=== mem_access_unit_flat ===
mem_access_unit_flat, the metal 1 layer:
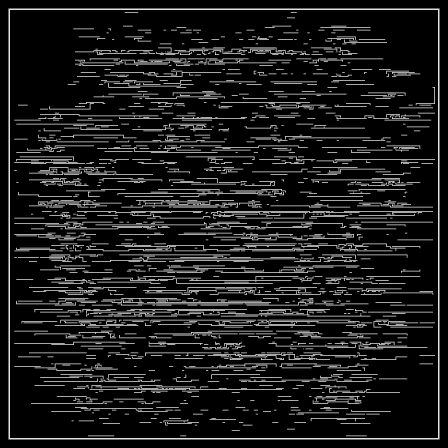

File: src/rtl/mem_access_unit_if.sv
// Bus bundle between the execute stage, mem_access_unit and rw_memory.
// The unit uses the slave modport; the execute stage / memory side uses master.
interface mem_access_unit_if;
    logic        req_valid;
    logic        req_ready;
    logic        req_write;
    logic [1:0]  req_size;
    logic        req_signed;
    logic [31:0] req_addr;
    logic [31:0] req_wdata;
    logic        resp_valid;
    logic [31:0] resp_rdata;
    logic        resp_fault;
    logic        mem_enable;
    logic        mem_write;
    logic [31:0] mem_address;
    logic [31:0] mem_wdata;
    logic [31:0] mem_rdata;

    modport slave (
        input  req_valid, req_write, req_size, req_signed, req_addr, req_wdata, mem_rdata,
        output req_ready, resp_valid, resp_rdata, resp_fault,
        output mem_enable, mem_write, mem_address, mem_wdata
    );

    modport master (
        output req_valid, req_write, req_size, req_signed, req_addr, req_wdata, mem_rdata,
        input  req_ready, resp_valid, resp_rdata, resp_fault,
        input  mem_enable, mem_write, mem_address, mem_wdata
    );
endinterface

File: src/rtl/mem_access_unit.sv
// Load/store initiator for rw_memory; sub-word stores use read-modify-write.
// Optional ALIGN_CHECK_EN faults misaligned half/word accesses instead of ignoring low bits.
module mem_access_unit #(
    parameter int unsigned MEM_SIZE = 64000
) (
    input  logic              clk,
    input  logic              reset,
    mem_access_unit_if.slave  bus
);

    typedef enum logic [2:0] {IDLE, RD, CAP, WR, DONE} state_e;

    state_e      state_q, state_d;
    logic        write_q;
    logic [1:0]  size_q;
    logic        signed_q;
    logic [31:0] addr_q;
    logic [31:0] wdata_q;
    logic [31:0] resp_rdata_q;
    logic        resp_fault_q;

    logic        ready;
    logic        accept;
    logic [32:0] last_byte;
    logic        range_bad;
    logic        align_bad;
    logic [31:0] byte_sh;
    logic [31:0] half_sh;
    logic [31:0] load_data;
    logic [31:0] lane_mask;
    logic [31:0] lane_data;
    logic [31:0] merged;
    logic [31:0] rdata_d;
    logic        fault_d;

    // Ready is gated by reset so the execute stage sees no acceptance while reset is held.
    assign ready  = (state_q == IDLE) && reset;
    assign accept = bus.req_valid && ready;

    // 33-bit sum so addresses near 2^32 cannot wrap past the range check.
    assign last_byte = {1'b0, bus.req_addr[31:2], 2'b00} + 33'd3;
    assign range_bad = last_byte >= 33'(MEM_SIZE);

`ifdef ALIGN_CHECK_EN
    assign align_bad = ((bus.req_size == 2'b01) && bus.req_addr[0]) ||
                       (bus.req_size[1] && (bus.req_addr[1:0] != 2'b00));
`else
    assign align_bad = 1'b0;
`endif

    always_comb begin
        // NOTE: every always_comb output gets a default first so no path can infer a latch.
        state_d = state_q;
        unique case (state_q)
            IDLE: if (accept) begin
                if (range_bad || align_bad)                 state_d = DONE;
                else if (bus.req_write && bus.req_size[1])  state_d = WR;
                else                                        state_d = RD;
            end
            RD:      state_d = CAP;
            CAP:     state_d = write_q ? WR : DONE;
            WR:      state_d = DONE;
            DONE:    state_d = IDLE;
            default: state_d = IDLE;
        endcase
    end

    always_comb begin
        byte_sh = bus.mem_rdata >> {addr_q[1:0], 3'b000};
        half_sh = bus.mem_rdata >> {addr_q[1], 4'b0000};
        unique case (size_q)
            2'b00:   load_data = {{24{signed_q & byte_sh[7]}}, byte_sh[7:0]};
            2'b01:   load_data = {{16{signed_q & half_sh[15]}}, half_sh[15:0]};
            default: load_data = bus.mem_rdata;
        endcase

        if (size_q == 2'b00) begin
            lane_mask = 32'h0000_00FF << {addr_q[1:0], 3'b000};
            lane_data = {24'h0, wdata_q[7:0]} << {addr_q[1:0], 3'b000};
        end else begin
            lane_mask = 32'h0000_FFFF << {addr_q[1], 4'b0000};
            lane_data = {16'h0, wdata_q[15:0]} << {addr_q[1], 4'b0000};
        end
        merged = (bus.mem_rdata & ~lane_mask) | lane_data;

        rdata_d = ((state_q == CAP) && !write_q) ? load_data : 32'h0;
        fault_d = (state_q == IDLE);
    end

    always_ff @(posedge clk or negedge reset) begin
        if (!reset) begin
            state_q      <= IDLE;
            write_q      <= 1'b0;
            size_q       <= 2'b00;
            signed_q     <= 1'b0;
            addr_q       <= 32'h0;
            wdata_q      <= 32'h0;
            resp_rdata_q <= 32'h0;
            resp_fault_q <= 1'b0;
        end else begin
            // NOTE: non-blocking assignments so every register samples pre-edge values.
            state_q <= state_d;
            if (accept) begin
                write_q  <= bus.req_write;
                size_q   <= bus.req_size;
                signed_q <= bus.req_signed;
                addr_q   <= bus.req_addr;
                wdata_q  <= bus.req_wdata;
            end
            if ((state_q == CAP) && write_q)
                wdata_q <= merged;
            if (state_d == DONE) begin
                resp_rdata_q <= rdata_d;
                resp_fault_q <= fault_d;
            end
        end
    end

    assign bus.req_ready   = ready;
    assign bus.resp_valid  = (state_q == DONE);
    assign bus.resp_rdata  = resp_rdata_q;
    assign bus.resp_fault  = resp_fault_q;
    assign bus.mem_enable  = (state_q == RD) || (state_q == WR);
    assign bus.mem_write   = (state_q == WR);
    assign bus.mem_address = {addr_q[31:2], 2'b00};
    assign bus.mem_wdata   = wdata_q;

endmodule

File: src/flat_wrapper.sv
// flat-port wrapper written by rule: the top's interface ports become plain ports
module mem_access_unit_flat 
#(
    parameter int unsigned MEM_SIZE = 64000
)
  (clk, reset, bus_req_valid, bus_req_write, bus_req_size, bus_req_signed, bus_req_addr, bus_req_wdata, bus_mem_rdata, bus_req_ready, bus_resp_valid, bus_resp_rdata, bus_resp_fault, bus_mem_enable, bus_mem_write, bus_mem_address, bus_mem_wdata);
  mem_access_unit_if bus_i ();
  input  logic clk;
  input  logic reset;
  input wire logic [$bits(bus_i.req_valid)-1:0] bus_req_valid;
  input wire logic [$bits(bus_i.req_write)-1:0] bus_req_write;
  input wire logic [$bits(bus_i.req_size)-1:0] bus_req_size;
  input wire logic [$bits(bus_i.req_signed)-1:0] bus_req_signed;
  input wire logic [$bits(bus_i.req_addr)-1:0] bus_req_addr;
  input wire logic [$bits(bus_i.req_wdata)-1:0] bus_req_wdata;
  input wire logic [$bits(bus_i.mem_rdata)-1:0] bus_mem_rdata;
  output wire logic [$bits(bus_i.req_ready)-1:0] bus_req_ready;
  output wire logic [$bits(bus_i.resp_valid)-1:0] bus_resp_valid;
  output wire logic [$bits(bus_i.resp_rdata)-1:0] bus_resp_rdata;
  output wire logic [$bits(bus_i.resp_fault)-1:0] bus_resp_fault;
  output wire logic [$bits(bus_i.mem_enable)-1:0] bus_mem_enable;
  output wire logic [$bits(bus_i.mem_write)-1:0] bus_mem_write;
  output wire logic [$bits(bus_i.mem_address)-1:0] bus_mem_address;
  output wire logic [$bits(bus_i.mem_wdata)-1:0] bus_mem_wdata;
  assign bus_i.req_valid = bus_req_valid;
  assign bus_i.req_write = bus_req_write;
  assign bus_i.req_size = bus_req_size;
  assign bus_i.req_signed = bus_req_signed;
  assign bus_i.req_addr = bus_req_addr;
  assign bus_i.req_wdata = bus_req_wdata;
  assign bus_i.mem_rdata = bus_mem_rdata;
  assign bus_req_ready = bus_i.req_ready;
  assign bus_resp_valid = bus_i.resp_valid;
  assign bus_resp_rdata = bus_i.resp_rdata;
  assign bus_resp_fault = bus_i.resp_fault;
  assign bus_mem_enable = bus_i.mem_enable;
  assign bus_mem_write = bus_i.mem_write;
  assign bus_mem_address = bus_i.mem_address;
  assign bus_mem_wdata = bus_i.mem_wdata;
  mem_access_unit #(.MEM_SIZE(MEM_SIZE)) u_core (.clk(clk), .reset(reset), .bus(bus_i));
endmodule
File: config.mk
export PLATFORM = sky130hd
export DESIGN_NAME = mem_access_unit_flat
export DESIGN_NICKNAME = d
export VERILOG_FILES = /design/src/rtl/mem_access_unit_if.sv /design/src/rtl/mem_access_unit.sv /design/src/flat_wrapper.sv
export SDC_FILE = /design/constraint.sdc
export NUM_CORES = 1
export LEC_CHECK = 0
export CORE_UTILIZATION = 49
export CTS_BUF_LIST = sky130_fd_sc_hd__clkbuf_4
export DETAILED_ROUTE_END_ITERATION = 10
export MAX_ROUTING_LAYER = met4
export PLACE_DENSITY = 0.91
export SYNTH_ARGS = -nofsm -noshare
export SYNTH_HDL_FRONTEND = slang
export SYNTH_SLANG_ARGS = --single-unit
File: constraint.sdc
create_clock -name clk -period 4.1 [get_ports clk]
set_input_delay 0.82 -clock clk [delete_from_list [all_inputs] [get_ports clk]]
set_output_delay 0.82 -clock clk [all_outputs]
set_load 0.01 [all_outputs]
=== pong_game_fsm ===
--- src/rtl/pong_game_fsm.sv ---
// rtl/pong_game_fsm.sv - pong game sequencer: edge events, scoring, serve/rally/pause/game-over
module pong_game_fsm #(
    parameter int SCORE_W        = 4,
    parameter int WIN_SCORE      = 11,
    parameter int PAUSE_FRAMES   = 60,
    parameter int PAUSE_W        = 6,
    parameter int HITS_PER_LEVEL = 4
) (
    input  logic               clk,
    input  logic               rst_n,
    input  logic               frame_tick,
    input  logic               start,
    input  logic               paddle_hit,
    input  logic               miss_p1,
    input  logic               miss_p2,
    output logic [SCORE_W-1:0] score1,
    output logic [SCORE_W-1:0] score2,
    output logic               ball_en,
    output logic               serve_pulse,
    output logic               serve_dir,
    output logic [1:0]         speed_lvl,
    output logic               game_over,
    output logic               winner
);

    localparam int RALLY_W = (HITS_PER_LEVEL > 1) ? $clog2(HITS_PER_LEVEL) : 1;
    localparam logic [SCORE_W-1:0] WIN_VAL    = SCORE_W'(WIN_SCORE);
    localparam logic [PAUSE_W-1:0] PAUSE_LAST = PAUSE_W'(PAUSE_FRAMES - 1);
    localparam logic [RALLY_W-1:0] RALLY_LAST = RALLY_W'(HITS_PER_LEVEL - 1);

    typedef enum logic [2:0] {
        S_IDLE,
        S_SERVE,
        S_PLAY,
        S_PAUSE,
        S_GAME_OVER
    } state_t;

    state_t state, state_nxt;

    logic start_q, hit_q, miss1_q, miss2_q;
    logic start_ev, hit_ev, miss1_ev, miss2_ev;

    logic [RALLY_W-1:0] rally_cnt, rally_nxt;
    logic [PAUSE_W-1:0] pause_cnt, pause_nxt;
    logic [SCORE_W-1:0] score1_nxt, score2_nxt, score1_inc, score2_inc;
    logic [1:0]         speed_nxt;
    logic               serve_dir_nxt, winner_nxt;

    // Rising-edge events: a level held for many cycles produces one event
    always_comb begin
        start_ev = start & ~start_q;
        hit_ev   = paddle_hit & ~hit_q;
        miss1_ev = miss_p1 & ~miss1_q;
        miss2_ev = miss_p2 & ~miss2_q;
    end

    // State register
    always_ff @(posedge clk or negedge rst_n) begin
        if (!rst_n) begin
            state <= S_IDLE;
        end else begin
            state <= state_nxt;
        end
    end

    // Next-state and next-value logic for scores, counters and serve direction
    always_comb begin
        state_nxt     = state;
        score1_nxt    = score1;
        score2_nxt    = score2;
        rally_nxt     = rally_cnt;
        pause_nxt     = pause_cnt;
        speed_nxt     = speed_lvl;
        serve_dir_nxt = serve_dir;
        winner_nxt    = winner;
        score1_inc    = score1 + SCORE_W'(1);
        score2_inc    = score2 + SCORE_W'(1);

        case (state)
            S_IDLE: begin
                if (start_ev) begin
                    score1_nxt    = '0;
                    score2_nxt    = '0;
                    serve_dir_nxt = 1'b0;
                    state_nxt     = S_SERVE;
                end
            end
            S_SERVE: begin
                rally_nxt = '0;
                speed_nxt = 2'd0;
                state_nxt = S_PLAY;
            end
            S_PLAY: begin
                // A miss always takes precedence over a same-cycle paddle hit
                if (miss1_ev && miss2_ev) begin
                    pause_nxt = '0;
                    state_nxt = S_PAUSE;
                end else if (miss1_ev) begin
                    score2_nxt    = score2_inc;
                    serve_dir_nxt = 1'b0;
                    if (score2_inc == WIN_VAL) begin
                        winner_nxt = 1'b1;
                        state_nxt  = S_GAME_OVER;
                    end else begin
                        pause_nxt = '0;
                        state_nxt = S_PAUSE;
                    end
                end else if (miss2_ev) begin
                    score1_nxt    = score1_inc;
                    serve_dir_nxt = 1'b1;
                    if (score1_inc == WIN_VAL) begin
                        winner_nxt = 1'b0;
                        state_nxt  = S_GAME_OVER;
                    end else begin
                        pause_nxt = '0;
                        state_nxt = S_PAUSE;
                    end
                end else if (hit_ev) begin
                    if (rally_cnt == RALLY_LAST) begin
                        rally_nxt = '0;
                        if (speed_lvl != 2'd3) begin
                            speed_nxt = speed_lvl + 2'd1;
                        end
                    end else begin
                        rally_nxt = rally_cnt + RALLY_W'(1);
                    end
                end
            end
            S_PAUSE: begin
                if (frame_tick) begin
                    pause_nxt = pause_cnt + PAUSE_W'(1);
                    if (pause_cnt == PAUSE_LAST) begin
                        state_nxt = S_SERVE;
                    end
                end
            end
            S_GAME_OVER: begin
                // Loser of the finished game receives the first serve
                if (start_ev) begin
                    score1_nxt    = '0;
                    score2_nxt    = '0;
                    serve_dir_nxt = ~winner;
                    state_nxt     = S_SERVE;
                end
            end
            default: begin
                state_nxt = S_IDLE;
            end
        endcase
    end

    // Datapath and output registers; status outputs follow the state being entered
    always_ff @(posedge clk or negedge rst_n) begin
        if (!rst_n) begin
            start_q     <= 1'b0;
            hit_q       <= 1'b0;
            miss1_q     <= 1'b0;
            miss2_q     <= 1'b0;
            rally_cnt   <= '0;
            pause_cnt   <= '0;
            score1      <= '0;
            score2      <= '0;
            speed_lvl   <= 2'd0;
            serve_dir   <= 1'b0;
            winner      <= 1'b0;
            ball_en     <= 1'b0;
            serve_pulse <= 1'b0;
            game_over   <= 1'b0;
        end else begin
            start_q     <= start;
            hit_q       <= paddle_hit;
            miss1_q     <= miss_p1;
            miss2_q     <= miss_p2;
            rally_cnt   <= rally_nxt;
            pause_cnt   <= pause_nxt;
            score1      <= score1_nxt;
            score2      <= score2_nxt;
            speed_lvl   <= speed_nxt;
            serve_dir   <= serve_dir_nxt;
            winner      <= winner_nxt;
            ball_en     <= (state_nxt == S_PLAY);
            serve_pulse <= (state_nxt == S_SERVE);
            game_over   <= (state_nxt == S_GAME_OVER);
        end
    end

endmodule

--- config.mk ---
export PLATFORM = sky130hd
export DESIGN_NAME = pong_game_fsm
export DESIGN_NICKNAME = d
export VERILOG_FILES = /design/src/rtl/pong_game_fsm.sv
export SDC_FILE = /design/constraint.sdc
export NUM_CORES = 1
export LEC_CHECK = 0
export CORE_ASPECT_RATIO = 2
export CORE_MARGIN = 3
export CORE_UTILIZATION = 32
export DETAILED_ROUTE_END_ITERATION = 8
export PLACE_DENSITY = 0.49
export REMOVE_ABC_BUFFERS = 1
export SLEW_MARGIN = 15
export SYNTH_ARGS = -nofsm -noshare
export SYNTH_HDL_FRONTEND = slang
export SYNTH_SLANG_ARGS = --single-unit
--- constraint.sdc ---
create_clock -name clk -period 2.2 [get_ports clk]
set_input_delay 0.44 -clock clk [delete_from_list [all_inputs] [get_ports clk]]
set_output_delay 0.44 -clock clk [all_outputs]
set_load 0.02 [all_outputs]
=== pipe_hold_ctrl ===
## src/rtl/pipe_hold_ctrl.sv

```systemverilog
// Pipeline hold/flush controller: turns jump, load-use and multi-cycle EX
// requests into per-stage hold codes (00 pass, 01 flush, 10 hold).
module pipe_hold_ctrl #(
  parameter int FLUSH_CYC = 2,
  parameter int MAX_STALL = 64,
  parameter int CW        = 32
) (
  input  logic          clk,
  input  logic          rst,
  input  logic          jump_i,
  input  logic          load_use_i,
  input  logic          ex_busy_i,
  output logic [1:0]    hold_pc_o,
  output logic [1:0]    hold_if_id_o,
  output logic [1:0]    hold_id_ex_o,
  output logic          pc_jump_o,
  output logic [CW-1:0] stall_cnt_o,
  output logic          stall_timeout_o
);

  localparam logic [1:0] S_IDLE  = 2'd0;
  localparam logic [1:0] S_FLUSH = 2'd1;
  localparam logic [1:0] S_BUSY  = 2'd2;

  localparam logic [1:0] H_PASS  = 2'b00;
  localparam logic [1:0] H_FLUSH = 2'b01;
  localparam logic [1:0] H_HOLD  = 2'b10;

  localparam logic [3:0]  FCNT_LOAD = 4'(FLUSH_CYC - 1);
  localparam logic [15:0] BCNT_SAT  = 16'hFFFF;
  localparam logic [15:0] STALL_LIM = 16'(MAX_STALL);

  logic [1:0]    r_state;
  logic [3:0]    r_fcnt;
  logic [15:0]   r_bcnt;
  logic [CW-1:0] r_stall_cnt;
  logic          r_timeout;

  logic [1:0]    w_state_next;
  logic [3:0]    w_fcnt_next;
  logic [15:0]   w_bcnt_next;
  logic [1:0]    w_hold_pc;
  logic [1:0]    w_hold_if_id;
  logic [1:0]    w_hold_id_ex;
  logic          w_pc_jump;
  logic          w_jump_take;

  always_comb begin
    w_state_next = r_state;
    w_fcnt_next  = r_fcnt;
    w_bcnt_next  = r_bcnt;
    w_hold_pc    = H_PASS;
    w_hold_if_id = H_PASS;
    w_hold_id_ex = H_PASS;
    w_pc_jump    = 1'b0;
    w_jump_take  = 1'b0;

    case (r_state)
      S_IDLE: begin
        if (jump_i) begin
          w_jump_take = 1'b1;
        end else if (ex_busy_i) begin
          w_hold_pc    = H_HOLD;
          w_hold_if_id = H_HOLD;
          w_hold_id_ex = H_HOLD;
          w_bcnt_next  = 16'd1;
          w_state_next = S_BUSY;
        end else if (load_use_i) begin
          w_hold_pc    = H_HOLD;
          w_hold_if_id = H_HOLD;
          w_hold_id_ex = H_FLUSH;
        end
      end
      // Hazard requests here belong to instructions already being squashed.
      S_FLUSH: begin
        w_hold_if_id = H_FLUSH;
        w_hold_id_ex = H_FLUSH;
        if (jump_i) begin
          w_jump_take = 1'b1;
        end else begin
          w_fcnt_next = r_fcnt - 4'd1;
          if (r_fcnt == 4'd1) begin
            w_state_next = S_IDLE;
          end
        end
      end
      S_BUSY: begin
        if (ex_busy_i) begin
          w_hold_pc    = H_HOLD;
          w_hold_if_id = H_HOLD;
          w_hold_id_ex = H_HOLD;
          w_bcnt_next  = (r_bcnt == BCNT_SAT) ? r_bcnt : r_bcnt + 16'd1;
        end else begin
          w_bcnt_next  = 16'd0;
          w_state_next = S_IDLE;
          w_jump_take  = jump_i;
        end
      end
      default: begin
        w_state_next = S_IDLE;
      end
    endcase

    // Shared redirect path: the newest jump always restarts the flush window.
    if (w_jump_take) begin
      w_pc_jump    = 1'b1;
      w_hold_pc    = H_PASS;
      w_hold_if_id = H_FLUSH;
      w_hold_id_ex = H_FLUSH;
      if (FLUSH_CYC > 1) begin
        w_state_next = S_FLUSH;
        w_fcnt_next  = FCNT_LOAD;
      end else begin
        w_state_next = S_IDLE;
      end
    end
  end

  always_ff @(posedge clk or negedge rst) begin
    if (!rst) begin
      r_state     <= S_IDLE;
      r_fcnt      <= 4'd0;
      r_bcnt      <= 16'd0;
      r_stall_cnt <= '0;
      r_timeout   <= 1'b0;
    end else begin
      r_state <= w_state_next;
      r_fcnt  <= w_fcnt_next;
      r_bcnt  <= w_bcnt_next;
      if (w_hold_pc == H_HOLD) begin
        r_stall_cnt <= r_stall_cnt + CW'(1);
      end
      if (w_bcnt_next >= STALL_LIM) begin
        r_timeout <= 1'b1;
      end
    end
  end

  // Reset forces flush codes directly so they appear without waiting for a clock.
  assign hold_pc_o       = rst ? w_hold_pc    : H_FLUSH;
  assign hold_if_id_o    = rst ? w_hold_if_id : H_FLUSH;
  assign hold_id_ex_o    = rst ? w_hold_id_ex : H_FLUSH;
  assign pc_jump_o       = rst & w_pc_jump;
  assign stall_cnt_o     = r_stall_cnt;
  assign stall_timeout_o = r_timeout;

endmodule

```

## config.mk

```make
export PLATFORM = sky130hd
export DESIGN_NAME = pipe_hold_ctrl
export DESIGN_NICKNAME = d
export VERILOG_FILES = /design/src/rtl/pipe_hold_ctrl.sv
export SDC_FILE = /design/constraint.sdc
export NUM_CORES = 1
export LEC_CHECK = 0
export CORE_MARGIN = 8
export CORE_UTILIZATION = 54
export DETAILED_ROUTE_END_ITERATION = 8
export PLACE_DENSITY = 0.83
export SLEW_MARGIN = 40
export SYNTH_ARGS = -nofsm -noshare
export SYNTH_HDL_FRONTEND = slang
export SYNTH_SLANG_ARGS = --single-unit
```

## constraint.sdc

```tcl
create_clock -name clk -period 2.8 [get_ports clk]
set_input_delay 0.56 -clock clk [delete_from_list [all_inputs] [get_ports clk]]
set_output_delay 0.56 -clock clk [all_outputs]
set_load 0.03 [all_outputs]
```

pipe_hold_ctrl, routing congestion:
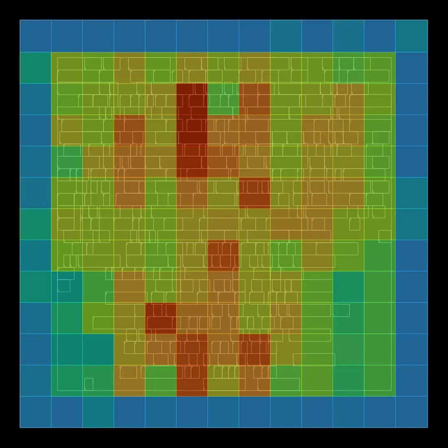
met1 Usage GRT: 20.5%
final standard cell utilization of the core: 65.4%

==> out/results.md, pipe_hold_ctrl <==
| Quantity | Value | Unit |
|:---|:---|:---|
| Clock buffer depth | 2 | - |
| Sink count of the clock tree | 55 | - |
| Cell resize tally after clock tree synthesis | 0 | - |
| Aggregate routed wire length | 6580 | um |
| Inverters | 11 | - |
| Number of placement rows | 27 | - |
| Mean routed wirelength per cell | 15.6 | um |
| Share of final layout cell area taken by clock buffers and inverters | 2.73 | % |
| Antenna-violating nets left | 0 | - |
| Number of top-level pins | 45 | - |
| Share of the core filled by cells before placement | 54.6 | % |
| Max IR drop VDD | 0.529 | mV |
| Top routing layer in use | met4 | - |
| Clock net power | 465 | uW |
| Crit path launch | load_use_i | - |
| Flip-flops with a built-in enable | 0 | - |
| Number of input and output port buffers inserted | 44 | - |
| Area inside the core boundary | 5410 | sq um |
| Endpoint kind of the worst setup timing path | output pin | - |
| Footprint of the flip-flops and latches | 1380 | sq um |
| Top cell type by instance count after synthesis | sky130_fd_sc_hd__dfrtp_1 | - |
| Result of the run | finished, final reports clean | - |
| Synthesized instance count | 302 | - |
| Sequential share of power | 48.8 | % |
| Fillcell total | 460 | - |
| DRC viols | 0 | - |
| Int Power | 1310 | uW |
| Transition time at the pin with the least slew margin | 467 | ps |
| MUX share of area | 1.10 | % |
| Overall die area | 8080 | sq um |
| Fin area | 3530 | sq um |
| Synthesized area per cell | 9.77 | sq um |
| Post-synthesis instance area | 2950 | sq um |
| Final setup violating endpoints | 0 | - |
| DR iter-0 viols | 191 | - |
| Async set or reset register ratio after synthesis | 100 | % |
| XOR/XNOR Fraction of Synth Area | 10.1 | % |
| Number of search-and-repair iterations in the first detailed-routing pass | 4 | - |
| Post-route setup TNS | 0 | ps |
| Overflow after GRT | 0 | - |
| Yosys Chip Area | 2950 | sq um |
| Vias after detailed routing | 2386 | - |
| Portion of the layout cell area used by non-clock buffers | 13.5 | % |
| Logic family by area | simple AND/OR/NAND/NOR gates | - |
| Register fraction of the total cell area | 39.0 | % |
==> pipe_hold_ctrl: sequential cells by signal (all words and copies together) (netlist names) <==
signal           count
stall_timeout_o      1
r_fcnt               4
stall_cnt_o         32
r_bcnt              16
r_state              2
==> pipe_hold_ctrl: critical path: stages <==
cell	delay (ps)
sky130_fd_sc_hd__clkdlybuf4s50_1	460
sky130_fd_sc_hd__nor2b_1	170
sky130_fd_sc_hd__a21oi_1	60
sky130_fd_sc_hd__o221ai_1	170
sky130_fd_sc_hd__clkdlybuf4s50_1	710
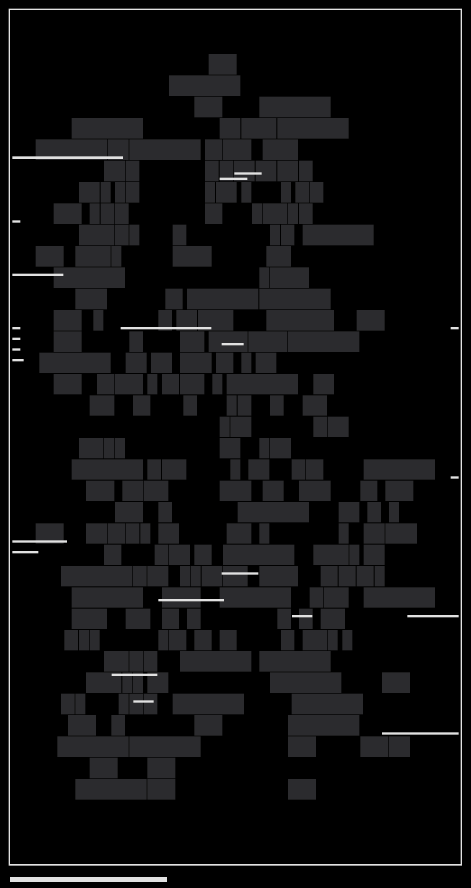
pong_game_fsm: the metal 3 layer
Scale bar: 20 um.
longest straight run: 13.8 um
share of all routed wire: 2.2%
main direction: horizontal
nets with wire on the layer: 19
wire length on this layer: 93.5 um
GR Util met3: 3.08%
aggregate routed wire length: 4340 um

==> out/results.md, pong_game_fsm <==
| Quantity | Value | Unit |
|:---|:---|:---|
| Worst path required time | 2400 | ps |
| Initial antenna violation count | 0 | - |
| Most area-hungry cell type in the Yosys netlist | sky130_fd_sc_hd__dfrtp_1 | - |
| Number of signal-net buffers in the layout | 35 | - |
| Crit path launch | miss_p2 | - |
| FMAX | 512 | MHz |
| Maximum level of the CTS H-tree | 2 | - |
| Reported leakage power | 0.000909 | uW |
| Worst R2R Path Depth | 7 | - |
| Fillcell total | 497 | - |
| YS warnings | 0 | - |
| Number of search-and-repair iterations in the first detailed-routing pass | 4 | - |
| Synth Register Bits | 30 | - |
| Root buffer cell | sky130_fd_sc_hd__clkbuf_8 | - |
| Share of final layout cell area taken by clock buffers and inverters | 4.28 | % |
| Count of nets after finishing | 228 | - |
| Die height | 109 | um |
| Clock buffer depth | 2 | - |
| Crit path DAT | 2150 | ps |
| Final clock period utilization by the worst path | 88.8 | % |
| Crit Path Category | input port to flip-flop | - |
| Mean routed wirelength per cell | 15.9 | um |
| Endpoint kind of the worst setup timing path | flip-flop | - |
| Clock tree from TritonCTS | done | - |
| Result of the run | finished, final reports clean | - |
| Portion of the layout cell area used by non-clock buffers | 14.8 | % |
| Cell repeated most along the worst path | sky130_fd_sc_hd__o21ai_0 | - |
| Top cells by count, synth | 30 x sky130_fd_sc_hd__dfrtp_1, 18 x sky130_fd_sc_hd__o21ai_0, 16 x sky130_fd_sc_hd__nand2_1, 16 x sky130_fd_sc_hd__nor2_1, 9 x sky130_fd_sc_hd__nand3_1 | - |
| Flip-flops with a built-in enable | 0 | - |
| Footprint of the flip-flops and latches | 751 | sq um |
| Multi-input gate share of the layout cell area | 41.4 | % |
| Overall global routing resource usage | 15.6 | % |
| Number of maximum-capacitance violations | 0 | - |
| Max incr delay on CP | 500 | ps |
pong_game_fsm: per-stage QoR:
stage	cells	instance area, sq um	total power (uW)	setup slack (ps)	hold WS [ps]
CTS	272	2140	2550	245	561
finish	272	2140	2520	247	546
detailed placement	264	2040	2080	-30.4	545
global route	272	2140	2740	66.8	599
global placement	264	2040	2060	-14.7	534
floorplan	172	1660	1590	464	144
pong_game_fsm: power breakdown:
group	internal (uW)	switching [uW]	leakage, uW
Clock	252	214	0.0000482
Sequential	702	227	0.000387
Combinational	510	619	0.000473
mem_access_unit_flat, routing congestion:
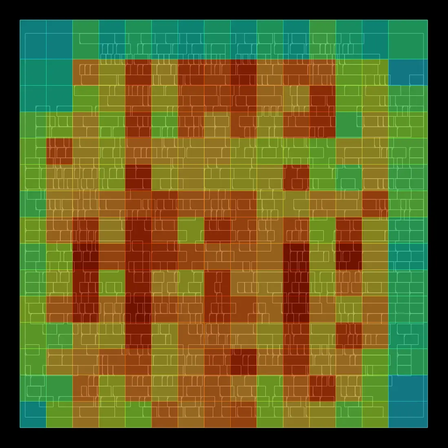
final standard cell utilization of the core: 69.6%
overall global routing resource usage: 31.3%
GR Util met3: 4.38%

mem_access_unit_flat, the metal 3 layer:
Scale bar: 20 um.
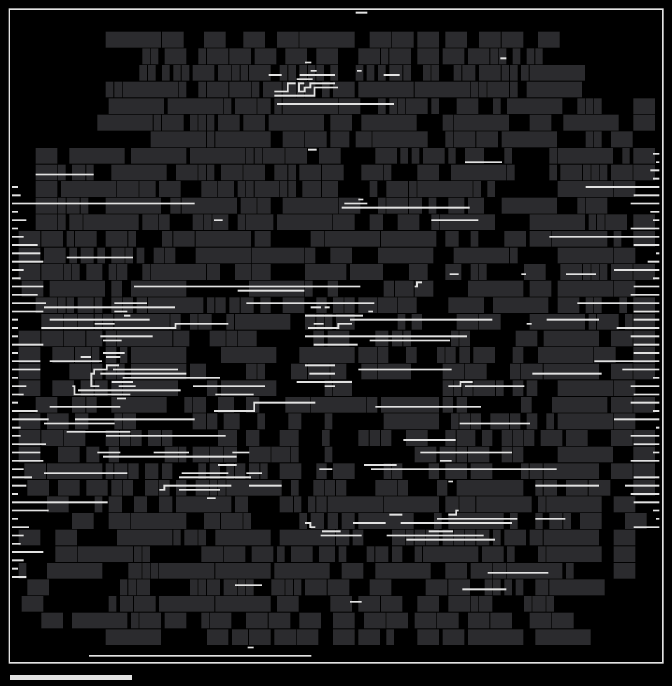
main direction: horizontal
longest straight run: 36.8 um
nets with wire on the layer: 174
wire length on this layer: 1330 um
vias after detailed routing: 5322
aggregate routed wire length: 17300 um

About 'the metal 1 layer' of mem_access_unit_flat:
main direction: horizontal
wire length on this layer: 6990 um
share of all routed wire: 40%
met1 Usage GRT: 40.5%

==> out/results.md, mem_access_unit_flat <==
| Quantity | Value | Unit |
|:---|:---|:---|
| Number of signal-net buffers in the layout | 209 | - |
| Result of the run | finished, final reports clean | - |
| Max incr delay on CP | 550 | ps |
| Transition time at the pin with the least slew margin | 998 | ps |
| Fraction of the yosys area taken by sequential cells | 48.3 | % |
| Psw | 816 | uW |
| Largest net degree at the start of global routing | 56 | - |
| Adder and majority gate portion of the synthesized area | 0 | % |
| Avg Vias per Cell | 5.91 | - |
| Most numerous logic cells after layout | 200 x sky130_fd_sc_hd__clkdlybuf4s50_1, 169 x sky130_fd_sc_hd__nand2_1, 104 x sky130_fd_sc_hd__dfrtp_1, 41 x sky130_fd_sc_hd__o21ai_0, 40 x sky130_fd_sc_hd__o22ai_1 | - |
| Footprint of the flip-flops and latches | 2600 | sq um |
| Wire length of the first global-routing pass | 26600 | um |
| Area inside the core boundary | 10500 | sq um |
| Number of buffer and inverter instances along the worst setup path | 1 | - |
| Hold Path Class | input port to asynchronous set/reset pin | - |
| Cell area reported after detailed placement | 7180 | sq um |
| Sink count of the clock tree | 104 | - |
| Count of nets after finishing | 862 | - |
| Met2 usage in global routing | 50.3 | % |
| Reported leakage power | 0.00310 | uW |
| Most area-hungry cell type in the Yosys netlist | sky130_fd_sc_hd__dfrtp_1 | - |
| Hold-fix buffer count after cts | 0 | - |
| Synthesized area per cell | 8.78 | sq um |
| Setup skew after layout | 15.0 | ps |
| XOR/XNOR Fraction of Synth Area | 0 | % |
| Max IR drop VDD | 0.187 | mV |
| Gp weighted congestion | 0.919 | - |
[mem_access_unit_flat: stage by stage]
step                setup slack, ps  cells  hold WS (ps)  total power, uW
floorplan                      2080    615           447             1630
global placement               1100    884           456             1960
detailed placement             1040    884           461             1980
CTS                            1240    900           242             2500
global route                   1160    901           253             2620
finish                         1250    901           243             2510
[mem_access_unit_flat: logic make-up after synthesis]
logic type | count (synthesis)
multiplexers | 9
AND-OR/OR-AND | 169
flip-flops | 104
AND/OR/NAND/NOR | 242
other | 1
buffers and inverters | 89

=== mag_comp_serial ===
mag_comp_serial, routing congestion:
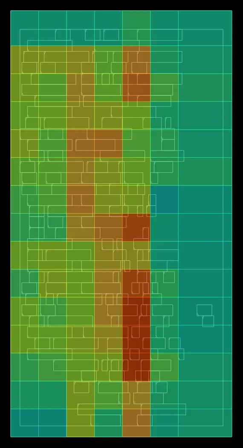

**src/rtl/mag_comp_serial.sv**
```systemverilog
// mag_comp_serial: multi-cycle MSB-first slice-serial magnitude comparator with signed mode and 7485-style cascade.
// Ports: clk, rst (sync, active-high); start/a/b/signed_mode/lt_in/eq_in/gt_in sampled when idle;
//        busy while comparing; done pulses one cycle as registered lt/eq/gt become valid.
module mag_comp_serial #(
  parameter int WIDTH = 16,
  parameter int SLICE = 4
) (
  input  logic             clk,
  input  logic             rst,
  input  logic             start,
  input  logic [WIDTH-1:0] a,
  input  logic [WIDTH-1:0] b,
  input  logic             signed_mode,
  input  logic             lt_in,
  input  logic             eq_in,
  input  logic             gt_in,
  output logic             busy,
  output logic             done,
  output logic             lt,
  output logic             eq,
  output logic             gt
);
  localparam int NSL = WIDTH / SLICE;
  localparam int IW = NSL > 1 ? $clog2(NSL) : 1;
  localparam logic [IW-1:0] TOP = IW'(NSL - 1);
  localparam logic [SLICE-1:0] MSB = SLICE'(1) << (SLICE - 1);
  typedef enum logic {IDLE, RUN} state_t;
  state_t state, state_n;
  logic [WIDTH-1:0] ra, rb;
  logic rsm;
  logic [2:0] rcas, res, res_n;
  logic [IW-1:0] idx, idx_n;
  logic done_n, load;
  logic [SLICE-1:0] flip, sa, sb;
  assign load = state == IDLE && start;
  assign busy = state == RUN;
  assign {lt, eq, gt} = res;
  // Flipping the sign bit of the top slice turns a two's-complement compare into an unsigned one.
  assign flip = (rsm && idx == TOP) ? MSB : '0;
  assign sa = ra[int'(idx)*SLICE +: SLICE] ^ flip;
  assign sb = rb[int'(idx)*SLICE +: SLICE] ^ flip;
  always_comb begin
    state_n = state;
    idx_n = idx;
    res_n = res;
    done_n = 1'b0;
    if (load) begin
      state_n = RUN;
      idx_n = TOP;
      res_n = '0;
    end else if (busy) begin
      if (sa != sb || idx == '0) begin
        state_n = IDLE;
        done_n = 1'b1;
        res_n = sa > sb ? 3'b001 : sa < sb ? 3'b100 : rcas;
      end else begin
        idx_n = idx - 1'b1;
      end
    end
  end
  always_ff @(posedge clk) begin
    if (rst) begin
      state <= IDLE;
      idx <= TOP;
      res <= '0;
      done <= 1'b0;
    end else begin
      state <= state_n;
      idx <= idx_n;
      res <= res_n;
      done <= done_n;
    end
  end
  always_ff @(posedge clk) begin
    if (load) begin
      ra <= a;
      rb <= b;
      rsm <= signed_mode;
      rcas <= {lt_in, eq_in, gt_in};
    end
  end
endmodule
```
**config.mk**
```make
export PLATFORM = sky130hd
export DESIGN_NAME = mag_comp_serial
export DESIGN_NICKNAME = d
export VERILOG_FILES = /design/src/rtl/mag_comp_serial.sv
export SDC_FILE = /design/constraint.sdc
export NUM_CORES = 1
export LEC_CHECK = 0
export CAP_MARGIN = 15
export CELL_PAD_IN_SITES_DETAIL_PLACEMENT = 1
export CELL_PAD_IN_SITES_GLOBAL_PLACEMENT = 2
export CORE_ASPECT_RATIO = 2
export CORE_MARGIN = 2
export CORE_UTILIZATION = 34
export CTS_CLUSTER_SIZE = 25
export DETAILED_ROUTE_END_ITERATION = 6
export PLACE_DENSITY = 0.85
export SYNTH_ARGS = -nofsm -noshare
export SYNTH_HDL_FRONTEND = slang
export SYNTH_SLANG_ARGS = --single-unit
```
**constraint.sdc**
```tcl
create_clock -name clk -period 3.1 [get_ports clk]
set_clock_uncertainty 0.05 [all_clocks]
set_input_delay 0.775 -clock clk [delete_from_list [all_inputs] [get_ports clk]]
set_output_delay 0.775 -clock clk [all_outputs]
set_load 0.1 [all_outputs]
```
=== tx_csum_arbiter ===
$ cat src/rtl/tx_csum_arb_pkg.sv
// Shared types for the tx_checksum request arbiter: FSM states and the
// per-packet checksum command bundle.
package tx_csum_arb_pkg;

  typedef enum logic [1:0] {
    IDLE,
    CMD,
    DATA
  } state_t;

  typedef struct packed {
    logic        enable;
    logic [7:0]  start;
    logic [7:0]  offset;
    logic [15:0] init;
  } csum_cmd_struct;

  localparam int CMD_W = 33;

endpackage

$ cat src/rtl/tx_csum_arbiter_rr_pick.sv
// Combinational round-robin picker: first set request at or after ptr,
// wrapping from NUM_SRC-1 back to 0.
module rr_pick #(
  parameter int NUM_SRC = 4,
  parameter int SRC_W   = 2
) (
  input  logic [NUM_SRC-1:0] req,
  input  logic [SRC_W-1:0]   ptr,
  output logic               any,
  output logic [SRC_W-1:0]   idx
);

  logic [SRC_W:0] pos;
  logic           found;

  always_comb begin
    any   = |req;
    idx   = '0;
    found = 1'b0;
    pos   = '0;
    for (int unsigned k = 0; k < NUM_SRC; k++) begin
      // One extra bit lets ptr+k exceed NUM_SRC-1 before the single wrap.
      pos = {1'b0, ptr} + (SRC_W + 1)'(k);
      if (pos >= (SRC_W + 1)'(NUM_SRC)) begin
        pos = pos - (SRC_W + 1)'(NUM_SRC);
      end
      if (!found && req[pos[SRC_W-1:0]]) begin
        found = 1'b1;
        idx   = pos[SRC_W-1:0];
      end
    end
  end

endmodule

$ cat src/rtl/tx_csum_arbiter.sv
// Packet-granular round-robin arbiter sharing one tx_checksum among
// NUM_SRC requesters: grant, pass the command through, then the packet.
module tx_csum_arbiter
  import tx_csum_arb_pkg::*;
#(
  parameter int NUM_SRC    = 4,
  parameter int DATA_WIDTH = 64,
  parameter int KEEP_WIDTH = DATA_WIDTH / 8,
  parameter int SRC_W      = (NUM_SRC > 1) ? $clog2(NUM_SRC) : 1
) (
  input  logic                          clk,
  input  logic                          rst_n,
  input  logic [NUM_SRC-1:0]            src_cmd_csum_enable,
  input  logic [8*NUM_SRC-1:0]          src_cmd_csum_start,
  input  logic [8*NUM_SRC-1:0]          src_cmd_csum_offset,
  input  logic [16*NUM_SRC-1:0]         src_cmd_csum_init,
  input  logic [NUM_SRC-1:0]            src_cmd_valid,
  output logic [NUM_SRC-1:0]            src_cmd_ready,
  input  logic [DATA_WIDTH*NUM_SRC-1:0] src_axis_tdata,
  input  logic [KEEP_WIDTH*NUM_SRC-1:0] src_axis_tkeep,
  input  logic [NUM_SRC-1:0]            src_axis_tvalid,
  output logic [NUM_SRC-1:0]            src_axis_tready,
  input  logic [NUM_SRC-1:0]            src_axis_tlast,
  output logic                          m_axis_cmd_csum_enable,
  output logic [7:0]                    m_axis_cmd_csum_start,
  output logic [7:0]                    m_axis_cmd_csum_offset,
  output logic [15:0]                   m_axis_cmd_csum_init,
  output logic                          m_axis_cmd_valid,
  input  logic                          m_axis_cmd_ready,
  output logic [DATA_WIDTH-1:0]         m_axis_tdata,
  output logic [KEEP_WIDTH-1:0]         m_axis_tkeep,
  output logic                          m_axis_tvalid,
  input  logic                          m_axis_tready,
  output logic                          m_axis_tlast,
  output logic                          busy,
  output logic [SRC_W-1:0]              cur_src
);

  state_t           state_q, state_d;
  logic [SRC_W-1:0] grant_q, grant_d;
  logic [SRC_W-1:0] rr_ptr_q, rr_ptr_d;
  logic [SRC_W-1:0] grant_next;
  logic             pick_any;
  logic [SRC_W-1:0] pick_idx;
  csum_cmd_struct   cmd_sel;

  logic [CMD_W-1:0]      cmd_a   [NUM_SRC];
  logic [DATA_WIDTH-1:0] tdata_a [NUM_SRC];
  logic [KEEP_WIDTH-1:0] tkeep_a [NUM_SRC];

  for (genvar g = 0; g < NUM_SRC; g++) begin : g_unpack
    assign cmd_a[g]   = {src_cmd_csum_enable[g], src_cmd_csum_start[8*g +: 8],
                         src_cmd_csum_offset[8*g +: 8], src_cmd_csum_init[16*g +: 16]};
    assign tdata_a[g] = src_axis_tdata[DATA_WIDTH*g +: DATA_WIDTH];
    assign tkeep_a[g] = src_axis_tkeep[KEEP_WIDTH*g +: KEEP_WIDTH];
  end

  rr_pick #(
    .NUM_SRC (NUM_SRC),
    .SRC_W   (SRC_W)
  ) u_rr_pick (
    .req (src_cmd_valid),
    .ptr (rr_ptr_q),
    .any (pick_any),
    .idx (pick_idx)
  );

  assign grant_next = (grant_q == SRC_W'(NUM_SRC - 1)) ? '0 : grant_q + 1'b1;
  assign cmd_sel    = csum_cmd_struct'(cmd_a[grant_q]);
  assign busy       = (state_q != IDLE);
  assign cur_src    = grant_q;

  always_ff @(posedge clk or negedge rst_n) begin
    if (!rst_n) begin
      state_q  <= IDLE;
      grant_q  <= '0;
      rr_ptr_q <= '0;
    end else begin
      state_q  <= state_d;
      grant_q  <= grant_d;
      rr_ptr_q <= rr_ptr_d;
    end
  end

  always_comb begin
    state_d                = state_q;
    grant_d                = grant_q;
    rr_ptr_d               = rr_ptr_q;
    src_cmd_ready          = '0;
    src_axis_tready        = '0;
    m_axis_cmd_valid       = 1'b0;
    m_axis_cmd_csum_enable = 1'b0;
    m_axis_cmd_csum_start  = '0;
    m_axis_cmd_csum_offset = '0;
    m_axis_cmd_csum_init   = '0;
    m_axis_tdata           = '0;
    m_axis_tkeep           = '0;
    m_axis_tvalid          = 1'b0;
    m_axis_tlast           = 1'b0;

    unique case (state_q)
      IDLE: begin
        if (pick_any) begin
          grant_d = pick_idx;
          state_d = CMD;
        end
      end
      CMD: begin
        m_axis_cmd_valid        = src_cmd_valid[grant_q];
        m_axis_cmd_csum_enable  = cmd_sel.enable;
        m_axis_cmd_csum_start   = cmd_sel.start;
        m_axis_cmd_csum_offset  = cmd_sel.offset;
        m_axis_cmd_csum_init    = cmd_sel.init;
        src_cmd_ready[grant_q]  = m_axis_cmd_ready;
        if (m_axis_cmd_valid && m_axis_cmd_ready) begin
          state_d = DATA;
        end
      end
      DATA: begin
        m_axis_tdata             = tdata_a[grant_q];
        m_axis_tkeep             = tkeep_a[grant_q];
        m_axis_tvalid            = src_axis_tvalid[grant_q];
        m_axis_tlast             = src_axis_tlast[grant_q];
        src_axis_tready[grant_q] = m_axis_tready;
        // Advancing the pointer here makes the just-served source lowest priority.
        if (m_axis_tvalid && m_axis_tready && m_axis_tlast) begin
          rr_ptr_d = grant_next;
          state_d  = IDLE;
        end
      end
      default: state_d = IDLE;
    endcase
  end

endmodule

$ cat config.mk
export PLATFORM = sky130hd
export DESIGN_NAME = tx_csum_arbiter
export DESIGN_NICKNAME = d
export VERILOG_FILES = /design/src/rtl/tx_csum_arb_pkg.sv /design/src/rtl/tx_csum_arbiter_rr_pick.sv /design/src/rtl/tx_csum_arbiter.sv
export SDC_FILE = /design/constraint.sdc
export NUM_CORES = 1
export LEC_CHECK = 0
export ABC_AREA = 1
export CORE_AREA = 2 2 215 217
export DETAILED_ROUTE_END_ITERATION = 8
export DIE_AREA = 0 0 217 219
export REMOVE_ABC_BUFFERS = 1
export SYNTH_ARGS = -nofsm -noshare
export SYNTH_HDL_FRONTEND = slang
export SYNTH_HIERARCHICAL = 1
export SYNTH_SLANG_ARGS = --single-unit
$ cat constraint.sdc
create_clock -name clk -period 1.8 [get_ports clk]
set_input_delay 0.27 -clock clk [delete_from_list [all_inputs] [get_ports clk]]
set_output_delay 0.27 -clock clk [all_outputs]
set_load 0.1 [all_outputs]

==> layout pictures side by side <==
The metal 1 layer.
(a)
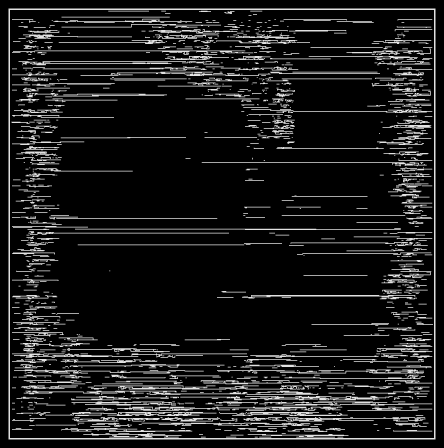
(b)
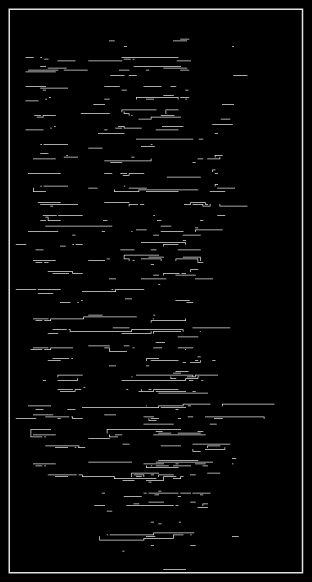
mag_comp_serial -> (b)
tx_csum_arbiter -> (a)

Key to (a):
main direction: horizontal
share of all routed wire: 40%

mag_comp_serial, register map, names as in the netlist:
Scale bar: 20 um.
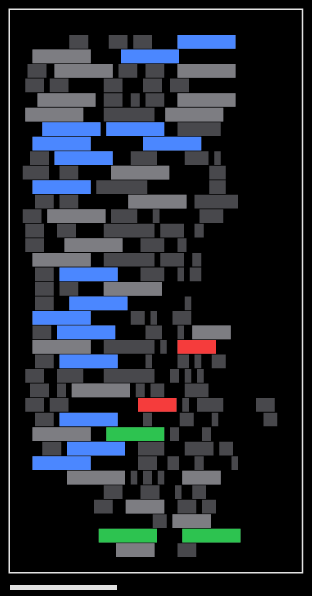
legend:
  blue:
    netlist_name: `ra`
    placed_flops: 16
  red:
    netlist_name: `idx`
    placed_flops: 2
  green:
    netlist_name: `rcas`
    placed_flops: 3
not coloured: 22
seq pwr: 674 uW
register fraction of the total cell area: 52.5%
final standard cell utilization of the core: 47.4%

## Picture notes: 'routing congestion' of mag_comp_serial
GR Util met3: 3.12%
overall global routing resource usage: 13.4%
mean routed wirelength per cell: 15.2 um

==> out/results.md, mag_comp_serial <==
| Quantity | Value | Unit |
|:---|:---|:---|
| Synthesized area per cell | 17.8 | sq um |
| Fin area | 2330 | sq um |
| Sink count of the clock tree | 43 | - |
| Combinational group power | 143 | uW |
| Critical hold path startpoint | res[0]$_SDFFE_PP0P_ | - |
| Post-synthesis instance area | 1740 | sq um |
| Unrepaired setup endpoints after global routing | no | - |
| Crit path DAT | 2660 | ps |
| DRC viols | 0 | - |
| Share of the core filled by cells before placement | 35.5 | % |
| Yosys Chip Area | 1740 | sq um |
| ANT cells | 0 | - |
| Number of clock buffers inserted by TritonCTS | 5 | - |
| Pre-CTS setup slack | 605 | ps |
| Overflow after GRT | 0 | - |
| Most numerous logic cells after layout | 38 x sky130_fd_sc_hd__clkdlybuf4s50_1, 36 x sky130_fd_sc_hd__edfxtp_1, 9 x sky130_fd_sc_hd__inv_1, 8 x sky130_fd_sc_hd__buf_4, 7 x sky130_fd_sc_hd__dfxtp_1 | - |
| Inverters | 9 | - |
| Number of maximum-capacitance violations | 0 | - |
| Element type at the critical path start | flip-flop | - |
| Transition time at the pin with the least slew margin | 459 | ps |
| Wire length of the first global-routing pass | 5400 | um |
| Gp weighted congestion | 0.808 | - |
| Distinct lib cells | 25 | - |
| Area growth from synthesis to final layout | 33.5 | % |
| Final clock period utilization by the worst path | 79.5 | % |
| End of the worst hold path | res[0]$_SDFFE_PP0P_ | - |
| Result of the run | finished, final reports clean | - |
| YS warnings | 0 | - |
| Final min period | 2460 | ps |
| Final setup violating endpoints | 0 | - |
| Root buffer cell | sky130_fd_sc_hd__clkbuf_8 | - |
| Met2 usage in global routing | 23.1 | % |
| Int Power | 891 | uW |
| Max incr delay on CP | 530 | ps |
| FMAX | 406 | MHz |
| Worst path required time | 3290 | ps |
| Layout cells sized above 1 | 15.3 | % |
| Multi-input gate share of the layout cell area | 20.5 | % |
| Taps Inserted | 57 | - |
| Psw | 260 | uW |
| Clock transition time at the flip-flop clock pins of the worst setup and hold paths | 80 | ps |
| Sequence of cells on the critical path | buf_4 > mux4_2 > xor2_1 > ha_1 > nand4_2 > o21ai_0 > a32o_1 | - |
| Overall die area | 5750 | sq um |
| Top cells by count, synth | 36 x sky130_fd_sc_hd__edfxtp_1, 9 x sky130_fd_sc_hd__inv_1, 7 x sky130_fd_sc_hd__dfxtp_1 | - |
| Clk ins delay skew pair | 290 | ps |
mag_comp_serial: sequential cells by signal, summed over array words and instances, names as in the netlist:
| signal | cells |
|---|---|
| ra | 16 |
| rb | 16 |
| rcas | 3 |
| res | 3 |
| idx | 2 |
| busy | 1 |
| done | 1 |
| rsm | 1 |
tx_csum_arbiter, the metal 3 layer:
Scale bar: 50 um.
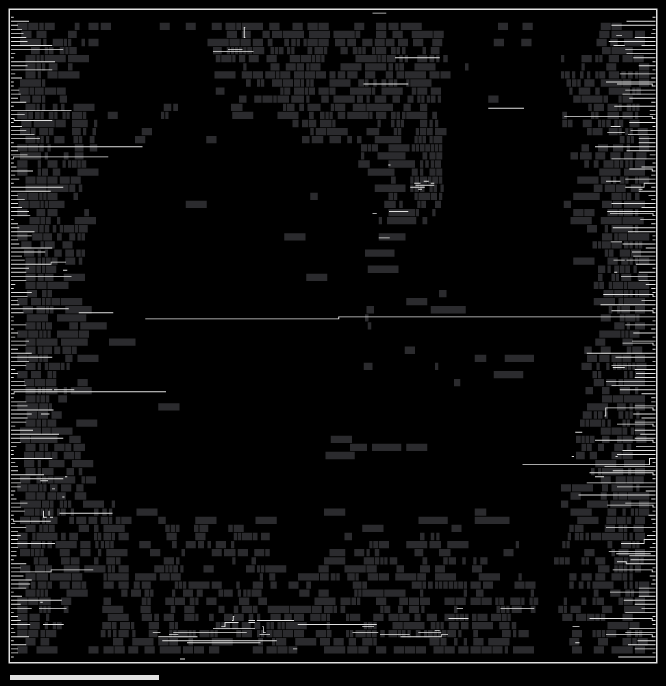
share of all routed wire: 7.4%
main direction: horizontal
aggregate routed wire length: 38300 um
vias after detailed routing: 8872
GR Util met3: 2.88%

==> out/results.md, tx_csum_arbiter <==
| Quantity | Value | Unit |
|:---|:---|:---|
| Launch instance of the worst register-to-register path | cur_src[0]$_DFFE_PN0P_ | - |
| Via count of the first global-routing pass | 8849 | - |
| Root buffer cell | sky130_fd_sc_hd__clkbuf_16 | - |
| Result of the run | finished with violations | - |
| Endpoint kind of the worst setup timing path | output pin | - |
| Count of nets after finishing | 1985 | - |
| Post-synth area hogs | sky130_fd_sc_hd__nor2_1 37%, sky130_fd_sc_hd__o21ai_0 17%, sky130_fd_sc_hd__a21oi_1 12% | - |
| Async set or reset register ratio after synthesis | 100 | % |
| Final setup violating endpoints | 116 | - |
| Number of maximum-capacitance violations | 0 | - |
| Proportion of netlist area held by the largest area contributor | 36.8 | % |
| Leading power group | combinational cells | - |
| Crit path launch | cur_src[0]$_DFFE_PN0P_ | - |
| Worst reg2reg path endpoint | rr_ptr_q[0]$_DFFE_PN0P_ | - |
| Sequence of cells on the critical path | buf_12 > buf_12 > buf_12 > buf_8 > nor2_4 > nor2_2 > o21ai_2 > a21oi_2 > buf_12 | - |
| Slew margin rel. | 78.1 | % |
| Synthesized instance count | 950 | - |
| Overall die area | 47500 | sq um |
| Logic family by area | simple AND/OR/NAND/NOR gates | - |
| Final hold slack | 295 | ps |
| Element type at the critical path start | flip-flop | - |
| Synthesized area per cell | 4.65 | sq um |
| Least setup slack across all paths after layout | -371 | ps |
| Hold-fix buffer count after cts | 0 | - |
| ANT cells | 0 | - |
| Seq pwr | 371 | uW |
| Violated checks | setup timing | - |
| Combinational group power | 23300 | uW |
| Most numerous logic cells after layout | 435 x sky130_fd_sc_hd__clkdlybuf4s50_1, 386 x sky130_fd_sc_hd__nor2_1, 147 x sky130_fd_sc_hd__o21ai_1, 139 x sky130_fd_sc_hd__buf_12, 86 x sky130_fd_sc_hd__a21oi_2 | - |
| Gp weighted congestion | 0.957 | - |
| Cell total in the yosys stat output | 950 | - |
| Transition time at the pin with the least slew margin | 326 | ps |
[tx_csum_arbiter: registers in the layout (all words and copies together) (netlist names)]
register,flops
rr_ptr_q,2
cur_src,2
state_q,2
[tx_csum_arbiter: routing by layer]
layer  track usage, %  share of wire (%)
met3             2.88                7.4
met1             16.5                 40
met4             2.90                1.7
met5                0              0.063
met2             27.2                 51
[tx_csum_arbiter: final cells by class]
type | instances | area [sq um]
fill | 4810 | 31400
timing repair buffer | 675 | 8320
multi-input combinational | 840 | 4260
tap | 600 | 751
sequential | 6 | 159
inverter | 19 | 96.3
clock buffer | 4 | 78.8

=== i2c_req_arbiter ===
i2c_req_arbiter, M4 wires:
Scale bar: 20 um.
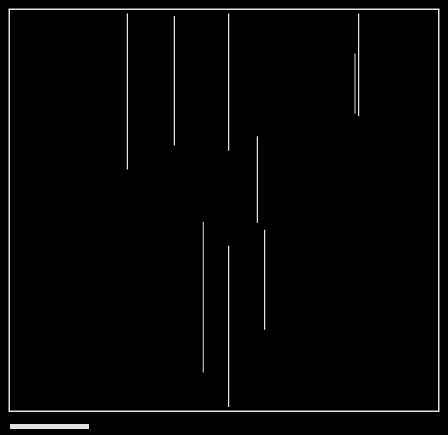

--- config.mk ---
export PLATFORM = sky130hd
export DESIGN_NAME = i2c_req_arbiter
export DESIGN_NICKNAME = d
export VERILOG_FILES = /design/src/rtl/i2c_req_arbiter.sv
export SDC_FILE = /design/constraint.sdc
export NUM_CORES = 1
export LEC_CHECK = 0
export CAP_MARGIN = 25
export CORE_AREA = 5 5 104 97
export CTS_BUF_LIST = sky130_fd_sc_hd__clkbuf_4 sky130_fd_sc_hd__clkbuf_8 sky130_fd_sc_hd__clkbuf_16
export CTS_CLUSTER_DIAMETER = 50
export DETAILED_ROUTE_END_ITERATION = 8
export DIE_AREA = 0 0 109 102
export GPL_TIMING_DRIVEN = 0
export PLACE_DENSITY = 0.79
export SYNTH_ARGS = -nofsm -noshare
export SYNTH_HDL_FRONTEND = slang
export SYNTH_SLANG_ARGS = --single-unit
--- constraint.sdc ---
create_clock -name i2c_clk -period 2.8 [get_ports i2c_clk]
set_input_delay 0.42 -clock i2c_clk [delete_from_list [all_inputs] [get_ports i2c_clk]]
set_output_delay 0.42 -clock i2c_clk [all_outputs]
set_load 0.02 [all_outputs]
--- src/rtl/i2c_req_arbiter.sv ---
// Round-robin arbiter sharing one I2C master between N_REQ requesters.
// State | meaning: IDLE arbitrate | LAUNCH issue start | WAIT_ACK master accepts | WAIT_DONE master runs | GAP bus idle
module i2c_req_arbiter #(
    parameter int N_REQ        = 3,
    parameter int GAP_CYCLES   = 4,
    parameter int ACK_TIMEOUT  = 16,
    parameter int DONE_TIMEOUT = 600000
) (
    input  logic                 i2c_clk,
    input  logic                 rst,
    input  logic [N_REQ-1:0]     req,
    input  logic [35*N_REQ-1:0]  req_cmd,
    input  logic                 i2c_ready,
    output logic                 i2c_start,
    output logic [6:0]           slave_addr,
    output logic                 cmd_byte,
    output logic [15:0]          i2c_cmd,
    output logic [5:0]           wait_time,
    output logic [2:0]           data_byte,
    output logic [1:0]           num,
    output logic [N_REQ-1:0]     grant,
    output logic [N_REQ-1:0]     done,
    output logic [N_REQ-1:0]     err,
    output logic                 busy
);

    localparam int          PW        = $clog2(N_REQ);
    localparam logic [19:0] ACK_LAST  = 20'(ACK_TIMEOUT - 1);
    localparam logic [19:0] DONE_LAST = 20'(DONE_TIMEOUT - 1);
    localparam logic [19:0] GAP_LAST  = 20'(GAP_CYCLES - 1);

    typedef enum logic [2:0] {
        IDLE      = 3'd0,
        LAUNCH    = 3'd1,
        WAIT_ACK  = 3'd2,
        WAIT_DONE = 3'd3,
        GAP       = 3'd4
    } state_t;

    state_t            state, next_state;
    logic [19:0]       cnt, next_cnt;
    logic [PW-1:0]     ptr, next_ptr, sel, idx;
    logic              found;
    logic [34:0]       desc, next_desc;
    logic [N_REQ-1:0]  next_grant, next_done, next_err;
    logic              next_start;

    // First pending request after the last winner, wrapping around.
    always_comb begin
        found = 1'b0;
        sel   = ptr;
        idx   = ptr;
        for (int i = 1; i <= N_REQ; i++) begin
            idx = PW'((int'(ptr) + i) % N_REQ);
            if (!found && req[idx]) begin
                found = 1'b1;
                sel   = idx;
            end
        end
    end

    always_comb begin
        next_state = state;
        next_cnt   = cnt;
        next_ptr   = ptr;
        next_grant = grant;
        next_desc  = desc;
        next_done  = '0;
        next_err   = '0;
        next_start = 1'b0;
        case (state)
            IDLE: begin
                if (found && i2c_ready) begin
                    next_grant      = '0;
                    next_grant[sel] = 1'b1;
                    next_desc       = req_cmd[35*int'(sel) +: 35];
                    next_ptr        = sel;
                    next_state      = LAUNCH;
                end
            end
            // start is registered, so the master sees it the cycle after grant
            LAUNCH: begin
                next_start = 1'b1;
                next_cnt   = '0;
                next_state = WAIT_ACK;
            end
            WAIT_ACK: begin
                if (!i2c_ready) begin
                    next_cnt   = '0;
                    next_state = WAIT_DONE;
                end else if (cnt >= ACK_LAST) begin
                    next_err   = grant;
                    next_grant = '0;
                    next_desc  = '0;
                    next_cnt   = '0;
                    next_state = GAP;
                end else begin
                    next_cnt = cnt + 20'd1;
                end
            end
            WAIT_DONE: begin
                if (i2c_ready) begin
                    next_done  = grant;
                    next_grant = '0;
                    next_desc  = '0;
                    next_cnt   = '0;
                    next_state = GAP;
                end else if (cnt >= DONE_LAST) begin
                    next_err   = grant;
                    next_grant = '0;
                    next_desc  = '0;
                    next_cnt   = '0;
                    next_state = GAP;
                end else begin
                    next_cnt = cnt + 20'd1;
                end
            end
            GAP: begin
                if (cnt >= GAP_LAST) begin
                    next_cnt   = '0;
                    next_state = IDLE;
                end else begin
                    next_cnt = cnt + 20'd1;
                end
            end
            default: begin
                next_cnt   = '0;
                next_grant = '0;
                next_desc  = '0;
                next_state = IDLE;
            end
        endcase
    end

    always_ff @(posedge i2c_clk) begin
        if (rst) begin
            state     <= IDLE;
            cnt       <= '0;
            ptr       <= PW'(N_REQ - 1);
            grant     <= '0;
            desc      <= '0;
            done      <= '0;
            err       <= '0;
            i2c_start <= 1'b0;
        end else begin
            state     <= next_state;
            cnt       <= next_cnt;
            ptr       <= next_ptr;
            grant     <= next_grant;
            desc      <= next_desc;
            done      <= next_done;
            err       <= next_err;
            i2c_start <= next_start;
        end
    end

    assign slave_addr = desc[34:28];
    assign cmd_byte   = desc[27];
    assign i2c_cmd    = desc[26:11];
    assign wait_time  = desc[10:5];
    assign data_byte  = desc[4:2];
    assign num        = desc[1:0];
    assign busy       = (state != IDLE);

endmodule

=== axi_master_write_burst_flat ===
## src/rtl/axi_master_write_burst_if.sv

```systemverilog
// rtl/axi_master_write_burst_if.sv - AXI4 write channels plus user request/FIFO side of the burst write master.
interface axi_master_write_burst_if #(
   parameter int DATA_W = 64,
   parameter int ADDR_W = 32,
   parameter int ID_W   = 4,
   parameter int LEN_W  = 16
);
   logic [ID_W-1:0]     M_AXI_AWID;
   logic [ADDR_W-1:0]   M_AXI_AWADDR;
   logic [7:0]          M_AXI_AWLEN;
   logic [2:0]          M_AXI_AWSIZE;
   logic [1:0]          M_AXI_AWBURST;
   logic                M_AXI_AWLOCK;
   logic [3:0]          M_AXI_AWCACHE;
   logic [2:0]          M_AXI_AWPROT;
   logic [3:0]          M_AXI_AWQOS;
   logic                M_AXI_AWVALID;
   logic                M_AXI_AWREADY;
   logic [DATA_W-1:0]   M_AXI_WDATA;
   logic [DATA_W/8-1:0] M_AXI_WSTRB;
   logic                M_AXI_WLAST;
   logic                M_AXI_WVALID;
   logic                M_AXI_WREADY;
   logic [ID_W-1:0]     M_AXI_BID;
   logic [1:0]          M_AXI_BRESP;
   logic                M_AXI_BVALID;
   logic                M_AXI_BREADY;
   logic                WR_START;
   logic [ADDR_W-1:0]   WR_ADRS;
   logic [LEN_W-1:0]    WR_LEN;
   logic                WR_READY;
   logic                WR_FIFO_RE;
   logic [DATA_W-1:0]   WR_FIFO_DATA;
   logic                WR_DONE;
   logic                WR_ERR;

   modport master (
      output M_AXI_AWID, M_AXI_AWADDR, M_AXI_AWLEN, M_AXI_AWSIZE, M_AXI_AWBURST,
             M_AXI_AWLOCK, M_AXI_AWCACHE, M_AXI_AWPROT, M_AXI_AWQOS, M_AXI_AWVALID,
             M_AXI_WDATA, M_AXI_WSTRB, M_AXI_WLAST, M_AXI_WVALID, M_AXI_BREADY,
             WR_READY, WR_FIFO_RE, WR_DONE, WR_ERR,
      input  M_AXI_AWREADY, M_AXI_WREADY, M_AXI_BID, M_AXI_BRESP, M_AXI_BVALID,
             WR_START, WR_ADRS, WR_LEN, WR_FIFO_DATA
   );

   modport slave (
      input  M_AXI_AWID, M_AXI_AWADDR, M_AXI_AWLEN, M_AXI_AWSIZE, M_AXI_AWBURST,
             M_AXI_AWLOCK, M_AXI_AWCACHE, M_AXI_AWPROT, M_AXI_AWQOS, M_AXI_AWVALID,
             M_AXI_WDATA, M_AXI_WSTRB, M_AXI_WLAST, M_AXI_WVALID, M_AXI_BREADY,
             WR_READY, WR_FIFO_RE, WR_DONE, WR_ERR,
      output M_AXI_AWREADY, M_AXI_WREADY, M_AXI_BID, M_AXI_BRESP, M_AXI_BVALID,
             WR_START, WR_ADRS, WR_LEN, WR_FIFO_DATA
   );
endinterface

```

## src/rtl/axi_master_write_burst.sv

```systemverilog
// rtl/axi_master_write_burst.sv - splits one user write request into 4 KB-safe AXI4 INCR bursts.
module axi_master_write_burst #(
   parameter int              DATA_W    = 64,
   parameter int              ADDR_W    = 32,
   parameter int              ID_W      = 4,
   parameter logic [ID_W-1:0] AXI_ID    = 4'hF,
   parameter int              MAX_BURST = 128,
   parameter int              LEN_W     = 16
) (
   input logic                       ACLK,
   input logic                       ARESET,
   axi_master_write_burst_if.master  bus
);
   localparam int SZ = $clog2(DATA_W / 8);
   // wide enough for both the user count (+1) and a full 4 KB page in beats
   localparam int CW = (LEN_W + 1 > 13) ? LEN_W + 1 : 13;
   localparam logic [ADDR_W-1:0] ALIGN_MASK = {ADDR_W{1'b1}} << SZ;

   typedef enum logic [2:0] {S_IDLE, S_CALC, S_AW, S_W, S_B, S_DONE} state_t;

   state_t            state_q, state_d;
   logic [ADDR_W-1:0] addr_q, addr_d;
   logic [LEN_W-1:0]  remain_q, remain_d;
   logic [CW-1:0]     beats_q, beats_d;
   logic [7:0]        cnt_q, cnt_d;
   logic [7:0]        awlen_q, awlen_d;
   logic              err_q, err_d;

   logic [CW-1:0]     room;
   logic [CW-1:0]     calc_beats;
   logic [ID_W-1:0]   unused_bid;

   assign unused_bid = bus.M_AXI_BID;

   always_comb begin
      room       = CW'((13'd4096 - {1'b0, addr_q[11:0]}) >> SZ);
      calc_beats = CW'(remain_q);
      if (calc_beats > CW'(MAX_BURST)) calc_beats = CW'(MAX_BURST);
      if (calc_beats > room)           calc_beats = room;
   end

   always_ff @(posedge ACLK or posedge ARESET) begin
      if (ARESET) begin
         state_q  <= S_IDLE;
         addr_q   <= '0;
         remain_q <= '0;
         beats_q  <= '0;
         cnt_q    <= '0;
         awlen_q  <= '0;
         err_q    <= 1'b0;
      end else begin
         state_q  <= state_d;
         addr_q   <= addr_d;
         remain_q <= remain_d;
         beats_q  <= beats_d;
         cnt_q    <= cnt_d;
         awlen_q  <= awlen_d;
         err_q    <= err_d;
      end
   end

   always_comb begin
      state_d  = state_q;
      addr_d   = addr_q;
      remain_d = remain_q;
      beats_d  = beats_q;
      cnt_d    = cnt_q;
      awlen_d  = awlen_q;
      err_d    = err_q;
      case (state_q)
         S_IDLE: begin
            if (bus.WR_START && bus.WR_LEN != '0) begin
               addr_d   = bus.WR_ADRS & ALIGN_MASK;
               remain_d = bus.WR_LEN;
               err_d    = 1'b0;
               state_d  = S_CALC;
            end
         end
         S_CALC: begin
            beats_d = calc_beats;
            awlen_d = 8'(calc_beats - CW'(1));
            cnt_d   = 8'(calc_beats - CW'(1));
            state_d = S_AW;
         end
         S_AW: begin
            if (bus.M_AXI_AWREADY) state_d = S_W;
         end
         S_W: begin
            if (bus.M_AXI_WREADY) begin
               cnt_d = cnt_q - 8'd1;
               if (cnt_q == 8'd0) state_d = S_B;
            end
         end
         S_B: begin
            if (bus.M_AXI_BVALID) begin
               err_d    = err_q | (bus.M_AXI_BRESP != 2'b00);
               addr_d   = addr_q + (ADDR_W'(beats_q) << SZ);
               remain_d = remain_q - LEN_W'(beats_q);
               state_d  = (remain_q != LEN_W'(beats_q)) ? S_CALC : S_DONE;
            end
         end
         S_DONE:  state_d = S_IDLE;
         default: state_d = S_IDLE;
      endcase
   end

   always_comb begin
      bus.M_AXI_AWID    = AXI_ID;
      bus.M_AXI_AWADDR  = addr_q;
      bus.M_AXI_AWLEN   = awlen_q;
      bus.M_AXI_AWSIZE  = 3'(SZ);
      bus.M_AXI_AWBURST = 2'b01;
      bus.M_AXI_AWLOCK  = 1'b0;
      bus.M_AXI_AWCACHE = 4'b0010;
      bus.M_AXI_AWPROT  = 3'b000;
      bus.M_AXI_AWQOS   = 4'b0000;
      bus.M_AXI_AWVALID = (state_q == S_AW);
      bus.M_AXI_WDATA   = bus.WR_FIFO_DATA;
      bus.M_AXI_WSTRB   = '1;
      bus.M_AXI_WVALID  = (state_q == S_W);
      bus.M_AXI_WLAST   = (state_q == S_W) && (cnt_q == 8'd0);
      bus.M_AXI_BREADY  = (state_q == S_B);
      bus.WR_FIFO_RE    = (state_q == S_W) && bus.M_AXI_WREADY;
      bus.WR_READY      = (state_q == S_IDLE);
      bus.WR_DONE       = (state_q == S_DONE);
      bus.WR_ERR        = err_q;
   end
endmodule

```

## src/flat_wrapper.sv

```systemverilog
// flat-port wrapper written by rule: the top's interface ports become plain ports
module axi_master_write_burst_flat 
#(
   parameter int              DATA_W    = 64,
   parameter int              ADDR_W    = 32,
   parameter int              ID_W      = 4,
   parameter logic [ID_W-1:0] AXI_ID    = 4'hF,
   parameter int              MAX_BURST = 128,
   parameter int              LEN_W     = 16
)
  (ACLK, ARESET, bus_M_AXI_AWID, bus_M_AXI_AWADDR, bus_M_AXI_AWLEN, bus_M_AXI_AWSIZE, bus_M_AXI_AWBURST, bus_M_AXI_AWLOCK, bus_M_AXI_AWCACHE, bus_M_AXI_AWPROT, bus_M_AXI_AWQOS, bus_M_AXI_AWVALID, bus_M_AXI_WDATA, bus_M_AXI_WSTRB, bus_M_AXI_WLAST, bus_M_AXI_WVALID, bus_M_AXI_BREADY, bus_WR_READY, bus_WR_FIFO_RE, bus_WR_DONE, bus_WR_ERR, bus_M_AXI_AWREADY, bus_M_AXI_WREADY, bus_M_AXI_BID, bus_M_AXI_BRESP, bus_M_AXI_BVALID, bus_WR_START, bus_WR_ADRS, bus_WR_LEN, bus_WR_FIFO_DATA);
  axi_master_write_burst_if #(.DATA_W(DATA_W), .ADDR_W(ADDR_W), .ID_W(ID_W), .LEN_W(LEN_W)) bus_i ();
  input logic ACLK;
  input logic ARESET;
  output wire logic [$bits(bus_i.M_AXI_AWID)-1:0] bus_M_AXI_AWID;
  output wire logic [$bits(bus_i.M_AXI_AWADDR)-1:0] bus_M_AXI_AWADDR;
  output wire logic [$bits(bus_i.M_AXI_AWLEN)-1:0] bus_M_AXI_AWLEN;
  output wire logic [$bits(bus_i.M_AXI_AWSIZE)-1:0] bus_M_AXI_AWSIZE;
  output wire logic [$bits(bus_i.M_AXI_AWBURST)-1:0] bus_M_AXI_AWBURST;
  output wire logic [$bits(bus_i.M_AXI_AWLOCK)-1:0] bus_M_AXI_AWLOCK;
  output wire logic [$bits(bus_i.M_AXI_AWCACHE)-1:0] bus_M_AXI_AWCACHE;
  output wire logic [$bits(bus_i.M_AXI_AWPROT)-1:0] bus_M_AXI_AWPROT;
  output wire logic [$bits(bus_i.M_AXI_AWQOS)-1:0] bus_M_AXI_AWQOS;
  output wire logic [$bits(bus_i.M_AXI_AWVALID)-1:0] bus_M_AXI_AWVALID;
  output wire logic [$bits(bus_i.M_AXI_WDATA)-1:0] bus_M_AXI_WDATA;
  output wire logic [$bits(bus_i.M_AXI_WSTRB)-1:0] bus_M_AXI_WSTRB;
  output wire logic [$bits(bus_i.M_AXI_WLAST)-1:0] bus_M_AXI_WLAST;
  output wire logic [$bits(bus_i.M_AXI_WVALID)-1:0] bus_M_AXI_WVALID;
  output wire logic [$bits(bus_i.M_AXI_BREADY)-1:0] bus_M_AXI_BREADY;
  output wire logic [$bits(bus_i.WR_READY)-1:0] bus_WR_READY;
  output wire logic [$bits(bus_i.WR_FIFO_RE)-1:0] bus_WR_FIFO_RE;
  output wire logic [$bits(bus_i.WR_DONE)-1:0] bus_WR_DONE;
  output wire logic [$bits(bus_i.WR_ERR)-1:0] bus_WR_ERR;
  input wire logic [$bits(bus_i.M_AXI_AWREADY)-1:0] bus_M_AXI_AWREADY;
  input wire logic [$bits(bus_i.M_AXI_WREADY)-1:0] bus_M_AXI_WREADY;
  input wire logic [$bits(bus_i.M_AXI_BID)-1:0] bus_M_AXI_BID;
  input wire logic [$bits(bus_i.M_AXI_BRESP)-1:0] bus_M_AXI_BRESP;
  input wire logic [$bits(bus_i.M_AXI_BVALID)-1:0] bus_M_AXI_BVALID;
  input wire logic [$bits(bus_i.WR_START)-1:0] bus_WR_START;
  input wire logic [$bits(bus_i.WR_ADRS)-1:0] bus_WR_ADRS;
  input wire logic [$bits(bus_i.WR_LEN)-1:0] bus_WR_LEN;
  input wire logic [$bits(bus_i.WR_FIFO_DATA)-1:0] bus_WR_FIFO_DATA;
  assign bus_M_AXI_AWID = bus_i.M_AXI_AWID;
  assign bus_M_AXI_AWADDR = bus_i.M_AXI_AWADDR;
  assign bus_M_AXI_AWLEN = bus_i.M_AXI_AWLEN;
  assign bus_M_AXI_AWSIZE = bus_i.M_AXI_AWSIZE;
  assign bus_M_AXI_AWBURST = bus_i.M_AXI_AWBURST;
  assign bus_M_AXI_AWLOCK = bus_i.M_AXI_AWLOCK;
  assign bus_M_AXI_AWCACHE = bus_i.M_AXI_AWCACHE;
  assign bus_M_AXI_AWPROT = bus_i.M_AXI_AWPROT;
  assign bus_M_AXI_AWQOS = bus_i.M_AXI_AWQOS;
  assign bus_M_AXI_AWVALID = bus_i.M_AXI_AWVALID;
  assign bus_M_AXI_WDATA = bus_i.M_AXI_WDATA;
  assign bus_M_AXI_WSTRB = bus_i.M_AXI_WSTRB;
  assign bus_M_AXI_WLAST = bus_i.M_AXI_WLAST;
  assign bus_M_AXI_WVALID = bus_i.M_AXI_WVALID;
  assign bus_M_AXI_BREADY = bus_i.M_AXI_BREADY;
  assign bus_WR_READY = bus_i.WR_READY;
  assign bus_WR_FIFO_RE = bus_i.WR_FIFO_RE;
  assign bus_WR_DONE = bus_i.WR_DONE;
  assign bus_WR_ERR = bus_i.WR_ERR;
  assign bus_i.M_AXI_AWREADY = bus_M_AXI_AWREADY;
  assign bus_i.M_AXI_WREADY = bus_M_AXI_WREADY;
  assign bus_i.M_AXI_BID = bus_M_AXI_BID;
  assign bus_i.M_AXI_BRESP = bus_M_AXI_BRESP;
  assign bus_i.M_AXI_BVALID = bus_M_AXI_BVALID;
  assign bus_i.WR_START = bus_WR_START;
  assign bus_i.WR_ADRS = bus_WR_ADRS;
  assign bus_i.WR_LEN = bus_WR_LEN;
  assign bus_i.WR_FIFO_DATA = bus_WR_FIFO_DATA;
  axi_master_write_burst #(.DATA_W(DATA_W), .ADDR_W(ADDR_W), .ID_W(ID_W), .AXI_ID(AXI_ID), .MAX_BURST(MAX_BURST), .LEN_W(LEN_W)) u_core (.ACLK(ACLK), .ARESET(ARESET), .bus(bus_i));
endmodule
```

## config.mk

```make
export PLATFORM = sky130hd
export DESIGN_NAME = axi_master_write_burst_flat
export DESIGN_NICKNAME = d
export VERILOG_FILES = /design/src/rtl/axi_master_write_burst_if.sv /design/src/rtl/axi_master_write_burst.sv /design/src/flat_wrapper.sv
export SDC_FILE = /design/constraint.sdc
export NUM_CORES = 1
export LEC_CHECK = 0
export CORE_MARGIN = 2
export CORE_UTILIZATION = 25
export CTS_BUF_LIST = sky130_fd_sc_hd__clkbuf_16
export CTS_CLUSTER_DIAMETER = 200
export DETAILED_ROUTE_END_ITERATION = 16
export HOLD_SLACK_MARGIN = 0.03
export PLACE_DENSITY = 0.53
export SYNTH_ARGS = -nofsm -noshare
export SYNTH_HDL_FRONTEND = slang
export SYNTH_SLANG_ARGS = --single-unit
```

## constraint.sdc

```tcl
create_clock -name ACLK -period 4.59 [get_ports ACLK]
set_input_delay 0.459 -clock ACLK [delete_from_list [all_inputs] [get_ports ACLK]]
set_output_delay 0.459 -clock ACLK [all_outputs]
set_load 0.03 [all_outputs]
```

=== sha_round_ctrl ===
--- config.mk ---
export PLATFORM = sky130hd
export DESIGN_NAME = sha_round_ctrl
export DESIGN_NICKNAME = d
export VERILOG_FILES = /design/src/rtl/sha_round_ctrl.sv
export SDC_FILE = /design/constraint.sdc
export NUM_CORES = 1
export LEC_CHECK = 0
export ABC_CLOCK_PERIOD_IN_PS = 1500
export CAP_MARGIN = 25
export CELL_PAD_IN_SITES_DETAIL_PLACEMENT = 1
export CELL_PAD_IN_SITES_GLOBAL_PLACEMENT = 1
export CORE_AREA = 5 5 57 59
export DETAILED_ROUTE_END_ITERATION = 8
export DIE_AREA = 0 0 62 64
export PLACE_DENSITY = 0.73
export SYNTH_ARGS = -nofsm -noshare
export SYNTH_HDL_FRONTEND = slang
export SYNTH_SLANG_ARGS = --single-unit
--- constraint.sdc ---
create_clock -name CLK -period 1.5 [get_ports CLK]
set_input_delay 0.15 -clock CLK [delete_from_list [all_inputs] [get_ports CLK]]
set_output_delay 0.15 -clock CLK [all_outputs]
set_load 0.02 [all_outputs]
--- src/rtl/sha_round_ctrl.sv ---
// -----------------------------------------------------------------------------
// sha_round_ctrl
//
// Sequencer for one SHA-256 compression of a 512-bit message block. It takes
// the 16 message words in over a valid/ready handshake, runs ROUNDS rounds,
// folds the working variables back into H and then pulses done. It sits
// between the host/padding front end and the register/round datapath.
//
// Build option:
//   SHA_ROUND_CTRL_ABORT_EN - when defined, adds an 'abort' input. Asserting
//   abort in LOAD, ROUND or FINAL drops the block: the controller returns to
//   IDLE, hash_update_en is never raised and done never pulses. RST still
//   has priority over abort.
//
// Ports:
//   CLK            in   clock; all logic is on the rising edge
//   RST            in   synchronous active-high reset
//   start          in   begin one block (sampled only in IDLE)
//   init           in   sampled with start; 1 = first block, load IV into H
//   msg_valid      in   message word present on the datapath input
//   abort          in   (optional) drop the block in flight
//   msg_ready      out  controller accepts a word this cycle
//   word_idx       out  schedule register index of the word being loaded
//   w_load_en      out  write the current word into schedule reg word_idx
//   w_shift_en     out  advance the message schedule one step
//   hash_init_en   out  load IV constants into H0..H7
//   state_load_en  out  copy H0..H7 into a..h
//   round_en       out  execute one round in the datapath
//   round_idx      out  current round number (selects K constant)
//   hash_update_en out  H[i] <= H[i] + working[i]
//   busy           out  block in progress
//   done           out  one-cycle completion pulse
// -----------------------------------------------------------------------------
module sha_round_ctrl #(
    parameter int ROUNDS = 64,
    parameter int WORDS  = 16,
    parameter int CNT_W  = 7
) (
    input  logic             CLK,
    input  logic             RST,
    input  logic             start,
    input  logic             init,
    input  logic             msg_valid,
`ifdef SHA_ROUND_CTRL_ABORT_EN
    input  logic             abort,
`endif
    output logic             msg_ready,
    output logic [3:0]       word_idx,
    output logic             w_load_en,
    output logic             w_shift_en,
    output logic             hash_init_en,
    output logic             state_load_en,
    output logic             round_en,
    output logic [CNT_W-1:0] round_idx,
    output logic             hash_update_en,
    output logic             busy,
    output logic             done
);

    typedef enum logic [2:0] {
        S_IDLE  = 3'd0,
        S_LOAD  = 3'd1,
        S_ROUND = 3'd2,
        S_FINAL = 3'd3,
        S_DONE  = 3'd4
    } state_t;

    localparam logic [CNT_W-1:0] LAST_WORD  = CNT_W'(WORDS - 1);
    localparam logic [CNT_W-1:0] LAST_ROUND = CNT_W'(ROUNDS - 1);
    localparam logic [CNT_W-1:0] CNT_ONE    = CNT_W'(1);

    state_t           state_reg;
    state_t           state_next;
    logic [CNT_W-1:0] cnt_reg;
    logic [CNT_W-1:0] cnt_next;

    // Word handshake: msg_ready is high in every LOAD cycle, so a valid word
    // in LOAD is always accepted.
    logic load_hs;
    assign load_hs = (state_reg == S_LOAD) && msg_valid;

`ifdef SHA_ROUND_CTRL_ABORT_EN
    // abort only matters while a block is actually in flight.
    logic abort_hit;
    assign abort_hit = abort && ((state_reg == S_LOAD)  ||
                                 (state_reg == S_ROUND) ||
                                 (state_reg == S_FINAL));
`endif

    // -------------------------------------------------------------------------
    // State and counter registers
    // -------------------------------------------------------------------------
    always_ff @(posedge CLK) begin
        if (RST) begin
            state_reg <= S_IDLE;
            cnt_reg   <= '0;
        end else begin
            state_reg <= state_next;
            cnt_reg   <= cnt_next;
        end
    end

    // -------------------------------------------------------------------------
    // Next-state and counter logic
    // -------------------------------------------------------------------------
    always_comb begin
        state_next = state_reg;
        cnt_next   = cnt_reg;
        case (state_reg)
            S_IDLE: begin
                if (start) begin
                    state_next = S_LOAD;
                    cnt_next   = '0;
                end
            end
            S_LOAD: begin
                // Without a handshake the counter simply holds; there is no
                // timeout, the front end may stall indefinitely.
                if (load_hs) begin
                    if (cnt_reg == LAST_WORD) begin
                        state_next = S_ROUND;
                        cnt_next   = '0;
                    end else begin
                        cnt_next = cnt_reg + CNT_ONE;
                    end
                end
            end
            S_ROUND: begin
                if (cnt_reg == LAST_ROUND) begin
                    state_next = S_FINAL;
                    cnt_next   = '0;
                end else begin
                    cnt_next = cnt_reg + CNT_ONE;
                end
            end
            S_FINAL: begin
                state_next = S_DONE;
            end
            S_DONE: begin
                // start is deliberately not looked at here; a new block has
                // to be requested from IDLE.
                state_next = S_IDLE;
            end
            default: begin
                state_next = S_IDLE;
                cnt_next   = '0;
            end
        endcase
`ifdef SHA_ROUND_CTRL_ABORT_EN
        if (abort_hit) begin
            state_next = S_IDLE;
            cnt_next   = '0;
        end
`endif
    end

    // -------------------------------------------------------------------------
    // Output decode
    // -------------------------------------------------------------------------
    always_comb begin
        msg_ready      = 1'b0;
        word_idx       = '0;
        w_load_en      = 1'b0;
        w_shift_en     = 1'b0;
        hash_init_en   = 1'b0;
        state_load_en  = 1'b0;
        round_en       = 1'b0;
        round_idx      = '0;
        hash_update_en = 1'b0;
        busy           = 1'b0;
        done           = 1'b0;
        case (state_reg)
            S_IDLE: begin
                // Mealy: the IV load happens in the very cycle start is seen,
                // so H is ready long before the first round needs it.
                hash_init_en = start && init;
            end
            S_LOAD: begin
                busy      = 1'b1;
                msg_ready = 1'b1;
                word_idx  = cnt_reg[3:0];
                w_load_en = load_hs;
                // a..h are loaded alongside the last word so the first round
                // can start on the next cycle.
                state_load_en = load_hs && (cnt_reg == LAST_WORD);
            end
            S_ROUND: begin
                busy       = 1'b1;
                round_en   = 1'b1;
                w_shift_en = 1'b1;
                round_idx  = cnt_reg;
            end
            S_FINAL: begin
                busy = 1'b1;
`ifdef SHA_ROUND_CTRL_ABORT_EN
                // An abort in FINAL must leave H untouched.
                hash_update_en = !abort;
`else
                hash_update_en = 1'b1;
`endif
            end
            S_DONE: begin
                done = 1'b1;
            end
            default: begin
                busy = 1'b0;
            end
        endcase
    end

endmodule

=== tick_burst_gen_flat ===
<file path="src/rtl/tick_burst_gen_if.sv">
// Control/status bundle between a burst controller (master) and tick_burst_gen (slave).
// The master drives the time base, the command and the lengths; the slave reports status.
interface tick_burst_gen_if #(
    parameter int CNT_W = 8
);
    logic             tick_i;
    logic             start;
    logic             abort;
    logic [CNT_W-1:0] burst_len;
    logic [CNT_W-1:0] high_len;
    logic [CNT_W-1:0] low_len;
    logic             pulse_out;
    logic             busy;
    logic             done;
    logic [CNT_W-1:0] pulses_sent;

    modport master (
        output tick_i, start, abort, burst_len, high_len, low_len,
        input  pulse_out, busy, done, pulses_sent
    );

    modport slave (
        input  tick_i, start, abort, burst_len, high_len, low_len,
        output pulse_out, busy, done, pulses_sent
    );
endinterface

</file>
<file path="src/rtl/tick_burst_gen.sv">
// Emits a burst of tick-timed pulses on command, with start/busy/done handshake and abort.
// All outputs are decoded from registered state, so none of them depend combinationally on inputs.
module tick_burst_gen #(
    parameter int CNT_W = 8
) (
    input  logic             clk,
    input  logic             reset,
    tick_burst_gen_if.slave  bus
);
    typedef enum logic [1:0] {
        S_IDLE,
        S_HIGH,
        S_LOW,
        S_DONE
    } state_t;

    state_t           r_state;
    logic [CNT_W-1:0] r_cnt;
    logic [CNT_W-1:0] r_sent;
    logic [CNT_W-1:0] r_burst;
    logic [CNT_W-1:0] r_high;
    logic [CNT_W-1:0] r_low;

    state_t           w_nextState;
    logic [CNT_W-1:0] w_nextCnt;
    logic [CNT_W-1:0] w_nextSent;
    logic [CNT_W-1:0] w_sentInc;
    logic             w_load;

    assign w_sentInc = r_sent + 1'b1;

    always_ff @(posedge clk or posedge reset) begin
        if (reset) begin
            r_state <= S_IDLE;
            r_cnt   <= '0;
            r_sent  <= '0;
            r_burst <= '0;
            r_high  <= '0;
            r_low   <= '0;
        end else begin
            r_state <= w_nextState;
            r_cnt   <= w_nextCnt;
            r_sent  <= w_nextSent;
            if (w_load) begin
                r_burst <= bus.burst_len;
                r_high  <= bus.high_len;
                // A zero low length is stored as one tick so the LOW countdown always terminates
                r_low   <= (bus.low_len == '0) ? CNT_W'(1) : bus.low_len;
            end
        end
    end

    always_comb begin
        w_nextState = r_state;
        w_nextCnt   = r_cnt;
        w_nextSent  = r_sent;
        w_load      = 1'b0;

        if (bus.abort) begin
            w_nextState = S_IDLE;
            w_nextCnt   = '0;
        end else begin
            unique case (r_state)
                S_IDLE: begin
                    if (bus.start) begin
                        w_load     = 1'b1;
                        w_nextSent = '0;
                        if (bus.burst_len == '0 || bus.high_len == '0) begin
                            w_nextState = S_DONE;
                            w_nextCnt   = '0;
                        end else begin
                            w_nextState = S_HIGH;
                            w_nextCnt   = bus.high_len;
                        end
                    end
                end
                S_HIGH: begin
                    if (bus.tick_i) begin
                        if (r_cnt == CNT_W'(1)) begin
                            w_nextSent = w_sentInc;
                            if (w_sentInc == r_burst) begin
                                w_nextState = S_DONE;
                                w_nextCnt   = '0;
                            end else begin
                                w_nextState = S_LOW;
                                w_nextCnt   = r_low;
                            end
                        end else begin
                            w_nextCnt = r_cnt - 1'b1;
                        end
                    end
                end
                S_LOW: begin
                    if (bus.tick_i) begin
                        if (r_cnt == CNT_W'(1)) begin
                            w_nextState = S_HIGH;
                            w_nextCnt   = r_high;
                        end else begin
                            w_nextCnt = r_cnt - 1'b1;
                        end
                    end
                end
                S_DONE: begin
                    w_nextState = S_IDLE;
                end
                default: begin
                    w_nextState = S_IDLE;
                end
            endcase
        end
    end

    assign bus.pulse_out   = (r_state == S_HIGH);
    assign bus.busy        = (r_state != S_IDLE);
    assign bus.done        = (r_state == S_DONE);
    assign bus.pulses_sent = r_sent;
endmodule

</file>
<file path="src/flat_wrapper.sv">
// flat-port wrapper written by rule: the top's interface ports become plain ports
module tick_burst_gen_flat 
#(
    parameter int CNT_W = 8
)
  (clk, reset, bus_tick_i, bus_start, bus_abort, bus_burst_len, bus_high_len, bus_low_len, bus_pulse_out, bus_busy, bus_done, bus_pulses_sent);
  tick_burst_gen_if #(.CNT_W(CNT_W)) bus_i ();
  input  logic clk;
  input  logic reset;
  input wire logic [$bits(bus_i.tick_i)-1:0] bus_tick_i;
  input wire logic [$bits(bus_i.start)-1:0] bus_start;
  input wire logic [$bits(bus_i.abort)-1:0] bus_abort;
  input wire logic [$bits(bus_i.burst_len)-1:0] bus_burst_len;
  input wire logic [$bits(bus_i.high_len)-1:0] bus_high_len;
  input wire logic [$bits(bus_i.low_len)-1:0] bus_low_len;
  output wire logic [$bits(bus_i.pulse_out)-1:0] bus_pulse_out;
  output wire logic [$bits(bus_i.busy)-1:0] bus_busy;
  output wire logic [$bits(bus_i.done)-1:0] bus_done;
  output wire logic [$bits(bus_i.pulses_sent)-1:0] bus_pulses_sent;
  assign bus_i.tick_i = bus_tick_i;
  assign bus_i.start = bus_start;
  assign bus_i.abort = bus_abort;
  assign bus_i.burst_len = bus_burst_len;
  assign bus_i.high_len = bus_high_len;
  assign bus_i.low_len = bus_low_len;
  assign bus_pulse_out = bus_i.pulse_out;
  assign bus_busy = bus_i.busy;
  assign bus_done = bus_i.done;
  assign bus_pulses_sent = bus_i.pulses_sent;
  tick_burst_gen #(.CNT_W(CNT_W)) u_core (.clk(clk), .reset(reset), .bus(bus_i));
endmodule
</file>
<file path="config.mk">
export PLATFORM = sky130hd
export DESIGN_NAME = tick_burst_gen_flat
export DESIGN_NICKNAME = d
export VERILOG_FILES = /design/src/rtl/tick_burst_gen_if.sv /design/src/rtl/tick_burst_gen.sv /design/src/flat_wrapper.sv
export SDC_FILE = /design/constraint.sdc
export NUM_CORES = 1
export LEC_CHECK = 0
export ABC_AREA = 1
export CORE_AREA = 4 4 76 92
export CTS_CLUSTER_SIZE = 8
export DETAILED_ROUTE_END_ITERATION = 10
export DIE_AREA = 0 0 80 96
export DONT_BUFFER_PORTS = 1
export GPL_TIMING_DRIVEN = 0
export HOLD_SLACK_MARGIN = 0.05
export SYNTH_ARGS = -nofsm -noshare
export SYNTH_HDL_FRONTEND = slang
export SYNTH_SLANG_ARGS = --single-unit
</file>
<file path="constraint.sdc">
create_clock -name clk -period 1.57 [get_ports clk]
set_input_delay 0.314 -clock clk [delete_from_list [all_inputs] [get_ports clk]]
set_output_delay 0.314 -clock clk [all_outputs]
set_load 0.03 [all_outputs]
</file>

==> notes/layouts.md <==
Pictures saved along the way, in no particular order.

Routing congestion.
shot_01.png
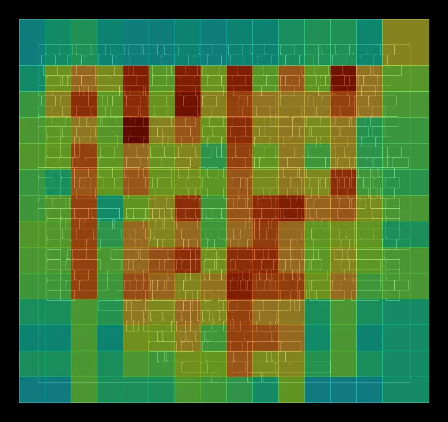
shot_02.png
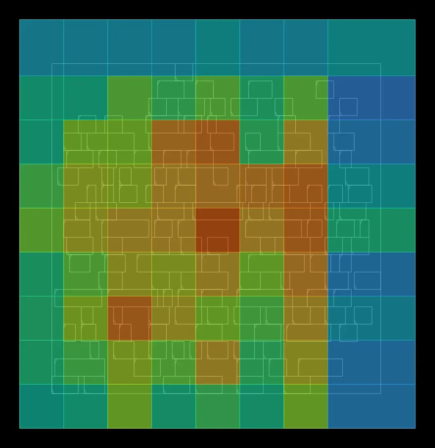
shot_03.png
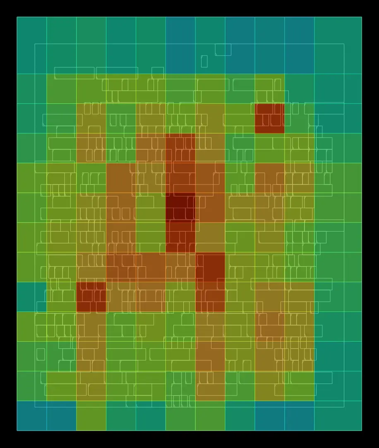
shot_04.png
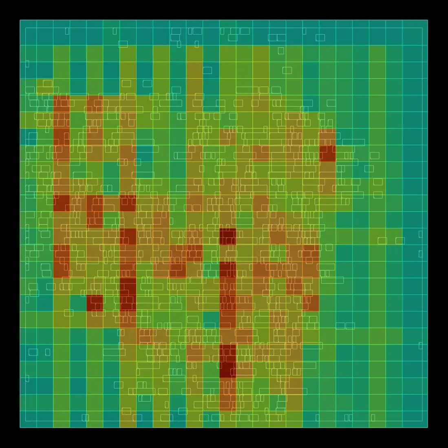
- lowest utilization: shot_04.png
- highest utilization: shot_01.png
shot_04.png is axi_master_write_burst_flat.
shot_03.png is tick_burst_gen_flat.
shot_01.png is i2c_req_arbiter.
shot_02.png is sha_round_ctrl.

i2c_req_arbiter, the metal 1 layer:
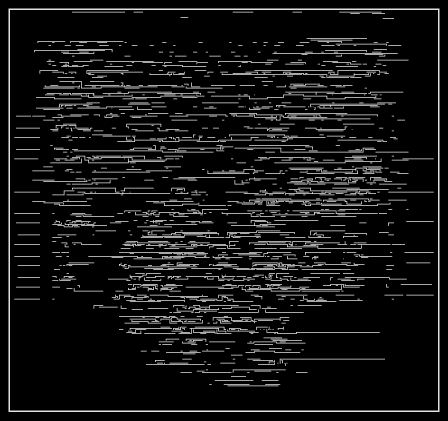
wire length on this layer: 4830 um
share of all routed wire: 40%
met1 Usage GRT: 25.6%
aggregate routed wire length: 12200 um
vias after detailed routing: 3862

i2c_req_arbiter, the metal 3 layer:
Scale bar: 20 um.
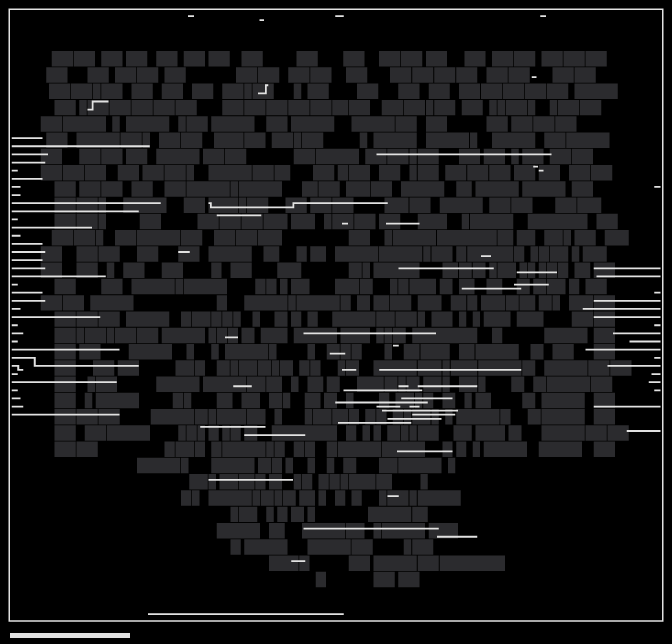
wire length on this layer: 745 um
main direction: horizontal
share of all routed wire: 6.1%
longest straight run: 32.4 um
GR Util met3: 6.00%

About 'M4 wires' of i2c_req_arbiter:
wire length on this layer: 273 um
main direction: vertical
longest straight run: 40.8 um

==> out/results.md, i2c_req_arbiter <==
| Quantity | Value | Unit |
|:---|:---|:---|
| Synth Register Bits | 70 | - |
| Async set or reset register ratio after synthesis | 0 | % |
| Pre-CTS setup slack | -319 | ps |
| Endpoint of the worst setup timing path | desc[16]$_SDFFE_PP0P_ | - |
| Post-synthesis instance area | 3710 | sq um |
| Number of multi-input combinational cells | 310 | - |
| Number of flip-flops and latches | 70 | - |
| Power density of the placed cells | 752 | nW/um^2 |
| DR iter-0 viols | 227 | - |
| Footprint of the flip-flops and latches | 1400 | sq um |
| Multi-input gate share of the layout cell area | 37.2 | % |
| Family of cells with the greatest summed delay on the critical path | AND-OR/OR-AND gates | - |
| Area of combinational cells with multiple inputs | 2130 | sq um |
| Share of the core filled by cells before placement | 41.8 | % |
| Total nets after synthesis | 530 | - |
| Clock tree from TritonCTS | done | - |
| Result of the run | finished, final reports clean | - |
| Int Power | 2770 | uW |
| Layout cells sized above 1 | 11.3 | % |
| Cell count after placement | 693 | - |
i2c_req_arbiter: layer usage:
layer	wire (um)	part of all wire [%]
met1	4830	40
met4	273	2.2
met3	744	6.1
met2	6320	52
met5	0	0
i2c_req_arbiter: power by group through the flow:
stage | Combinational (uW) | Sequential [uW] | Clock [uW]
finish | 2020 | 1280 | 1010
global route | 2160 | 1300 | 1060
CTS | 1970 | 1280 | 1020
detailed placement | 1940 | 1300 | 0
global placement | 1900 | 1290 | 0
floorplan | 1020 | 1470 | 0
sha_round_ctrl, the metal 3 layer:
Scale bar: 20 um.
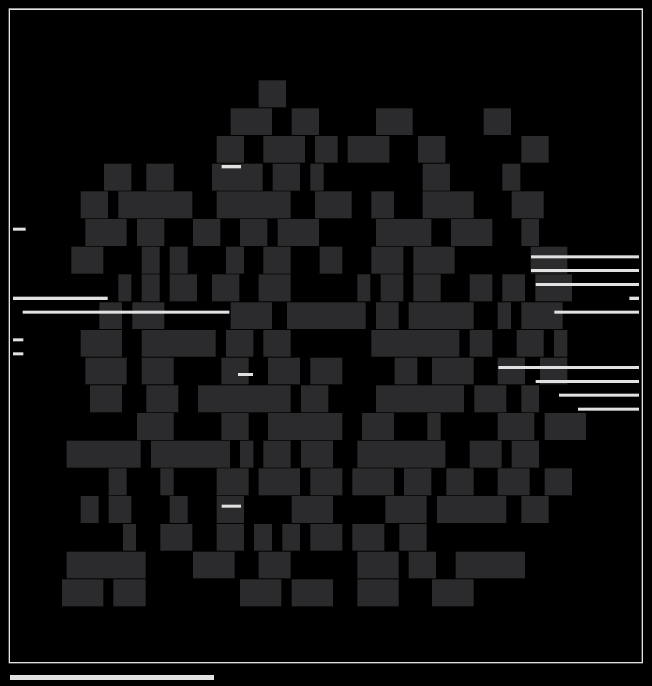
share of all routed wire: 4.3%
nets with wire on the layer: 14
vias after detailed routing: 840
GR Util met3: 2.01%
aggregate routed wire length: 2570 um

==> out/results.md, sha_round_ctrl <==
| Quantity | Value | Unit |
|:---|:---|:---|
| Result of the run | finished with violations | - |
| Violated checks | setup timing | - |
| Worst path required time | 1350 | ps |
| Cell type of the slowest stage on the worst timing path | sky130_fd_sc_hd__dfxtp_2 | - |
| Top routing layer in use | met4 | - |
| Post-synth area hogs | sky130_fd_sc_hd__dfxtp_1 28%, sky130_fd_sc_hd__and2_1 14%, sky130_fd_sc_hd__nor3b_2 3.4% | - |
| Crit path launch | cnt_reg[1]$_SDFFE_PP0P_ | - |
| Least setup slack across all paths after layout | -90.1 | ps |
| R2r setup slk | -60 | ps |
| Number of flip-flops and latches | 10 | - |
| Most used routing layer in global routing | met2 | - |
| Cell count after placement | 160 | - |
| Max IR drop VDD | 0.372 | mV |
| Cell area reported after detailed placement | 1170 | sq um |
| Simple-gate portion of the synthesized area | 41.8 | % |
| Logic family by area | simple AND/OR/NAND/NOR gates | - |
| Int Power | 552 | uW |
| Sequential share of power | 36.3 | % |
| Number of buffer and inverter instances along the worst setup path | 1 | - |
| Slew margin rel. | 75.3 | % |
| Final setup violating endpoints | 8 | - |
| Leading register cell type out of synthesis | sky130_fd_sc_hd__dfxtp_1 | - |
-- sha_round_ctrl: power groups by stage --
| stage | Sequential [uW] | Clock, uW | Combinational, uW |
|---|---|---|---|
| 6_report | 284 | 262 | 238 |
| 5_1_grt | 287 | 282 | 257 |
| 4_1_cts | 285 | 266 | 220 |
| 3_5_place_dp | 289 | 0 | 204 |
| 3_3_place_gp | 289 | 0 | 197 |
| 2_1_floorplan | 287 | 0 | 109 |
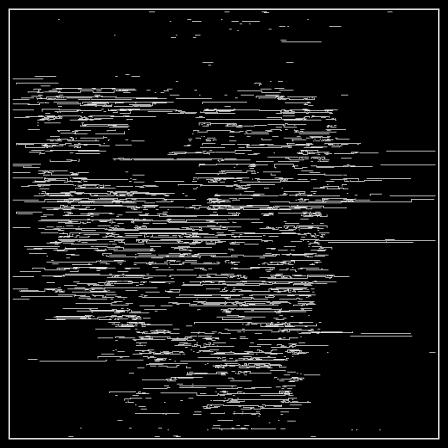
axi_master_write_burst_flat: the metal 1 layer
longest straight run: 40.0 um
wire length on this layer: 9080 um
aggregate routed wire length: 19300 um
vias after detailed routing: 5760
met1 Usage GRT: 18.4%

axi_master_write_burst_flat, the metal 3 layer:
Scale bar: 50 um.
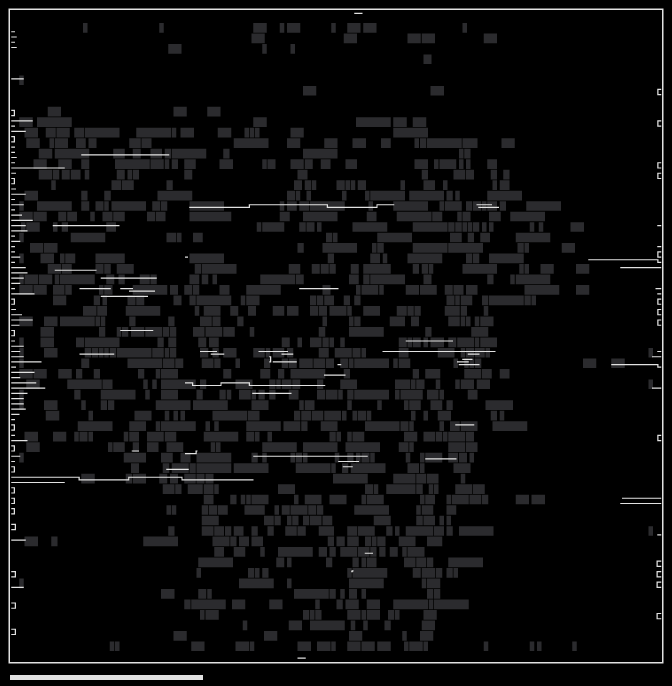
longest straight run: 29.4 um
share of all routed wire: 4.0%
wire length on this layer: 777 um
GR Util met3: 2.45%

==> out/results.md, axi_master_write_burst_flat <==
| Quantity | Value | Unit |
|:---|:---|:---|
| Final standard cell utilization of the core | 29.4 | % |
| Sink count of the clock tree | 81 | - |
| Share of the core filled by cells before placement | 25.4 | % |
| Cell resize tally after clock tree synthesis | 0 | - |
| Largest net degree at the start of global routing | 61 | - |
| Number of maximum-capacitance violations | 0 | - |
| Worst path required time | 4830 | ps |
| Cell count after placement | 1183 | - |
| Int Power | 2870 | uW |
| DR iter-0 viols | 333 | - |
| Initial antenna violation count | 0 | - |
| Max incr delay on CP | 600 | ps |
| Final hold slack | 478 | ps |
| Psw | 2720 | uW |
| Endpoint kind of the worst setup timing path | flip-flop | - |
| Number of multi-input combinational cells | 612 | - |
| Worst-path maximum fanout | 18 | - |
| Slew margin rel. | 35.4 | % |
| Chip Width | 169 | um |
| Number of clock buffers inserted by TritonCTS | 9 | - |
| Overall die area | 28600 | sq um |
| Hold-fix buffer count after cts | 0 | - |
| Worst R2R Path Depth | 15 | - |
| Overall global routing resource usage | 13.7 | % |
| Sequential share of power | 25.3 | % |
| Mean routed wirelength per cell | 16.1 | um |
| FMAX | 247 | MHz |
| Leading register cell type out of synthesis | sky130_fd_sc_hd__dfrtp_1 | - |
| Stages on the worst setup path | 15 | - |
| Most frequent logic cell in the layout | sky130_fd_sc_hd__clkdlybuf4s50_1 | - |
| DRC viols | 0 | - |
| Multi-input gate share of the layout cell area | 49.5 | % |
| Max IR drop VDD | 0.224 | mV |
| Number of signal-net buffers in the layout | 109 | - |
| Result of the run | finished, final reports clean | - |
| Gp weighted congestion | 0.830 | - |
| End of the worst hold path | u_core.bus.M_AXI_AWLEN[5]$_DFFE_PP0P_ | - |
| Top cell type by instance count after synthesis | sky130_fd_sc_hd__buf_4 | - |
| Post-synth area hogs | sky130_fd_sc_hd__dfrtp_1 30%, sky130_fd_sc_hd__buf_4 11%, sky130_fd_sc_hd__ha_1 8.4% | - |
| Transition time at the pin with the least slew margin | 969 | ps |
| Area of combinational cells with multiple inputs | 3910 | sq um |
| Area growth from synthesis to final layout | 15.7 | % |
| Number of top-level pins | 265 | - |
axi_master_write_burst_flat: power by group through the flow:
stage / Sequential, uW / Clock (uW) / Combinational, uW
global route: 1480 / 819 / 3800
CTS: 1420 / 780 / 3450
floorplan: 1610 / 0 / 2290
global placement: 1430 / 0 / 3400
detailed placement: 1430 / 0 / 3420
finish: 1410 / 763 / 3410
axi_master_write_burst_flat: state kept, by name, indices dropped and copies added (netlist names):
register,cells
u_core.state_q,3
u_core.bus.M_AXI_AWLEN,8
u_core.remain_q,16
u_core.bus.WR_ERR,1
u_core.beats_q,16
u_core.cnt_q,8
u_core.bus.M_AXI_AWADDR,29
tick_burst_gen_flat, the metal 3 layer:
Scale bar: 20 um.
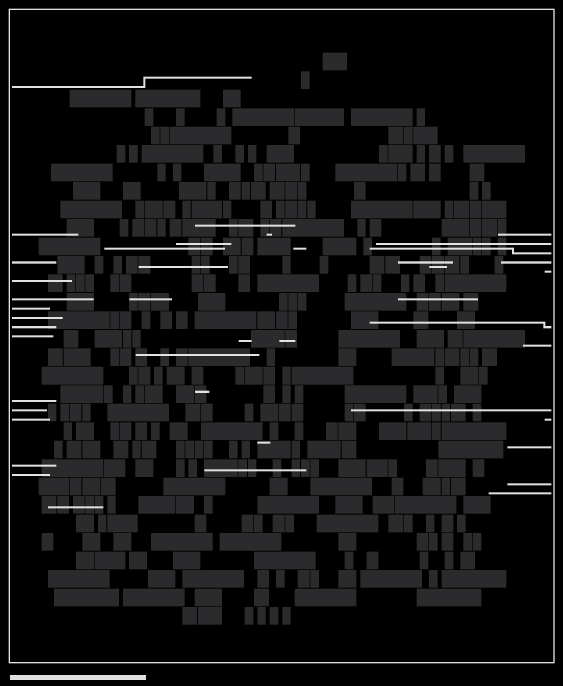
share of all routed wire: 6.0%
longest straight run: 29.2 um
wire length on this layer: 405 um
main direction: horizontal
nets with wire on the layer: 36
vias after detailed routing: 2392
aggregate routed wire length: 6720 um
GR Util met3: 4.59%

==> out/results.md, tick_burst_gen_flat <==
| Quantity | Value | Unit |
|:---|:---|:---|
| Result of the run | finished with violations | - |
| Number of hold-slack violations in the final timing report | 0 | - |
| Antenna-violating nets left | 0 | - |
| MUX share of area | 5.01 | % |
| Largest net degree at the start of global routing | 33 | - |
| Cell area reported after detailed placement | 2860 | sq um |
| Yosys Chip Area | 2700 | sq um |
| Least setup slack across all paths after layout | -416 | ps |
| Overflow after GRT | 0 | - |
| Synthesized instance count | 349 | - |
| Endpoint kind of the worst setup timing path | flip-flop | - |
| Setup skew after layout | 3.56 | ps |
| Number of search-and-repair iterations in the first detailed-routing pass | 5 | - |
| Synthesized area per cell | 7.73 | sq um |
| Worst path required time | 1760 | ps |
| Final setup violating endpoints | 18 | - |
| Combinational power share | 52.1 | % |
| Cell total in the yosys stat output | 349 | - |
| Violated checks | setup timing | - |
| Fraction of the yosys area taken by sequential cells | 39.0 | % |
| YS warnings | 0 | - |
| Crit path DAT | 2170 | ps |
tick_burst_gen_flat: cell usage after synthesis (all sizes together):
library cell	count	area (sq um)
a21oi	16	80.1
nor3	4	20.0
nand2	105	412
o211ai	8	60.1
nand3	45	263
o22ai	7	43.8
mux2	12	135
or2	2	12.5
nand3b	1	7.51
inv	42	158
buf	2	12.5
clkbuf	6	56.3
ha	8	100
dfrtp	42	1050
o31ai	1	7.51
o21bai	1	7.51
xor2	1	8.76
nand4	2	12.5
o21ai	17	85.1
nor4	5	31.3
xnor2	1	8.76
nor2	21	124


==> notes/layouts.md <==
Pictures saved along the way, in no particular order.

The metal 2 layer.
image #1
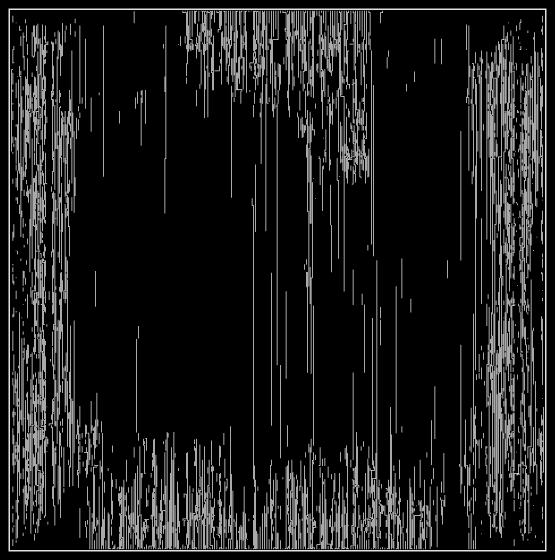
image #2
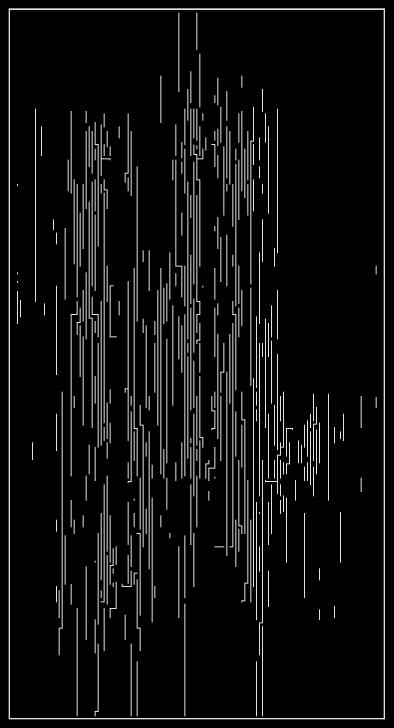
image #3
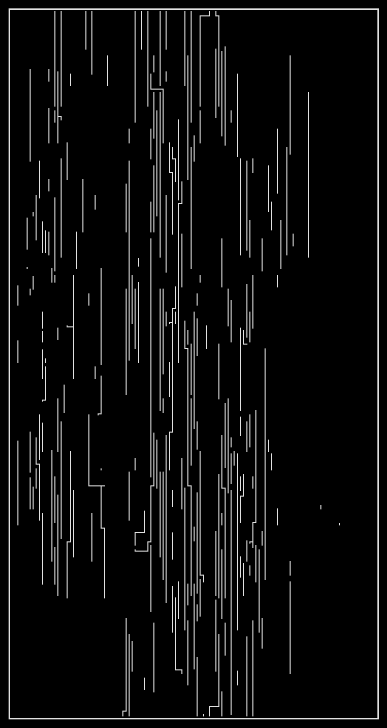
image #4
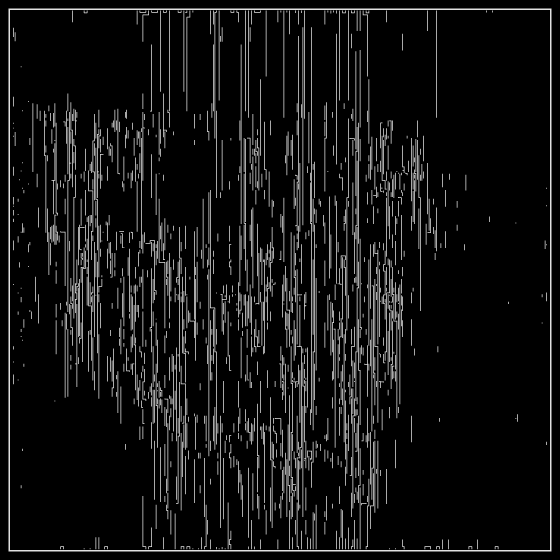
image #5
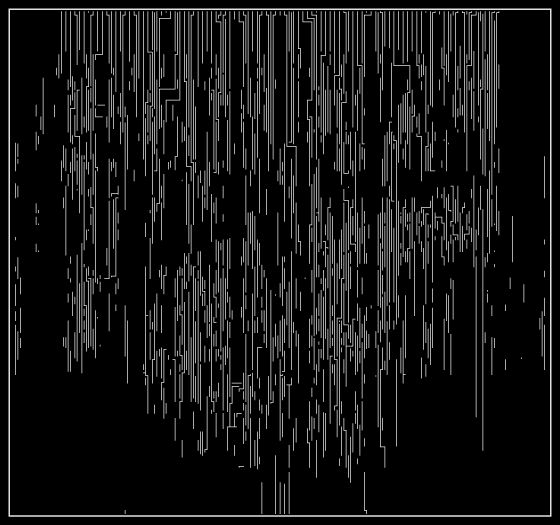
image #6
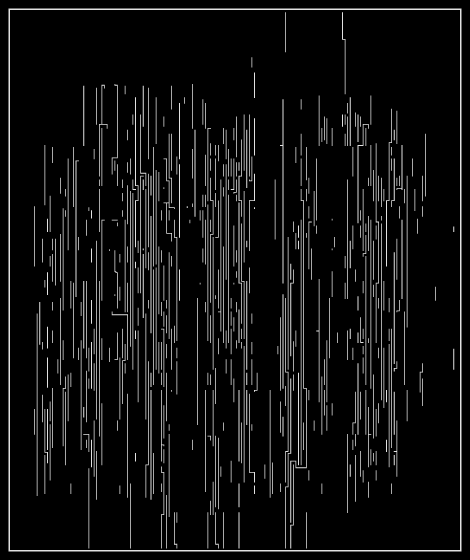
Image #1 is tx_csum_arbiter.
Image #5 is i2c_req_arbiter.
Image #6 is tick_burst_gen_flat.
Image #4 is axi_master_write_burst_flat.
Image #2 is pong_game_fsm.
Image #3 is mag_comp_serial.


==> gallery <==
The metal 2 layer.
panel A
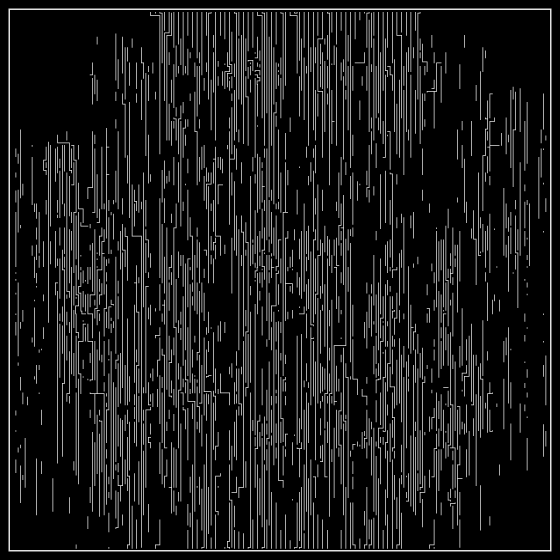
panel B
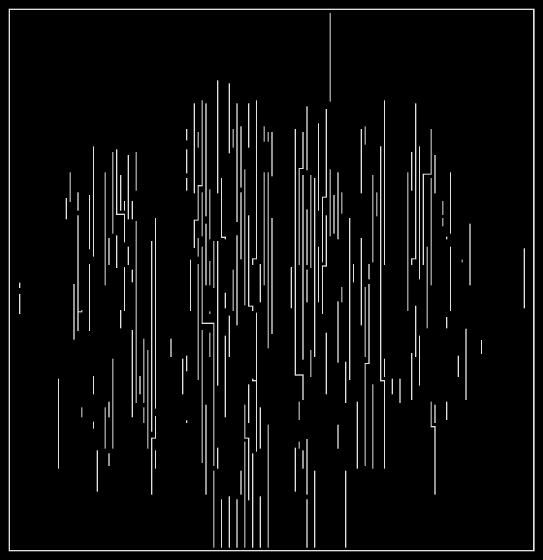
panel C
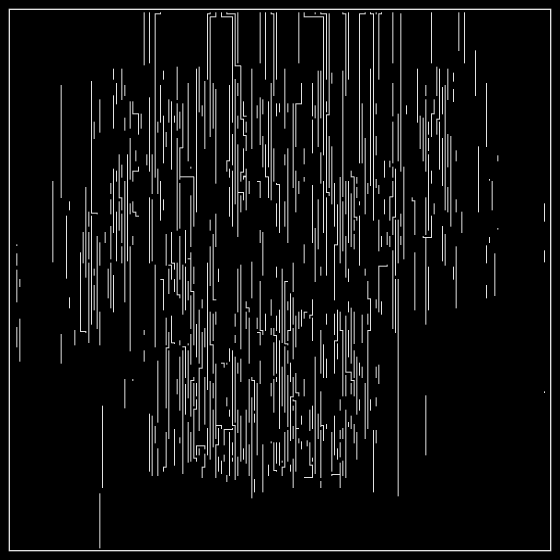
mem_access_unit_flat: panel A
sha_round_ctrl: panel B
pipe_hold_ctrl: panel C

Key to panel C:
main direction: vertical
nets with wire on the layer: 303
longest straight run: 36.0 um
share of all routed wire: 49%
wire length on this layer: 3230 um

Power figures rest on the tool's default switching activity, not on a simulated workload.
